######## pwm_duty_decoder ########
**pwm_duty_decoder: cells by drive strength**

(1.5 px per um)
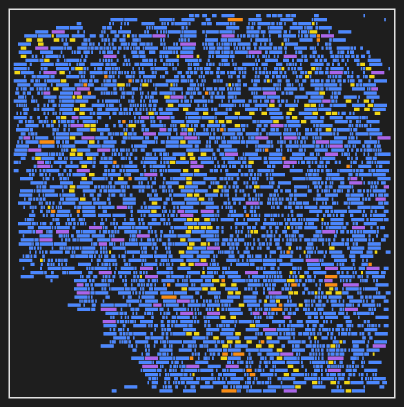

--- src/rtl/pwm_duty_pkg.sv ---
// Shared types and elaboration-time constants for the PWM duty decoder.
package pwm_duty_pkg;

  typedef enum logic [1:0] {
    ST_IDLE,
    ST_LOAD,
    ST_DIV,
    ST_DONE
  } t_div_state;

  localparam int c_sync_stages = 2;

  function automatic int unsigned calc_period(input int unsigned fclk,
                                              input int unsigned period_ms);
    return fclk / 1000 * period_ms;
  endfunction

  // Clock cycles of high time per palette step.
  function automatic int unsigned calc_r(input int unsigned period,
                                         input int unsigned tenths);
    return (period / 10 * tenths) / 256;
  endfunction

endpackage

--- src/rtl/pwm_duty_divider.sv ---
// Per-channel 8-step restoring divider: high_count / R, saturating to 255.
// A force input lets the timeout path overwrite the reported value directly.
module pwm_duty_divider
  import pwm_duty_pkg::*;
#(
  parameter int unsigned parm_divisor = 9
) (
  input  logic        i_clk,
  input  logic        i_srst,
  input  logic        req_i,
  input  logic [31:0] dividend_i,
  input  logic        force_i,
  input  logic [7:0]  force_value_i,
  output logic [7:0]  result_o,
  output logic        done_o,
  output logic        last_step_o
);

  localparam logic [31:0] c_div = 32'(parm_divisor);
  localparam logic [31:0] c_sat = 32'(parm_divisor) << 8;

  t_div_state  state_q, state_d;
  logic [31:0] rem_q, rem_d;
  logic [7:0]  quot_q, quot_d;
  logic [7:0]  result_q, result_d;
  logic [2:0]  step_q, step_d;
  logic        sat_q, sat_d;
  logic [31:0] trial;

  always_comb begin
    state_d  = state_q;
    rem_d    = rem_q;
    quot_d   = quot_q;
    result_d = result_q;
    step_d   = step_q;
    sat_d    = sat_q;
    trial    = c_div << step_q;
    case (state_q)
      ST_IDLE: begin
        if (req_i) state_d = ST_LOAD;
      end
      ST_LOAD: begin
        rem_d   = dividend_i;
        sat_d   = (dividend_i >= c_sat);
        quot_d  = '0;
        step_d  = 3'd7;
        state_d = ST_DIV;
      end
      ST_DIV: begin
        if (rem_q >= trial) begin
          rem_d          = rem_q - trial;
          quot_d[step_q] = 1'b1;
        end
        step_d = step_q - 3'd1;
        // Result register moves on the final step so it is valid during ST_DONE.
        if (step_q == 3'd0) begin
          result_d = sat_q ? 8'hFF : quot_d;
          state_d  = ST_DONE;
        end
      end
      ST_DONE: begin
        state_d = ST_IDLE;
      end
      default: begin
        state_d = ST_IDLE;
      end
    endcase
    if (force_i) result_d = force_value_i;
  end

  always_ff @(posedge i_clk or posedge i_srst) begin
    if (i_srst) begin
      state_q  <= ST_IDLE;
      rem_q    <= '0;
      quot_q   <= '0;
      result_q <= '0;
      step_q   <= '0;
      sat_q    <= 1'b0;
    end else begin
      state_q  <= state_d;
      rem_q    <= rem_d;
      quot_q   <= quot_d;
      result_q <= result_d;
      step_q   <= step_d;
      sat_q    <= sat_d;
    end
  end

  assign result_o    = result_q;
  assign done_o      = (state_q == ST_DONE);
  assign last_step_o = (state_q == ST_DIV) && (step_q == 3'd0);

endmodule

--- src/rtl/pwm_duty_decoder.sv ---
// Recovers palette values from N PWM inputs by measuring high time per period.
// Optional period-window check is built when PWM_DUTY_PERIOD_CHECK_EN is defined.
module pwm_duty_decoder
  import pwm_duty_pkg::*;
#(
  parameter int unsigned parm_channel_count           = 4,
  parameter int unsigned parm_FCLK                    = 40_000_000,
  parameter int unsigned parm_pwm_period_milliseconds = 10,
  parameter int unsigned parm_max_duty_tenths         = 5
) (
  input  logic                            i_clk,
  input  logic                            i_srst,
  input  logic [parm_channel_count-1:0]   ei_pwm,
  output logic [8*parm_channel_count-1:0] o_value,
  output logic [parm_channel_count-1:0]   o_valid,
  output logic [parm_channel_count-1:0]   o_timeout,
  output logic [parm_channel_count-1:0]   o_period_error
);

  localparam int unsigned c_p   = calc_period(parm_FCLK, parm_pwm_period_milliseconds);
  localparam int unsigned c_r   = calc_r(c_p, parm_max_duty_tenths);
  localparam logic [31:0] c_p2  = 32'(2 * c_p);

  if (c_r < 2) begin : g_bad_ratio
    $error("pwm_duty_decoder: cycles per palette step must be at least 2");
  end

  for (genvar k = 0; k < parm_channel_count; k++) begin : g_ch
    logic [c_sync_stages-1:0] sync_q;
    logic        level_q;
    logic        rise_q;
    logic [31:0] period_q, period_d;
    logic [31:0] high_q, high_d;
    logic [31:0] high_lat_q;
    logic        armed_q;
    logic        req_q;
    logic        timeout_q;
    logic        tmo_valid_q;
    logic        tmo_evt;
    logic        div_done;
    logic        div_last;
    logic [7:0]  div_result;

    always_ff @(posedge i_clk or posedge i_srst) begin
      if (i_srst) begin
        sync_q  <= '0;
        level_q <= 1'b0;
        rise_q  <= 1'b0;
      end else begin
        sync_q  <= {sync_q[c_sync_stages-2:0], ei_pwm[k]};
        level_q <= sync_q[c_sync_stages-1];
        rise_q  <= sync_q[c_sync_stages-1] & ~level_q;
      end
    end

    // A rise in the same cycle as the terminal count suppresses the timeout.
    assign tmo_evt = ~rise_q && (period_q == c_p2 - 32'd1);

    always_comb begin
      period_d = period_q;
      high_d   = high_q;
      if (rise_q) begin
        period_d = 32'd1;
        high_d   = 32'd1;
      end else begin
        if (period_q != c_p2) period_d = period_q + 32'd1;
        if (level_q && (high_q != c_p2)) high_d = high_q + 32'd1;
      end
    end

    always_ff @(posedge i_clk or posedge i_srst) begin
      if (i_srst) begin
        period_q    <= '0;
        high_q      <= '0;
        high_lat_q  <= '0;
        armed_q     <= 1'b0;
        req_q       <= 1'b0;
        timeout_q   <= 1'b0;
        tmo_valid_q <= 1'b0;
      end else begin
        period_q    <= period_d;
        high_q      <= high_d;
        req_q       <= rise_q & armed_q;
        tmo_valid_q <= tmo_evt;
        if (rise_q) begin
          high_lat_q <= high_q;
          armed_q    <= 1'b1;
          timeout_q  <= 1'b0;
        end else if (tmo_evt) begin
          armed_q   <= 1'b0;
          timeout_q <= 1'b1;
        end
      end
    end

    pwm_duty_divider #(
      .parm_divisor (c_r)
    ) u_div (
      .i_clk         (i_clk),
      .i_srst        (i_srst),
      .req_i         (req_q),
      .dividend_i    (high_lat_q),
      .force_i       (tmo_evt),
      .force_value_i (level_q ? 8'hFF : 8'h00),
      .result_o      (div_result),
      .done_o        (div_done),
      .last_step_o   (div_last)
    );

    assign o_value[8*k +: 8] = div_result;
    assign o_valid[k]        = div_done | tmo_valid_q;
    assign o_timeout[k]      = timeout_q;

`ifdef PWM_DUTY_PERIOD_CHECK_EN
    localparam logic [31:0] c_p_lo = 32'(c_p - 1);
    localparam logic [31:0] c_p_hi = 32'(c_p + 1);
    logic perr_pend_q;
    logic perr_q;

    // Flag is captured at the rise but published alongside the value it belongs to.
    always_ff @(posedge i_clk or posedge i_srst) begin
      if (i_srst) begin
        perr_pend_q <= 1'b0;
        perr_q      <= 1'b0;
      end else begin
        if (rise_q && armed_q) perr_pend_q <= (period_q < c_p_lo) || (period_q > c_p_hi);
        if (div_last) perr_q <= perr_pend_q;
      end
    end

    assign o_period_error[k] = perr_q;
`else
    logic unused_last;
    assign unused_last       = div_last;
    assign o_period_error[k] = 1'b0;
`endif
  end

endmodule

--- config.mk ---
export PLATFORM = sky130hd
export DESIGN_NAME = pwm_duty_decoder
export DESIGN_NICKNAME = d
export VERILOG_FILES = /design/src/rtl/pwm_duty_pkg.sv /design/src/rtl/pwm_duty_divider.sv /design/src/rtl/pwm_duty_decoder.sv
export SDC_FILE = /design/constraint.sdc
export NUM_CORES = 2
export LEC_CHECK = 0
export ABC_AREA = 0
export ABC_CLOCK_PERIOD_IN_PS = 22900
export CORE_AREA = 2 2 254 256
export DETAILED_ROUTE_END_ITERATION = 8
export DIE_AREA = 0 0 256 258
export PLACE_DENSITY = 0.68
export SYNTH_ARGS = -nofsm -noshare
export SYNTH_HDL_FRONTEND = slang
export SYNTH_SLANG_ARGS = --single-unit
--- constraint.sdc ---
create_clock -name i_clk -period 22.9 [get_ports i_clk]
set_input_delay 3.435 -clock i_clk [delete_from_list [all_inputs] [get_ports i_clk]]
set_output_delay 3.435 -clock i_clk [all_outputs]
set_load 0.02 [all_outputs]
######## alu_op_sequencer ########
`src/rtl/alu_op_sequencer.sv`:
```
// rtl/alu_op_sequencer.sv - ALU mux selector sequencer with shift-add multiplier
module alu_op_sequencer #(
  parameter int WIDTH = 24
) (
  input  logic             Clock,
  input  logic             Reset_n,
  input  logic             Start,
  input  logic [2:0]       ALUOp,
  input  logic [WIDTH-1:0] A,
  input  logic [WIDTH-1:0] B,
  output logic [2:0]       Selector,
  output logic [WIDTH-1:0] MulResult,
  output logic             Busy,
  output logic             Done,
  output logic             IllegalOp
);

  localparam int CW = $clog2(WIDTH) + 1;
  localparam logic [CW-1:0] LAST_ITER = CW'(WIDTH - 1);
  localparam logic [2:0] OP_MUL = 3'b100;

  typedef enum logic [1:0] {
    S_IDLE   = 2'd0,
    S_SINGLE = 2'd1,
    S_MUL    = 2'd2,
    S_DONE   = 2'd3
  } state_t;

  state_t           state, state_next;
  logic [WIDTH-1:0] mcand, mplier, acc;
  logic [WIDTH-1:0] acc_next;
  logic [CW-1:0]    cnt;
  logic             accept, op_illegal, op_mul, last_iter;

  assign accept     = (state == S_IDLE) && Start;
  assign op_illegal = ALUOp[2] & ALUOp[1];
  assign op_mul     = (ALUOp == OP_MUL);
  assign last_iter  = (cnt == LAST_ITER);
  // Partial-product add for the current iteration; carries out of WIDTH are dropped.
  assign acc_next   = mplier[0] ? (acc + mcand) : acc;

  // Busy/Done decode only the state register, so neither sees the inputs.
  assign Busy = (state != S_IDLE);
  assign Done = (state == S_SINGLE) || (state == S_DONE);

  // State register.
  always_ff @(posedge Clock or negedge Reset_n) begin
    if (!Reset_n) state <= S_IDLE;
    else          state <= state_next;
  end

  // Next-state logic: requests are honoured only in IDLE and never queued.
  always_comb begin
    state_next = state;
    case (state)
      S_IDLE: begin
        if (accept && !op_illegal) state_next = op_mul ? S_MUL : S_SINGLE;
      end
      S_SINGLE: state_next = S_IDLE;
      S_MUL: begin
        if (last_iter) state_next = S_DONE;
      end
      S_DONE: state_next = S_IDLE;
      default: state_next = S_IDLE;
    endcase
  end

  // Selector follows each accepted legal opcode and holds otherwise.
  always_ff @(posedge Clock or negedge Reset_n) begin
    if (!Reset_n)                  Selector <= 3'b000;
    else if (accept && !op_illegal) Selector <= ALUOp;
  end

  // Illegal-opcode pulse lasts exactly the cycle after the accepting edge.
  always_ff @(posedge Clock or negedge Reset_n) begin
    if (!Reset_n) IllegalOp <= 1'b0;
    else          IllegalOp <= accept && op_illegal;
  end

  // Shift-add multiplier: operands latched on accept, one bit retired per MUL cycle.
  always_ff @(posedge Clock or negedge Reset_n) begin
    if (!Reset_n) begin
      mcand  <= '0;
      mplier <= '0;
      acc    <= '0;
      cnt    <= '0;
    end else if (accept && op_mul) begin
      mcand  <= A;
      mplier <= B;
      acc    <= '0;
      cnt    <= '0;
    end else if (state == S_MUL) begin
      acc    <= acc_next;
      mcand  <= mcand << 1;
      mplier <= mplier >> 1;
      cnt    <= cnt + 1'b1;
    end
  end

  // Product register updates only when the final iteration retires.
  always_ff @(posedge Clock or negedge Reset_n) begin
    if (!Reset_n)                         MulResult <= '0;
    else if ((state == S_MUL) && last_iter) MulResult <= acc_next;
  end

endmodule

```
`config.mk`:
```
export PLATFORM = sky130hd
export DESIGN_NAME = alu_op_sequencer
export DESIGN_NICKNAME = d
export VERILOG_FILES = /design/src/rtl/alu_op_sequencer.sv
export SDC_FILE = /design/constraint.sdc
export NUM_CORES = 1
export LEC_CHECK = 0
export ABC_AREA = 1
export CAP_MARGIN = 30
export CORE_UTILIZATION = 58
export CTS_BUF_LIST = sky130_fd_sc_hd__clkbuf_2 sky130_fd_sc_hd__clkbuf_4 sky130_fd_sc_hd__clkbuf_8
export DETAILED_ROUTE_END_ITERATION = 10
export PLACE_DENSITY = 0.95
export SLEW_MARGIN = 20
export SYNTH_ARGS = -nofsm -noshare
export SYNTH_HDL_FRONTEND = slang
export SYNTH_SLANG_ARGS = --single-unit
export TNS_END_PERCENT = 1
```
`constraint.sdc`:
```
create_clock -name Clock -period 2.05 [get_ports Clock]
set_input_delay 0.41 -clock Clock [delete_from_list [all_inputs] [get_ports Clock]]
set_output_delay 0.41 -clock Clock [all_outputs]
set_load 0.03 [all_outputs]
```

==> gallery <==
Signal wires on met1.
shot_01.png
(4 px per um)
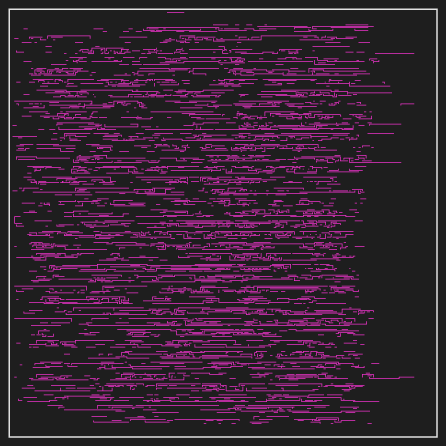
shot_02.png
(2 px per um)
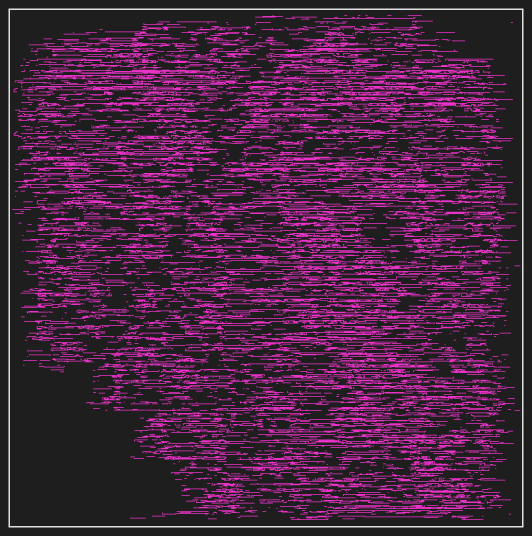
- shot_01.png = alu_op_sequencer
- shot_02.png = pwm_duty_decoder
Of these, largest die: shot_02.png

Key to shot_02.png:
The wires run mostly horizontal. The layer holds 50% of the routed length. 3482 nets have wire on it. The layer carries 38.0 mm of wire.

**alu_op_sequencer: zoomed window**

Region (14, 67) to (39, 92) um. Cells in grey, sequential cells in the stronger grey; small squares are vias.
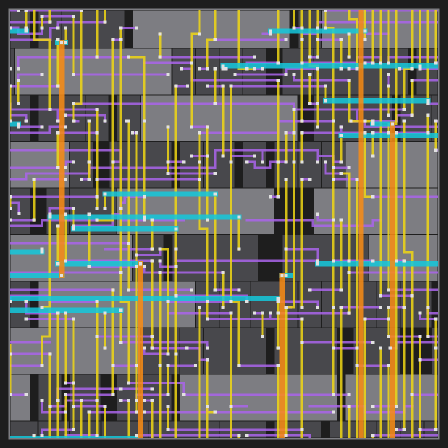
Key: met1 = purple; met4 = orange; met3 = cyan; met2 = yellow
Sequential cells in the window: 12. Netlist names of flops here include `cnt` (4), `mplier` (4), `mcand` (3). 60 logic cells have their middle in the window. Most frequent: nand2_1 (15), dfrtp_1 (12).

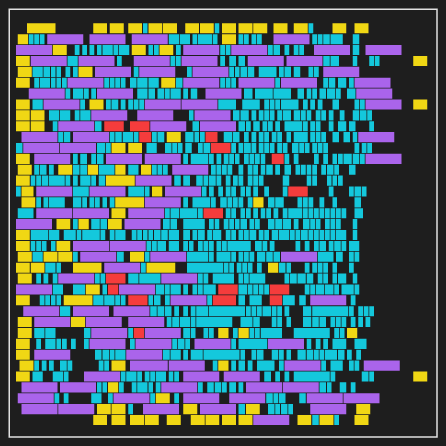
**Above:** alu_op_sequencer (cell classes on the final placement).
(4 px per um)
Key: clock drivers and dummy loads = red [cells 16, share of their area 2.5%]; all other logic = cyan [cells 726, share of their area 48%]; other buffers and delay cells = yellow [cells 101, share of their area 14%]; flip-flops = purple [cells 108, share of their area 36%]
core area: 10500 sq um
row count: 37
fraction of area in registers: 34.9%

==> job_summary.md, alu_op_sequencer <==
### Yosys + OpenROAD results

| Metric | Value |
|---|---|
| Status | finished clean |
| Via count | 6192 |
| Power Sequential | 3.51 mW |
| H-tree lvl count | 3 |
| CTS tree | built |
| Slew Viols, Final | 0 |
| FP Core Util | 60.6% |
| Max incr delay on CP | 440 ps |
| Cell total in the yosys stat output | roughly 860 |
| DR WL/cell | 15.9 um |
| Vias in the first global route | 5991 |
| Total power | 9.50 mW |
| Tool warning count | 29 |
| Most numerous logic cell after layout | nand2_1 |
| Logic share of the area | 41.7% |
| Clock buffers | 10 |
| Adder-cell share of the synthesized area | 5.05% |
| Reg2reg end | acc[8]$_DFFE_PN0P_ |
| Post-synth area hogs | dfrtp_1 43%, nand2_1 20%, inv_1 6.1% |
| Ant diodes | 0 |
| Sequential share of power | 37.0% |
| Layout clock area frac | 2.46% |
| Reg2Reg Depth | 10 |
| Final ANT Viol Nets | 0 |
| Final net count | 1025 |
| Comb pwr share | 49.7% |
| Port bufs | 83 |
| Main synth FF type | dfrtp_1 |
| Unique cell types | 38 |
| Crit path required time | 2310 ps |
| Slew @ Worst Pin | 735 ps |
| Cycle use final | 96.8% |
| Top cells excl fill/tap | 328 x nand2_1, 107 x dfrtp_1, 103 x inv_1 |
| Switching Share | 45.4% |
| Signal buffers | 101 |
| Reg area | about 2700 sq um |
| Comb. pwr | about 4.7 mW |
| WP data arrival | 2240 ps |
| Yosys chip area | about 6300 sq um |
| Cells after Synth | 863 |
| Largest logic family | simple AND/OR/NAND/NOR gates |
| Cell Pwr Density | ~1200 nW/um^2 |
alu_op_sequencer: repair_timing:
item,4_1_cts,5_1_grt
gates resized,2,28
hold buffers,0,0
gates cloned,0,0
setup endpoints to repair,3,37
buffers inserted,0,3
endpoints found under the hold margin,0,0
alu_op_sequencer: state kept, by name, indices dropped and copies added (netlist names):
register	flops
MulResult	24
acc	24
mcand	24
mplier	24
cnt	6
Selector	3
state	2
IllegalOp	1
alu_op_sequencer: stage by stage:
stage	setup slack (ps)	std cells	area [sq um]	TNS (ps)	hold WS (ps)
global route	-35.7	1087	7740	-90.1	120
global placement	18.7	1068	7390	0	458
detailed placement	-12.9	1068	7390	-13.1	461
finish	65.2	1087	7740	0	75.7
CTS	0.254	1084	7580	0	121
floorplan	194	863	6340	0	114
alu_op_sequencer: per-layer routing:
metal,vias to the layer above,track usage [%],wire (um),share of wire [%]
met4,0,10.9,409,2.4
met5,-,0,0,0
met2,297,53.3,8530,49
met3,35,7.84,1380,8.0
li1,2926,-,-,-
met1,2934,39.8,7000,40
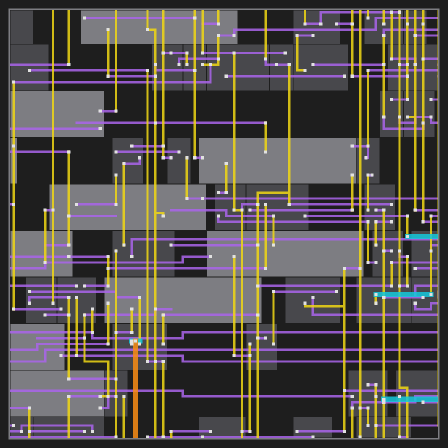
**Above:** pwm_duty_decoder (zoomed window).
Region (52, 181) to (77, 206) um. Cells in grey, sequential cells in the stronger grey; small squares are vias.
Key: met1 = purple; met2 = yellow; met3 = cyan; met4 = orange
Most frequent: dfrtp_1 (7), a21oi_1 (6). 37 logic cells have their middle in the window. Sequential cells in the window: 7. Netlist names of flops here include `g_ch.u_div.rem_q` (4), `g_ch.high_lat_q` (2).

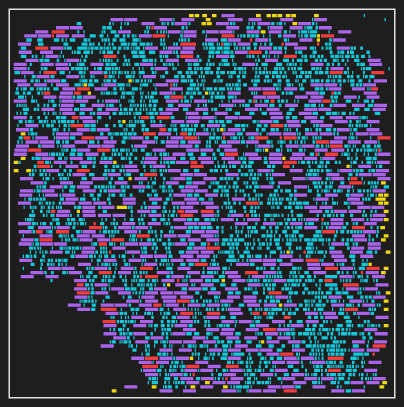
**Above:** pwm_duty_decoder (cell classes on the final placement).
(1.5 px per um)
Key: all other logic = cyan [cells 2831, share of their area 49%]; clock drivers and dummy loads = red [cells 125, share of their area 6.4%]; flip-flops = purple [cells 632, share of their area 43%]; other buffers and delay cells = yellow [cells 68, share of their area 1.8%]

Notes on 'cells by drive strength' of pwm_duty_decoder above:
Key: drive 2 = yellow [cells 196, share 5.4%]; drive 3 to 4 = orange [cells 36, share 0.98%]; drive 1 or less = blue [cells 3323, share 91%]; drive 6 and up = purple [cells 101, share 2.8%]

==> job_summary.md, pwm_duty_decoder <==
### Yosys + OpenROAD results

| Metric | Value |
|---|---|
| Status | finished clean |
| CTS Buffer Depth | 3 |
| Met3 wire length | approximately 3600 um |
| Signal buffers | 68 |
| Layout clock area frac | 6.19% |
| Slew Viols, Final | 0 |
| Tool warning count | 78 |
| First-pass GRT wire length | 130000 um |
| Clock buffers | 99 |
| Initial antenna violation count | 0 |
| Clock skew | 30.2 ps |
| Post-synth top cells | 632 x dfrtp_1, 446 x nor2_1, 247 x a21oi_1 |
| GR Overflow Total | 0 |
| Unrepaired setup endpoints after global routing | no |
| DR pass1 iterations | 5 |
| DP Worst Slack | 16530 ps |
| Non-clock inverter count | roughly 130 |
| Post-CTS Hold Buffers | 0 |
| Worst IR Drop VDD | between 0.06 and 0.07 mV |
| Final core utilization | 59.6% |
| Comb pwr share | 42.0% |
| WL final | 76300 um |
pwm_duty_decoder: cells by family after synthesis:
group                    Yosys count  share of synthesized area [%]
other                              1                         0.0109
XOR/XNOR                         269                           6.85
flip-flops                       632                           46.0
buffers and inverters            273                           3.12
adder cells (fa/ha/maj)          140                           5.18
multiplexers                     189                           5.98
AND-OR/OR-AND                    711                           12.7
AND/OR/NAND/NOR                 1392                           20.2
pwm_duty_decoder: worst max-delay path: stages:
cell and delay (ps):
clkdlybuf4s50_1 490, inv_8 460, buf_4 670, buf_4 880
pwm_duty_decoder: power by group through the flow:
stage	Combinational (mW)	Clock, mW	Sequential, mW
floorplan	1.52	0	1.46
global placement	1.88	0	1.51
detailed placement	1.89	0	1.51
CTS	1.90	1.17	1.49
global route	2.15	1.22	1.52
finish	1.91	1.14	1.50
pwm_duty_decoder: layer usage:
| metal | GRT usage (%) | up-vias |
|---|---|---|
| li1 | - | 12800 |
| met1 | 36.0 | 12700 |
| met2 | 35.0 | 490 |
| met3 | 3.88 | 85 |
| met4 | 4.99 | 0 |
| met5 | 0 | - |

######## fetch_unit_flat ########
**fetch_unit_flat: cell classes on the final placement**

(4 px per um)
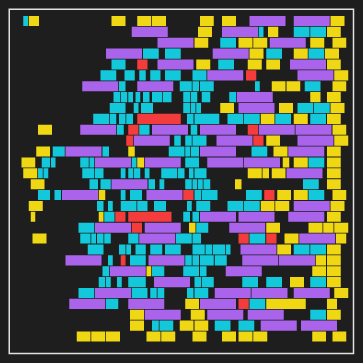

===== config.mk =====
export PLATFORM = sky130hd
export DESIGN_NAME = fetch_unit_flat
export DESIGN_NICKNAME = d
export VERILOG_FILES = /design/src/rtl/lc3b_types.sv /design/src/rtl/fetch_unit_if.sv /design/src/rtl/fetch_unit_pc_reg.sv /design/src/rtl/fetch_unit.sv /design/src/flat_wrapper.sv
export SDC_FILE = /design/constraint.sdc
export NUM_CORES = 1
export LEC_CHECK = 0
export CORE_UTILIZATION = 42
export CTS_BUF_LIST = sky130_fd_sc_hd__clkbuf_4
export DETAILED_ROUTE_END_ITERATION = 7
export GPL_TIMING_DRIVEN = 0
export PLACE_DENSITY = 0.77
export SLEW_MARGIN = 25
export SYNTH_ARGS = -nofsm -noshare
export SYNTH_HDL_FRONTEND = slang
export SYNTH_SLANG_ARGS = --single-unit

===== constraint.sdc =====
create_clock -name clk -period 2.3 [get_ports clk]
set_input_delay 0.46 -clock clk [delete_from_list [all_inputs] [get_ports clk]]
set_output_delay 0.46 -clock clk [all_outputs]
set_load 0.01 [all_outputs]

===== src/rtl/lc3b_types.sv =====
// Shared LC-3b datapath types plus fetch-stage state and PC step.
package lc3b_types;

  typedef logic [15:0] lc3b_word;

  typedef enum logic [3:0] {
    op_br   = 4'b0000,
    op_add  = 4'b0001,
    op_ldb  = 4'b0010,
    op_stb  = 4'b0011,
    op_jsr  = 4'b0100,
    op_and  = 4'b0101,
    op_ldr  = 4'b0110,
    op_str  = 4'b0111,
    op_rti  = 4'b1000,
    op_not  = 4'b1001,
    op_ldi  = 4'b1010,
    op_sti  = 4'b1011,
    op_jmp  = 4'b1100,
    op_shf  = 4'b1101,
    op_lea  = 4'b1110,
    op_trap = 4'b1111
  } lc3b_opcode;

  typedef enum logic [1:0] {
    s_start,
    s_fetch,
    s_hold
  } lc3b_fetch_state;

  localparam lc3b_word lc3b_pc_step = 16'd2;

endpackage


===== src/rtl/fetch_unit_if.sv =====
// Fetch-stage bus: memory read/resp channel, redirect input, decode valid/ready channel.
interface fetch_unit_if;
  import lc3b_types::*;

  lc3b_word   mem_address;
  logic       mem_read;
  lc3b_word   mem_rdata;
  logic       mem_resp;
  logic       redirect;
  lc3b_word   redirect_pc;
  logic       instr_valid;
  logic       instr_ready;
  lc3b_word   instr;
  lc3b_opcode opcode;
  lc3b_word   instr_pc;

  modport master (
    output mem_address, mem_read, instr_valid, instr, opcode, instr_pc,
    input  mem_rdata, mem_resp, redirect, redirect_pc, instr_ready
  );

  modport slave (
    input  mem_address, mem_read, instr_valid, instr, opcode, instr_pc,
    output mem_rdata, mem_resp, redirect, redirect_pc, instr_ready
  );

endinterface


===== src/rtl/fetch_unit_pc_reg.sv =====
// Fetch PC with load/increment mux, plus squash flag and its deferred redirect target.
// Latency: all updates visible the cycle after the control strobe. No backpressure.
module fetch_unit_pc_reg
  import lc3b_types::*;
#(
  parameter lc3b_word RESET_PC = 16'h0000
) (
  input  logic     clk,
  input  logic     reset_n,
  input  logic     pc_load,
  input  logic     pc_inc,
  input  logic     squash_set,
  input  logic     squash_clr,
  input  lc3b_word redirect_pc,
  output lc3b_word pc,
  output logic     squash
);

  lc3b_word target;
  lc3b_word redirect_aligned;

  assign redirect_aligned = redirect_pc & 16'hFFFE;

  // A live redirect beats a pending squash target; both beat sequential increment.
  always_ff @(posedge clk or negedge reset_n) begin
    if (!reset_n) begin
      pc     <= RESET_PC;
      squash <= 1'b0;
      target <= '0;
    end else begin
      if (pc_load) begin
        pc <= redirect_aligned;
      end else if (squash_clr) begin
        pc <= target;
      end else if (pc_inc) begin
        pc <= pc + lc3b_pc_step;
      end

      if (squash_set) begin
        squash <= 1'b1;
        target <= redirect_aligned;
      end else if (squash_clr) begin
        squash <= 1'b0;
      end
    end
  end

endmodule


===== src/rtl/fetch_unit.sv =====
// LC-3b fetch front end: owns PC, reads one instruction word at a time, holds it for decode.
// Latency: instr_valid the cycle after mem_resp; no prefetch, so issue interval is read latency + 2.
// Backpressure: instruction held stable while instr_ready is low; redirect drops it regardless.
module fetch_unit
  import lc3b_types::*;
#(
  parameter lc3b_word RESET_PC = 16'h0000
) (
  input  logic          clk,
  input  logic          reset_n,
  fetch_unit_if.master  bus
);

  lc3b_fetch_state state, state_n;
  lc3b_word        pc;
  lc3b_word        instr;
  lc3b_word        instr_pc;
  logic            squash;
  logic            pc_load;
  logic            pc_inc;
  logic            squash_set;
  logic            squash_clr;
  logic            ir_load;

  fetch_unit_pc_reg #(.RESET_PC(RESET_PC)) u_pc_reg (
    .clk         (clk),
    .reset_n     (reset_n),
    .pc_load     (pc_load),
    .pc_inc      (pc_inc),
    .squash_set  (squash_set),
    .squash_clr  (squash_clr),
    .redirect_pc (bus.redirect_pc),
    .pc          (pc),
    .squash      (squash)
  );

  always_ff @(posedge clk or negedge reset_n) begin
    if (!reset_n) begin
      state <= s_start;
    end else begin
      state <= state_n;
    end
  end

  always_ff @(posedge clk or negedge reset_n) begin
    if (!reset_n) begin
      instr    <= '0;
      instr_pc <= '0;
    end else if (ir_load) begin
      instr    <= bus.mem_rdata;
      instr_pc <= pc;
    end
  end

  // A redirect during an outstanding read cannot cancel it; it arms squash and the
  // response is thrown away before refetching from the target.
  always_comb begin
    state_n    = state;
    pc_load    = 1'b0;
    pc_inc     = 1'b0;
    squash_set = 1'b0;
    squash_clr = 1'b0;
    ir_load    = 1'b0;
    case (state)
      s_start: begin
        state_n = s_fetch;
        pc_load = bus.redirect;
      end
      s_fetch: begin
        if (bus.mem_resp) begin
          if (!squash && !bus.redirect) begin
            ir_load = 1'b1;
            pc_inc  = 1'b1;
            state_n = s_hold;
          end else begin
            pc_load    = bus.redirect;
            squash_clr = 1'b1;
          end
        end else if (bus.redirect) begin
          squash_set = 1'b1;
        end
      end
      s_hold: begin
        if (bus.redirect) begin
          pc_load = 1'b1;
          state_n = s_fetch;
        end else if (bus.instr_ready) begin
          state_n = s_fetch;
        end
      end
      default: state_n = s_start;
    endcase
  end

  assign bus.mem_address = pc;
  assign bus.mem_read    = (state == s_fetch);
  assign bus.instr_valid = (state == s_hold);
  assign bus.instr       = instr;
  assign bus.instr_pc    = instr_pc;
  assign bus.opcode      = lc3b_opcode'(instr[15:12]);

  a_resp_only_in_fetch: assert property (
    @(posedge clk) disable iff (!reset_n) bus.mem_resp |-> (state == s_fetch)
  );

endmodule


===== src/flat_wrapper.sv =====
// flat-port wrapper written by rule: the top's interface ports become plain ports
module fetch_unit_flat import lc3b_types::*;
#(
  parameter lc3b_word RESET_PC = 16'h0000
)
  (clk, reset_n, bus_mem_address, bus_mem_read, bus_instr_valid, bus_instr, bus_opcode, bus_instr_pc, bus_mem_rdata, bus_mem_resp, bus_redirect, bus_redirect_pc, bus_instr_ready);
  fetch_unit_if bus_i ();
  input  logic clk;
  input  logic reset_n;
  output wire logic [$bits(bus_i.mem_address)-1:0] bus_mem_address;
  output wire logic [$bits(bus_i.mem_read)-1:0] bus_mem_read;
  output wire logic [$bits(bus_i.instr_valid)-1:0] bus_instr_valid;
  output wire logic [$bits(bus_i.instr)-1:0] bus_instr;
  output wire logic [$bits(bus_i.opcode)-1:0] bus_opcode;
  output wire logic [$bits(bus_i.instr_pc)-1:0] bus_instr_pc;
  input wire logic [$bits(bus_i.mem_rdata)-1:0] bus_mem_rdata;
  input wire logic [$bits(bus_i.mem_resp)-1:0] bus_mem_resp;
  input wire logic [$bits(bus_i.redirect)-1:0] bus_redirect;
  input wire logic [$bits(bus_i.redirect_pc)-1:0] bus_redirect_pc;
  input wire logic [$bits(bus_i.instr_ready)-1:0] bus_instr_ready;
  assign bus_mem_address = bus_i.mem_address;
  assign bus_mem_read = bus_i.mem_read;
  assign bus_instr_valid = bus_i.instr_valid;
  assign bus_instr = bus_i.instr;
  assign bus_opcode = bus_i.opcode;
  assign bus_instr_pc = bus_i.instr_pc;
  assign bus_i.mem_rdata = bus_mem_rdata;
  assign bus_i.mem_resp = bus_mem_resp;
  assign bus_i.redirect = bus_redirect;
  assign bus_i.redirect_pc = bus_redirect_pc;
  assign bus_i.instr_ready = bus_instr_ready;
  fetch_unit #(.RESET_PC(RESET_PC)) u_core (.clk(clk), .reset_n(reset_n), .bus(bus_i));
endmodule

######## remap_hist_flat ########
## config.mk

```make
export PLATFORM = sky130hd
export DESIGN_NAME = remap_hist_flat
export DESIGN_NICKNAME = d
export VERILOG_FILES = /design/src/rtl/remap_hist_if.sv /design/src/rtl/remap_hist.sv /design/src/flat_wrapper.sv
export SDC_FILE = /design/constraint.sdc
export NUM_CORES = 1
export LEC_CHECK = 0
export CAP_MARGIN = 30
export CORE_MARGIN = 2
export CORE_UTILIZATION = 55
export CTS_BUF_LIST = sky130_fd_sc_hd__clkbuf_4
export DETAILED_ROUTE_END_ITERATION = 16
export PLACE_DENSITY = 0.8
export SYNTH_ARGS = -nofsm -noshare
export SYNTH_HDL_FRONTEND = slang
export SYNTH_SLANG_ARGS = --single-unit
```

## constraint.sdc

```tcl
create_clock -name clk_i -period 5.3 [get_ports clk_i]
set_input_delay 0.795 -clock clk_i [delete_from_list [all_inputs] [get_ports clk_i]]
set_output_delay 0.795 -clock clk_i [all_outputs]
set_load 0.1 [all_outputs]
```

## src/rtl/remap_hist_if.sv

```systemverilog
// Code-stream, clear and read-back signals of the remap_hist histogram stage.
// The master drives codes and requests; the slave is the histogram itself.
interface remap_hist_if #(
    parameter int CNT_W = 16
);
    logic             code_valid_i;
    logic [4:0]       code_i;
    logic             code_ready_o;
    logic             clear_i;
    logic             rd_req_i;
    logic [4:0]       rd_bin_i;
    logic             rd_valid_o;
    logic [CNT_W-1:0] rd_data_o;
    logic [CNT_W+4:0] total_o;
    logic             sat_o;
    logic             busy_o;

    modport master (
        output code_valid_i, code_i, clear_i, rd_req_i, rd_bin_i,
        input  code_ready_o, rd_valid_o, rd_data_o, total_o, sat_o, busy_o
    );

    modport slave (
        input  code_valid_i, code_i, clear_i, rd_req_i, rd_bin_i,
        output code_ready_o, rd_valid_o, rd_data_o, total_o, sat_o, busy_o
    );
endinterface

```

## src/rtl/remap_hist.sv

```systemverilog
// 32-bin saturating histogram of remap_top class codes, with a one-cycle read
// port and a 32-cycle zeroing sweep after reset or clear.
module remap_hist #(
    parameter int CNT_W = 16
) (
    input  logic         clk_i,
    input  logic         rst_ni,
    remap_hist_if.slave  bus
);
    localparam int TOT_W = CNT_W + 5;

    typedef enum logic [0:0] {
        ST_INIT = 1'b0,
        ST_RUN  = 1'b1
    } state_e;

    state_e           state_r;
    state_e           state_nx_s;
    logic [4:0]       idx_r;
    logic             s1_v_r;
    logic [4:0]       s1_bin_r;
    logic [CNT_W-1:0] cnt_mem_r [32];
    logic [CNT_W-1:0] inc_val_s;
    logic [CNT_W-1:0] rd_val_s;
    logic [CNT_W-1:0] rd_data_r;
    logic [TOT_W-1:0] total_r;
    logic             sat_r;
    logic             rd_valid_r;
    logic             ready_r;
    logic             busy_r;
    logic             accept_s;

    function automatic logic [CNT_W-1:0] sat_inc_cnt(input logic [CNT_W-1:0] v);
        return (&v) ? v : v + CNT_W'(1);
    endfunction

    function automatic logic [TOT_W-1:0] sat_inc_tot(input logic [TOT_W-1:0] v);
        return (&v) ? v : v + TOT_W'(1);
    endfunction

    assign accept_s = bus.code_valid_i & ready_r & ~bus.clear_i;
    assign inc_val_s = sat_inc_cnt(cnt_mem_r[s1_bin_r]);

    // Next-state logic: the sweep ends after idx 31, clear always restarts it.
    always_comb begin
        state_nx_s = state_r;
        case (state_r)
            ST_INIT: begin
                if (bus.clear_i) begin
                    state_nx_s = ST_INIT;
                end else if (idx_r == 5'd31) begin
                    state_nx_s = ST_RUN;
                end else begin
                    state_nx_s = ST_INIT;
                end
            end
            ST_RUN: begin
                if (bus.clear_i) begin
                    state_nx_s = ST_INIT;
                end else begin
                    state_nx_s = ST_RUN;
                end
            end
            default: state_nx_s = ST_INIT;
        endcase
    end

    // Read value: the in-flight s1 increment is forwarded so the response
    // covers every code accepted before the request cycle.
    always_comb begin
        rd_val_s = '0;
        if (state_r == ST_INIT) begin
            rd_val_s = '0;
        end else if (s1_v_r && (s1_bin_r == bus.rd_bin_i)) begin
            rd_val_s = inc_val_s;
        end else begin
            rd_val_s = cnt_mem_r[bus.rd_bin_i];
        end
    end

    // Control, pipeline, totals and read-response registers.
    always_ff @(posedge clk_i) begin
        if (!rst_ni) begin
            state_r    <= ST_INIT;
            idx_r      <= 5'd0;
            s1_v_r     <= 1'b0;
            s1_bin_r   <= 5'd0;
            ready_r    <= 1'b0;
            busy_r     <= 1'b1;
            rd_valid_r <= 1'b0;
            rd_data_r  <= '0;
            total_r    <= '0;
            sat_r      <= 1'b0;
        end else begin
            state_r <= state_nx_s;
            ready_r <= (state_nx_s == ST_RUN);
            busy_r  <= (state_nx_s == ST_INIT);

            if (bus.clear_i) begin
                idx_r <= 5'd0;
            end else if (state_r == ST_INIT) begin
                idx_r <= idx_r + 5'd1;
            end else begin
                idx_r <= idx_r;
            end

            s1_v_r <= accept_s;
            if (accept_s) begin
                s1_bin_r <= bus.code_i;
            end else begin
                s1_bin_r <= s1_bin_r;
            end

            rd_valid_r <= bus.rd_req_i;
            if (bus.rd_req_i) begin
                rd_data_r <= rd_val_s;
            end else begin
                rd_data_r <= rd_data_r;
            end

            if (bus.clear_i) begin
                total_r <= '0;
                sat_r   <= 1'b0;
            end else if (s1_v_r) begin
                total_r <= sat_inc_tot(total_r);
                sat_r   <= sat_r | (&inc_val_s);
            end else begin
                total_r <= total_r;
                sat_r   <= sat_r;
            end
        end
    end

    // Single-port counter storage: the sweep zeroes one entry per cycle,
    // otherwise the s1 stage writes back its increment.
    always_ff @(posedge clk_i) begin
        if (rst_ni && (state_r == ST_INIT)) begin
            cnt_mem_r[idx_r] <= '0;
        end else if (rst_ni && s1_v_r && !bus.clear_i) begin
            cnt_mem_r[s1_bin_r] <= inc_val_s;
        end
    end

    assign bus.code_ready_o = ready_r;
    assign bus.busy_o       = busy_r;
    assign bus.rd_valid_o   = rd_valid_r;
    assign bus.rd_data_o    = rd_data_r;
    assign bus.total_o      = total_r;
    assign bus.sat_o        = sat_r;
endmodule
```

## src/flat_wrapper.sv

```systemverilog
// flat-port wrapper written by rule: the top's interface ports become plain ports
module remap_hist_flat 
#(
    parameter int CNT_W = 16
)
  (clk_i, rst_ni, bus_code_valid_i, bus_code_i, bus_clear_i, bus_rd_req_i, bus_rd_bin_i, bus_code_ready_o, bus_rd_valid_o, bus_rd_data_o, bus_total_o, bus_sat_o, bus_busy_o);
  remap_hist_if #(.CNT_W(CNT_W)) bus_i ();
  input  logic clk_i;
  input  logic rst_ni;
  input wire logic [$bits(bus_i.code_valid_i)-1:0] bus_code_valid_i;
  input wire logic [$bits(bus_i.code_i)-1:0] bus_code_i;
  input wire logic [$bits(bus_i.clear_i)-1:0] bus_clear_i;
  input wire logic [$bits(bus_i.rd_req_i)-1:0] bus_rd_req_i;
  input wire logic [$bits(bus_i.rd_bin_i)-1:0] bus_rd_bin_i;
  output wire logic [$bits(bus_i.code_ready_o)-1:0] bus_code_ready_o;
  output wire logic [$bits(bus_i.rd_valid_o)-1:0] bus_rd_valid_o;
  output wire logic [$bits(bus_i.rd_data_o)-1:0] bus_rd_data_o;
  output wire logic [$bits(bus_i.total_o)-1:0] bus_total_o;
  output wire logic [$bits(bus_i.sat_o)-1:0] bus_sat_o;
  output wire logic [$bits(bus_i.busy_o)-1:0] bus_busy_o;
  assign bus_i.code_valid_i = bus_code_valid_i;
  assign bus_i.code_i = bus_code_i;
  assign bus_i.clear_i = bus_clear_i;
  assign bus_i.rd_req_i = bus_rd_req_i;
  assign bus_i.rd_bin_i = bus_rd_bin_i;
  assign bus_code_ready_o = bus_i.code_ready_o;
  assign bus_rd_valid_o = bus_i.rd_valid_o;
  assign bus_rd_data_o = bus_i.rd_data_o;
  assign bus_total_o = bus_i.total_o;
  assign bus_sat_o = bus_i.sat_o;
  assign bus_busy_o = bus_i.busy_o;
  remap_hist #(.CNT_W(CNT_W)) u_core (.clk_i(clk_i), .rst_ni(rst_ni), .bus(bus_i));
endmodule
```

######## apps_torque_gate ########
File: config.mk
export PLATFORM = sky130hd
export DESIGN_NAME = apps_torque_gate
export DESIGN_NICKNAME = d
export VERILOG_FILES = /design/src/rtl/apps_torque_gate.sv
export SDC_FILE = /design/constraint.sdc
export NUM_CORES = 1
export LEC_CHECK = 0
export ABC_AREA = 1
export CAP_MARGIN = 10
export CORE_UTILIZATION = 30
export CTS_BUF_LIST = sky130_fd_sc_hd__clkbuf_16
export DETAILED_ROUTE_END_ITERATION = 6
export PLACE_DENSITY = 0.56
export SLEW_MARGIN = 10
export SYNTH_ARGS = -nofsm -noshare
export SYNTH_HDL_FRONTEND = slang
export SYNTH_SLANG_ARGS = --single-unit
File: constraint.sdc
create_clock -name clk -period 8.3 [get_ports clk]
set_clock_uncertainty 0.2 [all_clocks]
set_input_delay 1.66 -clock clk [delete_from_list [all_inputs] [get_ports clk]]
set_output_delay 1.66 -clock clk [all_outputs]
set_load 0.005 [all_outputs]
File: src/rtl/apps_torque_gate.sv
// APPS/BPP torque gate: samples pedal ADCs, checks plausibility and
// rate-limits the torque request sent to the inverter.
module apps_torque_gate #(
  parameter logic [11:0] BRAKE_THRESHOLD = 12'd2,
  parameter logic [11:0] APPS_DEV_MAX    = 12'd410,
  parameter logic [19:0] IMPLAUS_CYCLES  = 20'd100000,
  parameter logic [11:0] BPP_ENTER       = 12'd1024,
  parameter logic [11:0] BPP_EXIT        = 12'd205,
  parameter logic [11:0] RAMP_STEP       = 12'd16
) (
  input  logic        clk,
  input  logic        rst,
  input  logic        ready_to_drive,
  input  logic        sample_valid,
  input  logic [11:0] apps1,
  input  logic [11:0] apps2,
  input  logic [11:0] BSE,
  output logic [11:0] torque_cmd,
  output logic        torque_valid,
  output logic        inverter_enable,
  output logic        fault_apps,
  output logic        fault_bpp
);

  typedef enum logic [1:0] {
    IDLE       = 2'd0,
    RUN        = 2'd1,
    BPP_CUT    = 2'd2,
    APPS_FAULT = 2'd3
  } state_t;

  state_t      state_q, state_d;
  logic [11:0] a1_q, a2_q, bse_q;
  logic        s1_q;
  logic [19:0] cnt_q, cnt_d;
  logic [11:0] tq_q, tq_d;
  logic        tv_q;
  logic        en_q, en_d;
  logic        fa_q, fa_d;
  logic        fb_q, fb_d;

  logic [12:0] sum;
  logic [11:0] avg;
  logic [11:0] dev;
  logic [12:0] up;
  logic [11:0] ramp;
  logic        implaus;
  logic        brake;

  assign sum     = {1'b0, a1_q} + {1'b0, a2_q};
  assign avg     = sum[12:1];
  assign dev     = (a1_q >= a2_q) ? (a1_q - a2_q) : (a2_q - a1_q);
  assign up      = {1'b0, tq_q} + {1'b0, RAMP_STEP};
  assign implaus = (cnt_q >= IMPLAUS_CYCLES);
  assign brake   = (bse_q > BRAKE_THRESHOLD);

  // 13-bit step sum: overflow past 4095 always exceeds avg, so min clamps.
  always_comb begin
    ramp = up[11:0];
    if (avg <= tq_q) begin
      ramp = avg;
    end else if (up >= {1'b0, avg}) begin
      ramp = avg;
    end
  end

  always_comb begin
    cnt_d = '0;
    if (dev > APPS_DEV_MAX) begin
      cnt_d = implaus ? IMPLAUS_CYCLES : cnt_q + 20'd1;
    end
  end

  always_comb begin
    state_d = state_q;
    if (!ready_to_drive) begin
      state_d = IDLE;
    end else begin
      unique case (state_q)
        IDLE: begin
          if (!implaus && avg < BPP_EXIT) state_d = RUN;
        end
        RUN: begin
          if (implaus) state_d = APPS_FAULT;
          else if (brake && avg > BPP_ENTER) state_d = BPP_CUT;
        end
        BPP_CUT: begin
          if (implaus) state_d = APPS_FAULT;
          else if (avg < BPP_EXIT) state_d = RUN;
        end
        APPS_FAULT: state_d = APPS_FAULT;
        default: state_d = IDLE;
      endcase
    end
  end

  always_comb begin
    tq_d = tq_q;
    if (!ready_to_drive || state_q != RUN) begin
      tq_d = '0;
    end else if (s1_q) begin
      tq_d = ramp;
    end
    en_d = (state_q == RUN) || (state_q == BPP_CUT);
    fa_d = (state_q == APPS_FAULT);
    fb_d = (state_q == BPP_CUT);
  end

  always_ff @(posedge clk or posedge rst) begin
    if (rst) begin
      a1_q  <= '0;
      a2_q  <= '0;
      bse_q <= '0;
    end else if (sample_valid) begin
      a1_q  <= apps1;
      a2_q  <= apps2;
      bse_q <= BSE;
    end
  end

  always_ff @(posedge clk or posedge rst) begin
    if (rst) begin
      state_q <= IDLE;
      s1_q    <= 1'b0;
      cnt_q   <= '0;
      tq_q    <= '0;
      tv_q    <= 1'b0;
      en_q    <= 1'b0;
      fa_q    <= 1'b0;
      fb_q    <= 1'b0;
    end else begin
      state_q <= state_d;
      s1_q    <= sample_valid;
      cnt_q   <= cnt_d;
      tq_q    <= tq_d;
      tv_q    <= s1_q;
      en_q    <= en_d;
      fa_q    <= fa_d;
      fb_q    <= fb_d;
    end
  end

  assign torque_cmd      = tq_q;
  assign torque_valid    = tv_q;
  assign inverter_enable = en_q;
  assign fault_apps      = fa_q;
  assign fault_bpp       = fb_q;

endmodule

######## local_inject_ctrl_flat ########
--- config.mk ---
export PLATFORM = sky130hd
export DESIGN_NAME = local_inject_ctrl_flat
export DESIGN_NICKNAME = d
export VERILOG_FILES = /design/src/rtl/local_inject_ctrl_if.sv /design/src/rtl/local_inject_ctrl.sv /design/src/flat_wrapper.sv
export SDC_FILE = /design/constraint.sdc
export NUM_CORES = 1
export LEC_CHECK = 0
export CELL_PAD_IN_SITES_DETAIL_PLACEMENT = 0
export CELL_PAD_IN_SITES_GLOBAL_PLACEMENT = 2
export CORE_UTILIZATION = 29
export DETAILED_ROUTE_END_ITERATION = 7
export GPL_TIMING_DRIVEN = 0
export HOLD_SLACK_MARGIN = 0.08
export PLACE_DENSITY = 0.66
export SYNTH_ARGS = -nofsm -noshare
export SYNTH_HDL_FRONTEND = slang
export SYNTH_SLANG_ARGS = --single-unit
export TNS_END_PERCENT = 5
--- constraint.sdc ---
create_clock -name clk -period 14.85 [get_ports clk]
set_clock_uncertainty 0.1 [all_clocks]
set_input_delay 2.97 -clock clk [delete_from_list [all_inputs] [get_ports clk]]
set_output_delay 2.97 -clock clk [all_outputs]
set_load 0.02 [all_outputs]
--- src/rtl/local_inject_ctrl_if.sv ---
// Core-to-injection-controller handshake: one flit plus its productive vector,
// transferred when coreValid and coreReady are both high at a rising clock edge.
interface local_inject_ctrl_if #(
    parameter int WIDTH_PORT = 64,
    parameter int WIDTH_PV   = 5
);
    logic [WIDTH_PORT-1:0] coreFlit;
    logic [WIDTH_PV-1:0]   corePV;
    logic                  coreValid;
    logic                  coreReady;

    modport master (
        output coreFlit,
        output corePV,
        output coreValid,
        input  coreReady
    );

    modport slave (
        input  coreFlit,
        input  corePV,
        input  coreValid,
        output coreReady
    );
endinterface

--- src/rtl/local_inject_ctrl.sv ---
// Local-port injection controller: queues core flits and presents the head to the router,
// with throttling and starvation override. Define INJ_TIME_STAMP_EN to stamp TIME at enqueue.
module local_inject_ctrl #(
    parameter int WIDTH_DATA = 32,
    parameter int WIDTH_PV   = 5,
    parameter int DEPTH      = 4,
    parameter int STARVE_TH  = 8,
    localparam int WIDTH_PORT = 32 + WIDTH_DATA,
    localparam int PTR_W      = $clog2(DEPTH),
    localparam int CNT_W      = $clog2(DEPTH) + 1
) (
    input  logic                  clk,
    input  logic                  reset,
    local_inject_ctrl_if.slave    core,
    input  logic [3:0]            inVld,
    input  logic                  ejectVld,
    input  logic                  throttle,
    output logic [WIDTH_PORT-1:0] dinLocal,
    output logic [WIDTH_PV-1:0]   PVLocal,
    output logic                  starve,
    output logic [CNT_W-1:0]      fifoLevel
);

    typedef enum logic [1:0] {IDLE, PRESENT, HOLD, STARVED} state_t;

    localparam logic [CNT_W-1:0] DEPTH_C = CNT_W'(DEPTH);
    localparam logic [7:0]       TH8     = 8'(STARVE_TH);

    function automatic logic [7:0] sat_inc(input logic [7:0] v);
        return (v >= TH8) ? TH8 : v + 8'd1;
    endfunction

    logic [WIDTH_PORT-1:0] mem_q [DEPTH];
    logic [WIDTH_PORT-1:0] mem_d [DEPTH];
    logic [WIDTH_PV-1:0]   pv_mem_q [DEPTH];
    logic [WIDTH_PV-1:0]   pv_mem_d [DEPTH];
    logic [PTR_W-1:0]      rd_ptr_q, rd_ptr_d;
    logic [PTR_W-1:0]      wr_ptr_q, wr_ptr_d;
    logic [CNT_W-1:0]      count_q, count_d;
    logic [CNT_W-1:0]      count_post_pop;
    logic [WIDTH_PORT-1:0] din_local_q, din_local_d;
    logic [WIDTH_PV-1:0]   pv_local_q, pv_local_d;
    logic                  starve_q, starve_d;
    logic [7:0]            wait_cnt_q, wait_cnt_d;
    state_t                state_q, state_d;
    logic [WIDTH_PORT-1:0] entry;
    logic                  core_ready;
    logic                  free_slot;
    logic                  accept;
    logic                  push;
    logic                  pop;
    logic                  load;
`ifdef INJ_TIME_STAMP_EN
    logic [7:0]            age_clk_q, age_clk_d;
`endif

    assign core_ready     = (count_q < DEPTH_C);
    assign core.coreReady = core_ready;

    always_comb begin
        free_slot = !(&inVld) | ejectVld;
        accept    = din_local_q[WIDTH_DATA] & free_slot;
        pop       = accept & (count_q != '0);
        push      = core.coreValid & core_ready;

        entry = core.coreFlit;
`ifdef INJ_TIME_STAMP_EN
        entry[WIDTH_DATA+7 +: 8] = age_clk_q;
        age_clk_d = age_clk_q + 8'd1;
`endif

        mem_d    = mem_q;
        pv_mem_d = pv_mem_q;
        if (push) begin
            mem_d[wr_ptr_q]    = entry;
            pv_mem_d[wr_ptr_q] = core.corePV;
        end

        wr_ptr_d       = wr_ptr_q + PTR_W'(push);
        rd_ptr_d       = rd_ptr_q + PTR_W'(pop);
        count_d        = count_q + CNT_W'(push) - CNT_W'(pop);
        count_post_pop = count_q - CNT_W'(pop);

        // Reload reads the pre-edge array, so a same-edge push is never presented early.
        load        = (count_post_pop != '0) & (!throttle | starve_q);
        din_local_d = '0;
        pv_local_d  = '0;
        if (load) begin
            din_local_d             = mem_q[rd_ptr_d];
            din_local_d[WIDTH_DATA] = 1'b1;
            pv_local_d              = pv_mem_q[rd_ptr_d];
        end

        if (accept || count_q == '0)
            wait_cnt_d = 8'd0;
        else if (state_q != IDLE)
            wait_cnt_d = sat_inc(wait_cnt_q);
        else
            wait_cnt_d = wait_cnt_q;
        starve_d = (wait_cnt_d == TH8);

        if (count_d == '0)
            state_d = IDLE;
        else if (din_local_d[WIDTH_DATA])
            state_d = starve_d ? STARVED : PRESENT;
        else
            state_d = HOLD;
    end

    always_ff @(posedge clk) begin
        if (!reset) begin
            rd_ptr_q    <= '0;
            wr_ptr_q    <= '0;
            count_q     <= '0;
            din_local_q <= '0;
            pv_local_q  <= '0;
            starve_q    <= 1'b0;
            wait_cnt_q  <= 8'd0;
            state_q     <= IDLE;
`ifdef INJ_TIME_STAMP_EN
            age_clk_q   <= 8'd0;
`endif
        end else begin
            rd_ptr_q    <= rd_ptr_d;
            wr_ptr_q    <= wr_ptr_d;
            count_q     <= count_d;
            din_local_q <= din_local_d;
            pv_local_q  <= pv_local_d;
            starve_q    <= starve_d;
            wait_cnt_q  <= wait_cnt_d;
            state_q     <= state_d;
`ifdef INJ_TIME_STAMP_EN
            age_clk_q   <= age_clk_d;
`endif
        end
    end

    // Storage needs no reset: count/pointers alone decide what is valid.
    always_ff @(posedge clk) begin
        mem_q    <= mem_d;
        pv_mem_q <= pv_mem_d;
    end

    assign dinLocal  = din_local_q;
    assign PVLocal   = pv_local_q;
    assign starve    = starve_q;
    assign fifoLevel = count_q;

endmodule

--- src/flat_wrapper.sv ---
// flat-port wrapper written by rule: the top's interface ports become plain ports
module local_inject_ctrl_flat 
#(
    parameter int WIDTH_DATA = 32,
    parameter int WIDTH_PV   = 5,
    parameter int DEPTH      = 4,
    parameter int STARVE_TH  = 8,
    localparam int WIDTH_PORT = 32 + WIDTH_DATA,
    localparam int PTR_W      = $clog2(DEPTH),
    localparam int CNT_W      = $clog2(DEPTH) + 1
)
  (clk, reset, inVld, ejectVld, throttle, dinLocal, PVLocal, starve, fifoLevel, core_coreFlit, core_corePV, core_coreValid, core_coreReady);
  local_inject_ctrl_if #(.WIDTH_PV(WIDTH_PV)) core_i ();
  input  logic clk;
  input  logic reset;
  input  logic [3:0] inVld;
  input  logic ejectVld;
  input  logic throttle;
  output logic [WIDTH_PORT-1:0] dinLocal;
  output logic [WIDTH_PV-1:0] PVLocal;
  output logic starve;
  output logic [CNT_W-1:0] fifoLevel;
  input wire logic [$bits(core_i.coreFlit)-1:0] core_coreFlit;
  input wire logic [$bits(core_i.corePV)-1:0] core_corePV;
  input wire logic [$bits(core_i.coreValid)-1:0] core_coreValid;
  output wire logic [$bits(core_i.coreReady)-1:0] core_coreReady;
  assign core_i.coreFlit = core_coreFlit;
  assign core_i.corePV = core_corePV;
  assign core_i.coreValid = core_coreValid;
  assign core_coreReady = core_i.coreReady;
  local_inject_ctrl #(.WIDTH_DATA(WIDTH_DATA), .WIDTH_PV(WIDTH_PV), .DEPTH(DEPTH), .STARVE_TH(STARVE_TH)) u_core (.clk(clk), .reset(reset), .core(core_i), .inVld(inVld), .ejectVld(ejectVld), .throttle(throttle), .dinLocal(dinLocal), .PVLocal(PVLocal), .starve(starve), .fifoLevel(fifoLevel));
endmodule
**remap_hist_flat: cells by drive strength**

(1.5 px per um)
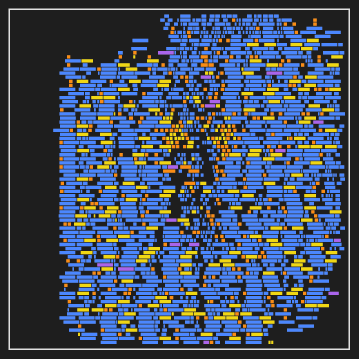
Key: drive 2 = yellow [cells 223, share 11%]; drive 1 or less = blue [cells 1449, share 73%]; drive 3 to 4 = orange [cells 288, share 15%]; drive 6 and up = purple [cells 16, share 0.81%]

==> job_summary.md, remap_hist_flat <==
### Yosys + OpenROAD results

| Metric | Value |
|---|---|
| Status | finished clean |
| Fillers | 3420 |
| Post-synth net total | about 1700 |
| Warnings, synthesis | 0 |
| Logic share of the area | 32.5% |
| DR pass1 iterations | 5 |
| Reg2Reg Depth | 12 |
| Biggest register | u_core.cnt_mem_r |
| Worst path bufs/invs | 2 |
| Synth-to-Final Area Change | 12.5% |
| Initial antenna violation count | 4 |
| Post-CTS sizing | 0 |
| Top cells excl fill/tap | 512 x edfxtp_1, 273 x mux2i_1, 198 x clkbuf_4 |
| Crit-path slowest cell | nor2_1 |
| Logic area | 9890 sq um |
| Main synth FF type | edfxtp_1 |
| GR Layer Usage met2 | 46.6% |
| Adder-cell share of the synthesized area | 0.185% |
| NonClk Buf Share | 4.38% |
| Mean Syn Cell Area | between 15 and 20 sq um |
| Most frequent CP cell | nor2_1 |
| Total track usage | 29.8% |
| Clock buffers | a little under 200 |
| Pwr top | registers |
## remap_hist_flat: synthesized netlist by cell type (5+ instances only)
master	count	share of area [%]
mux4_2	160	13
nor2b_1	20	0.46
xor2_1	23	0.75
edfxtp_1	512	57
and3_1	5	0.12
a211o_1	10	0.32
inv_1	7	0.097
nand2_1	72	1.0
buf_4	6	0.17
xnor2_1	8	0.26
nand4_1	20	0.46
a21oi_1	50	0.93
nand4_2	5	0.23
buf_1	21	0.29
buf_2	7	0.13
clkbuf_1	63	0.87
nand3_1	78	1.4
nand2b_1	6	0.14
buf_6	16	0.67
or2_2	5	0.12
o21ai_0	14	0.26
mux2i_1	273	10
nor2_1	91	1.3
a22oi_1	96	2.7
dfxtp_1	57	4.2
a211oi_1	15	0.42
## remap_hist_flat: metrics by stage
step	power (mW)	hold slack, ps	setup WS [ps]	utilization, %	std cells
2_1_floorplan	5.11	510	1480	-	1707
3_3_place_gp	5.20	454	1020	58.7	2394
3_5_place_dp	5.20	456	880	58.7	2394
4_1_cts	8.80	466	853	62.4	2640
5_1_grt	9.03	485	520	62.4	2641
6_report	8.76	463	762	62.4	2641
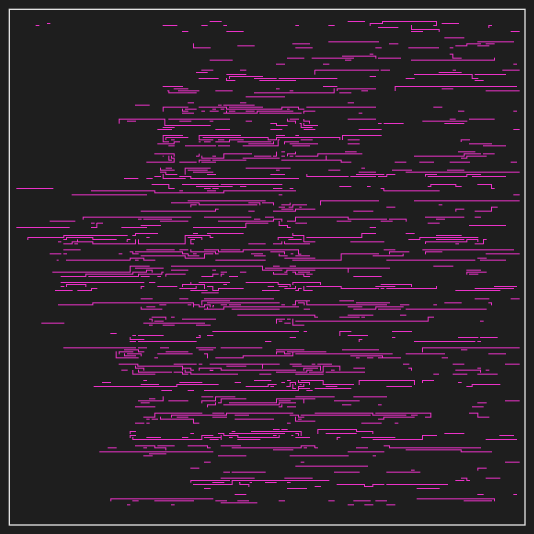
**Above:** fetch_unit_flat (signal wires on met1).
(6 px per um)
The layer carries 3020 um of wire. 337 nets have wire on it. The wires run mostly horizontal. The longest straight run is 22.1 um.
WL final: 6820 um
via count: 2344

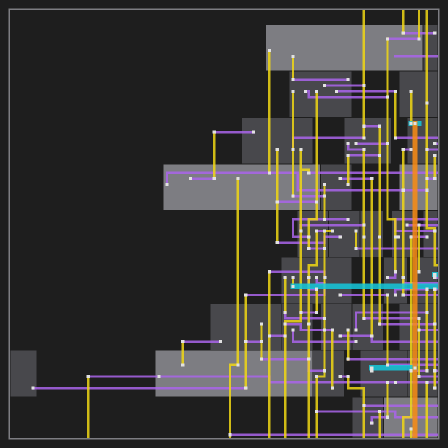
**Above:** fetch_unit_flat (zoomed window).
Region (9, 52) to (34, 77) um. Cells in grey, sequential cells in the stronger grey; small squares are vias.
Key: met3 = cyan; met2 = yellow; met1 = purple; met4 = orange
Most frequent: o21ai_0 (4), dfrtp_1 (3). Netlist names of flops here include `u_core.u_pc_reg.target` (2), `u_core.u_pc_reg.pc` (1). 23 logic cells have their middle in the window. Sequential cells in the window: 3.

## Picture notes: 'cell classes on the final placement' of fetch_unit_flat
Key: other buffers and delay cells = yellow [cells 104, share of their area 25%]; clock drivers and dummy loads = red [cells 16, share of their area 4.0%]; flip-flops = purple [cells 64, share of their area 40%]; all other logic = cyan [cells 166, share of their area 31%]
design area: 4120 sq um
final core utilization: 60.7%

==> job_summary.md, fetch_unit_flat <==
### Yosys + OpenROAD results

| Metric | Value |
|---|---|
| Status | finished clean |
| Clk Latency, worst-skew pair | 390 ps |
| Total power | slightly above 5 mW |
| Adder-cell share of the synthesized area | 0.425% |
| Clock power share | 16.5% |
| Postcts setup bufs | 0 |
| Clock skew | a little under 10 ps |
| Grt met1 use | 25.1% |
| Critical path startpoint | u_core.state[0]$_DFFE_PN0P_ |
| XOR Share, Synth | 1.79% |
| Worst-path maximum fanout | 9 |
| Cell Area, Synth | 2940 sq um |
| H-tree lvl count | 3 |
| Post-CTS sizing | 0 |
| Met2 wire len | 3250 um |
| Final WS setup | 183 ps |
| Ant diodes | 0 |
| Top-area cell share | between 50% and 60% |
| Largest net degree at the start of global routing | roughly 49 |
| Switch Pwr | between 1.5 and 2 mW |
| Crit-path slowest cell | clkdlybuf4s50_1 |
| Die X | 85.7 um |
| Final net count | 383 |
| Cell Pwr Density | between 1000 and 1500 nW/um^2 |
| I/O pin total | about 91 |
| Worst slew margin | a little over half |
| Slew Viols, Final | 0 |
| Flop-to-flop setup slack | about 280 ps |
| Leading area contributor after synthesis | dfrtp_1 |
| Reg area | 1600 sq um |
| EDFF count, synth | 0 |
| DR pass1 iterations | 4 |
| Post-synth seq share | 54.4% |
| Comb pwr share | 43.2% |
| Yosys chip area | between 2000 and 3000 sq um |
| Core area | ~6800 sq um |
| Hold_ws | about 470 ps |
| WP data arrival | 1660 ps |
| F_max | 472 MHz |
| DR WL/cell | between 15 and 20 um |
| Final ANT Viol Nets | 0 |
| Dpl hpwl | 5040 um |
| DRC Markers | 0 |
| Vias per inst | about 5.3 |
| CTS Buf Count | 9 |
## fetch_unit_flat: cell type report
class                   count  share of cell area, %
inverters                   5                  0.455
clock inverters             4                   1.67
well taps                  96                   2.91
multi-input cells         161                   30.0
repair buffers             88                   21.7
plain buffers              16                   2.22
clock buffers              12                   2.19
flip-flops and latches     64                   38.9
## fetch_unit_flat: final timing paths
kind | to | cells after the start
max | bus_mem_read | 3
min | u_core.bus.instr[13]$_DFFE_PN0P_ | 2
max reg2reg | u_core.u_pc_reg.pc[15]$_DFFE_PN0P_ | 6
min reg2reg | u_core.bus.instr_pc[13]$_DFFE_PN0P_ | 2
max in group asynchronous | u_core.u_pc_reg.target[12]$_DFFE_PN0P_ | 3
min in group clk | u_core.state[0]$_DFFE_PN0P_ | 3
## fetch_unit_flat: power by group through the flow
stage | logic (mW) | clock network, mW | registers, mW
2_1_floorplan | 0.910 | 0 | 2.20
3_3_place_gp | 2.20 | 0 | 2.07
3_5_place_dp | 2.25 | 0 | 2.11
4_1_cts | 2.25 | 0.870 | 2.08
5_1_grt | 2.41 | 0.929 | 2.16
6_report | 2.23 | 0.855 | 2.08
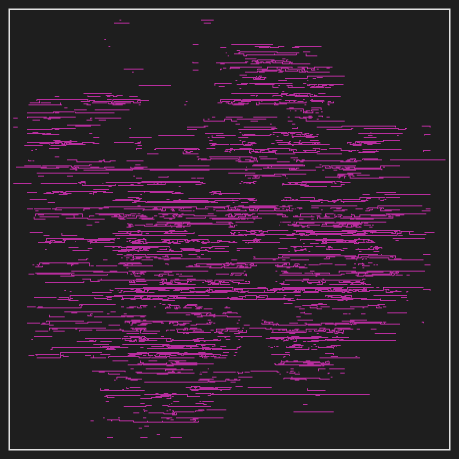
**Above:** apps_torque_gate (signal wires on met1).
(3 px per um)
The wires run mostly horizontal. The longest straight run is 52.9 um. The layer carries 7520 um of wire. The layer holds 52% of the routed length. 893 nets have wire on it.

==> job_summary.md, apps_torque_gate <==
### Yosys + OpenROAD results

| Metric | Value |
|---|---|
| Minimum clock period | 3850 ps |
| Adder-cell share of the synthesized area | roughly 14% |
| F_max | 260 MHz |
| Cell Area, Synth | about 6300 sq um |
| Design area | 7300 sq um |
| Met3 GRT Util | roughly 2.6% |
| Core area | roughly 20000 sq um |
| Most numerous logic cell after layout | nand2_1 |
| Final hold viol count | 0 |
| Status | finished clean |
| First-pass GRT wire length | around 25000 um |
| Crit end category | flop |
| Critical Path Start Type | flop |
| Cell Pwr Density | roughly 210 nW/um^2 |
| Cell Area, Placed | 7000 sq um |
| Yosys chip area | 6250 sq um |
| Count of final setup violators | 0 |
| Worst IR Drop VDD | about 0.11 mV |
| Top-area cell share | between 30% and 40% |
| Reg2reg end | torque_cmd[0]$_DFFE_PP0P_ |
| Largest logic family | simple AND/OR/NAND/NOR gates |
| Worst hold path class | flop to flop |
| Cycle use final | 46.4% |
| Vias per inst | 4.52 |
| Leading area contributor after synthesis | dfrtp_1 |
| Post-synth seq share | between 30% and 40% |
| CTS Sinks | roughly 75 |
| Post-synth top cells | 205 x nand2_1, 132 x inv_1, 75 x dfrtp_1 |
| Row count | 52 |
| FF-to-FF Start | a1_q[5]$_DFFE_PP0P_ |
| Post-synthesis simple-gate area fraction | 28.2% |
| I/O pin total | 56 |
| XOR Share, Synth | approximately 3.4% |
apps_torque_gate: power breakdown:
group	internal, mW	switching, mW
clock	0.234	0.163
sequential	0.413	0.0413
combinational	0.252	0.429
apps_torque_gate: critical path, stage by stage, from the launching register on:
cell      delay [ps]
dfrtp_1          380
inv_1             70
ha_1             540
inv_2             90
a21oi_1          240
nor2_1            80
nor2_1           130
nand2_1           80
nand2_1           80
nand3_1           70
nand2_1          150
inv_1             60
ha_1             290
a21oi_1          170
o21bai_1          80
a211oi_1         210
nand2_1           90
nor2_2           220
nor2_8            80
nand2_4          140
nand2_1          130
nand3_1           90
nand2_1           50
apps_torque_gate: layout make-up:
type	count	area, sq um
clock buffers	9	225
clock inverters	7	75.1
fillers	2181	13000
inverters	140	531
multi-input cells	620	3690
flip-flops and latches	75	1880
well taps	270	338
repair buffers	57	561
apps_torque_gate: per-layer routing:
layer	routed length (um)	up-vias	part of all wire, %
met5	0	-	0
met4	324	0	2.2
met3	473	16	3.3
met2	6180	86	43
met1	7520	2391	52
li1	-	2837	-
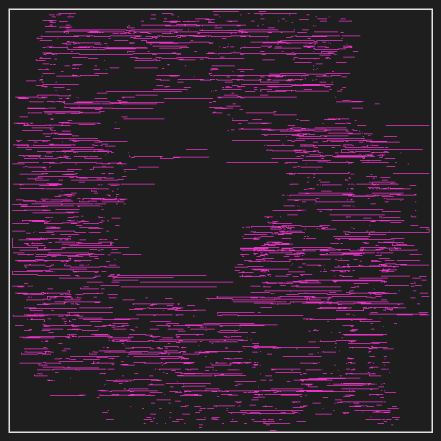
**Above:** local_inject_ctrl_flat (signal wires on met1).
(2 px per um)
The layer carries 11800 um of wire. The longest straight run is 47.8 um. The layer holds 44% of the routed length.
grt met1 use: 16.3%
via count: 6289
WL final: 26800 um

==> job_summary.md, local_inject_ctrl_flat <==
### Yosys + OpenROAD results

| Metric | Value |
|---|---|
| Layout clock area frac | 7.61% |
| XOR Share, Synth | 0.693% |
| First-pass GRT wire length | 41100 um |
| Max reg flops | 252 |
| Worst path bufs/invs | 3 |
| Post-synth net total | 709 |
| DR iter-0 viols | 346 |
| Slew Viols, Final | 0 |
| Post-CTS sizing | 0 |
| Crit end category | flop |
| Final net count | 913 |
| Signal buffers | 192 |
| Clock power share | 34.2% |
| Final setup TNS | 0 ps |
| Cell Area, Synth | 12600 sq um |
| Cell total in the yosys stat output | 622 |
| Critical Path Start Type | input pin |
| Clk Latency, worst-skew pair | ~540 ps |
| DR pass1 iterations | 4 |
| Postcts setup bufs | 0 |
| Comb. pwr | between 500 and 600 uW |
| WP data arrival | 6260 ps |
| Flip-flops | 359 |
| Yosys chip area | between 10000 and 15000 sq um |
| Synth-to-Final Area Change | 29.3% |
| Dpl hpwl | 16900 um |
| Worst hold path class | flop to flop |
| Status | finished clean |
| NonClk Buf Share | 11.1% |
| Power Sequential | 1.24 mW |
| Max incr delay on CP | 770 ps |
| H-tree lvl count | 2 |
| Global route hottest layer | met2 |
| Logic share of the area | between 10% and 20% |
| Compound Share, Synth | 1.20% |
| CTS tree | built |
| Hold_ws | 421 ps |
| Post-synthesis simple-gate area fraction | 5.21% |
| Worst IR Drop VDD | ~0.097 mV |
-- local_inject_ctrl_flat: path summary, 6_finish.rpt --
path	from	end	cells past startpoint
setup / recovery	inVld[0]	u_core.dinLocal[58]$_SDFF_PN0_	10
hold / removal	u_core.wait_cnt_q[7]$_SDFF_PN0_	u_core.wait_cnt_q[7]$_SDFF_PN0_	2
setup reg to reg	u_core.fifoLevel[2]$_SDFF_PN0_	u_core.dinLocal[58]$_SDFF_PN0_	8
hold reg to reg	u_core.wait_cnt_q[7]$_SDFF_PN0_	u_core.wait_cnt_q[7]$_SDFF_PN0_	2
-- local_inject_ctrl_flat: metal layers --
metal / vias up / wire length [um]
met5: - / 0
met4: 0 / 709
met3: 43 / 1500
met2: 151 / 12800
met1: 3197 / 11800
li1: 2898 / -
-- local_inject_ctrl_flat: synthesized netlist by cell type, types with 3 or more instances --
cell        n
and3_1     70
dfxtp_1    87
xor2_1      5
mux4_2     68
nor2_1     16
edfxtp_1  272
xnor2_1     5
ha_1        8
inv_1      12
clkbuf_1   20
nand2_1    12
or4_1       3
buf_2       8
a21oi_1     4
and2_1      5


==> layout pictures side by side <==
Cell classes on the final placement.
(a)
(2 px per um)
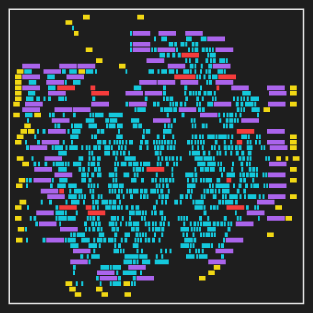
(b)
(2 px per um)
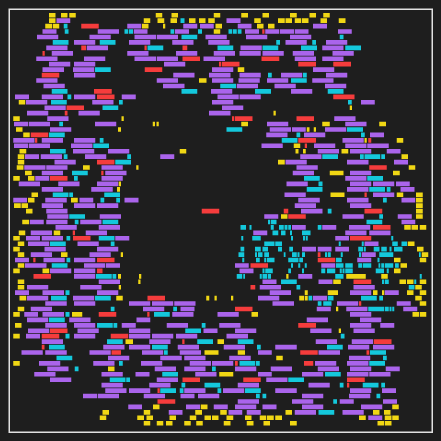
(c)
(1.5 px per um)
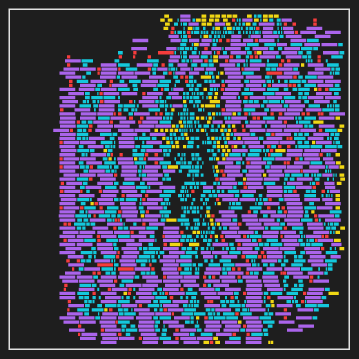
| from | picture |
|---|---|
| local_inject_ctrl_flat | (b) |
| remap_hist_flat | (c) |
| apps_torque_gate | (a) |
The one with the fewest cells is (a).
The one with the highest utilization is (c).

Key to (c):
Key: other buffers and delay cells = yellow [cells 143, share of their area 4.5%]; clock drivers and dummy loads = red [cells 246, share of their area 6.1%]; flip-flops = purple [cells 569, share of their area 56%]; all other logic = cyan [cells 1018, share of their area 34%]


==> gallery <==
Zoomed window.
panel A
Region (24, 97) to (49, 122) um. Cells in grey, sequential cells in the stronger grey; small squares are vias.
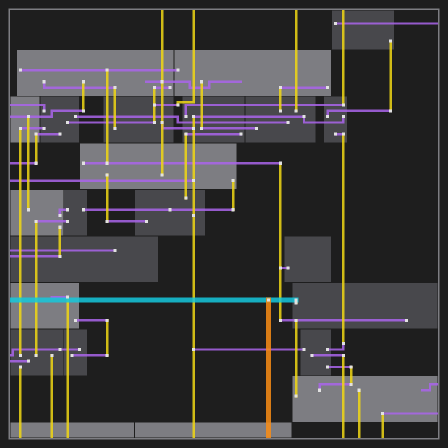
panel B
Region (40, 146) to (65, 171) um. Cells in grey, sequential cells in the stronger grey; small squares are vias.
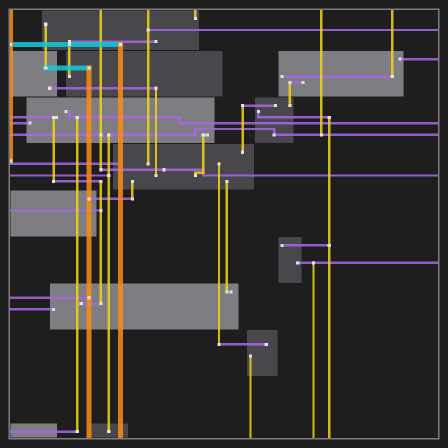
panel C
Region (44, 157) to (69, 182) um. Cells in grey, sequential cells in the stronger grey; small squares are vias.
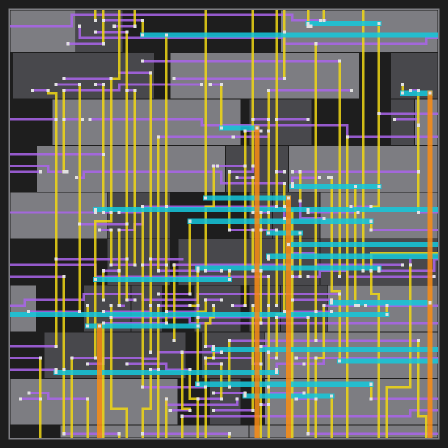
apps_torque_gate: panel A
local_inject_ctrl_flat: panel B
remap_hist_flat: panel C

Key to panel C:
Key: met3 = cyan; met4 = orange; met2 = yellow; met1 = purple
Netlist names of flops here include `u_core.cnt_mem_r` (11). 31 logic cells have their middle in the window. Sequential cells in the window: 11. Most frequent: edfxtp_1 (11), mux2i_1 (5), mux4_2 (4).

No activity file was given, so power comes from the tool's default toggle rates.
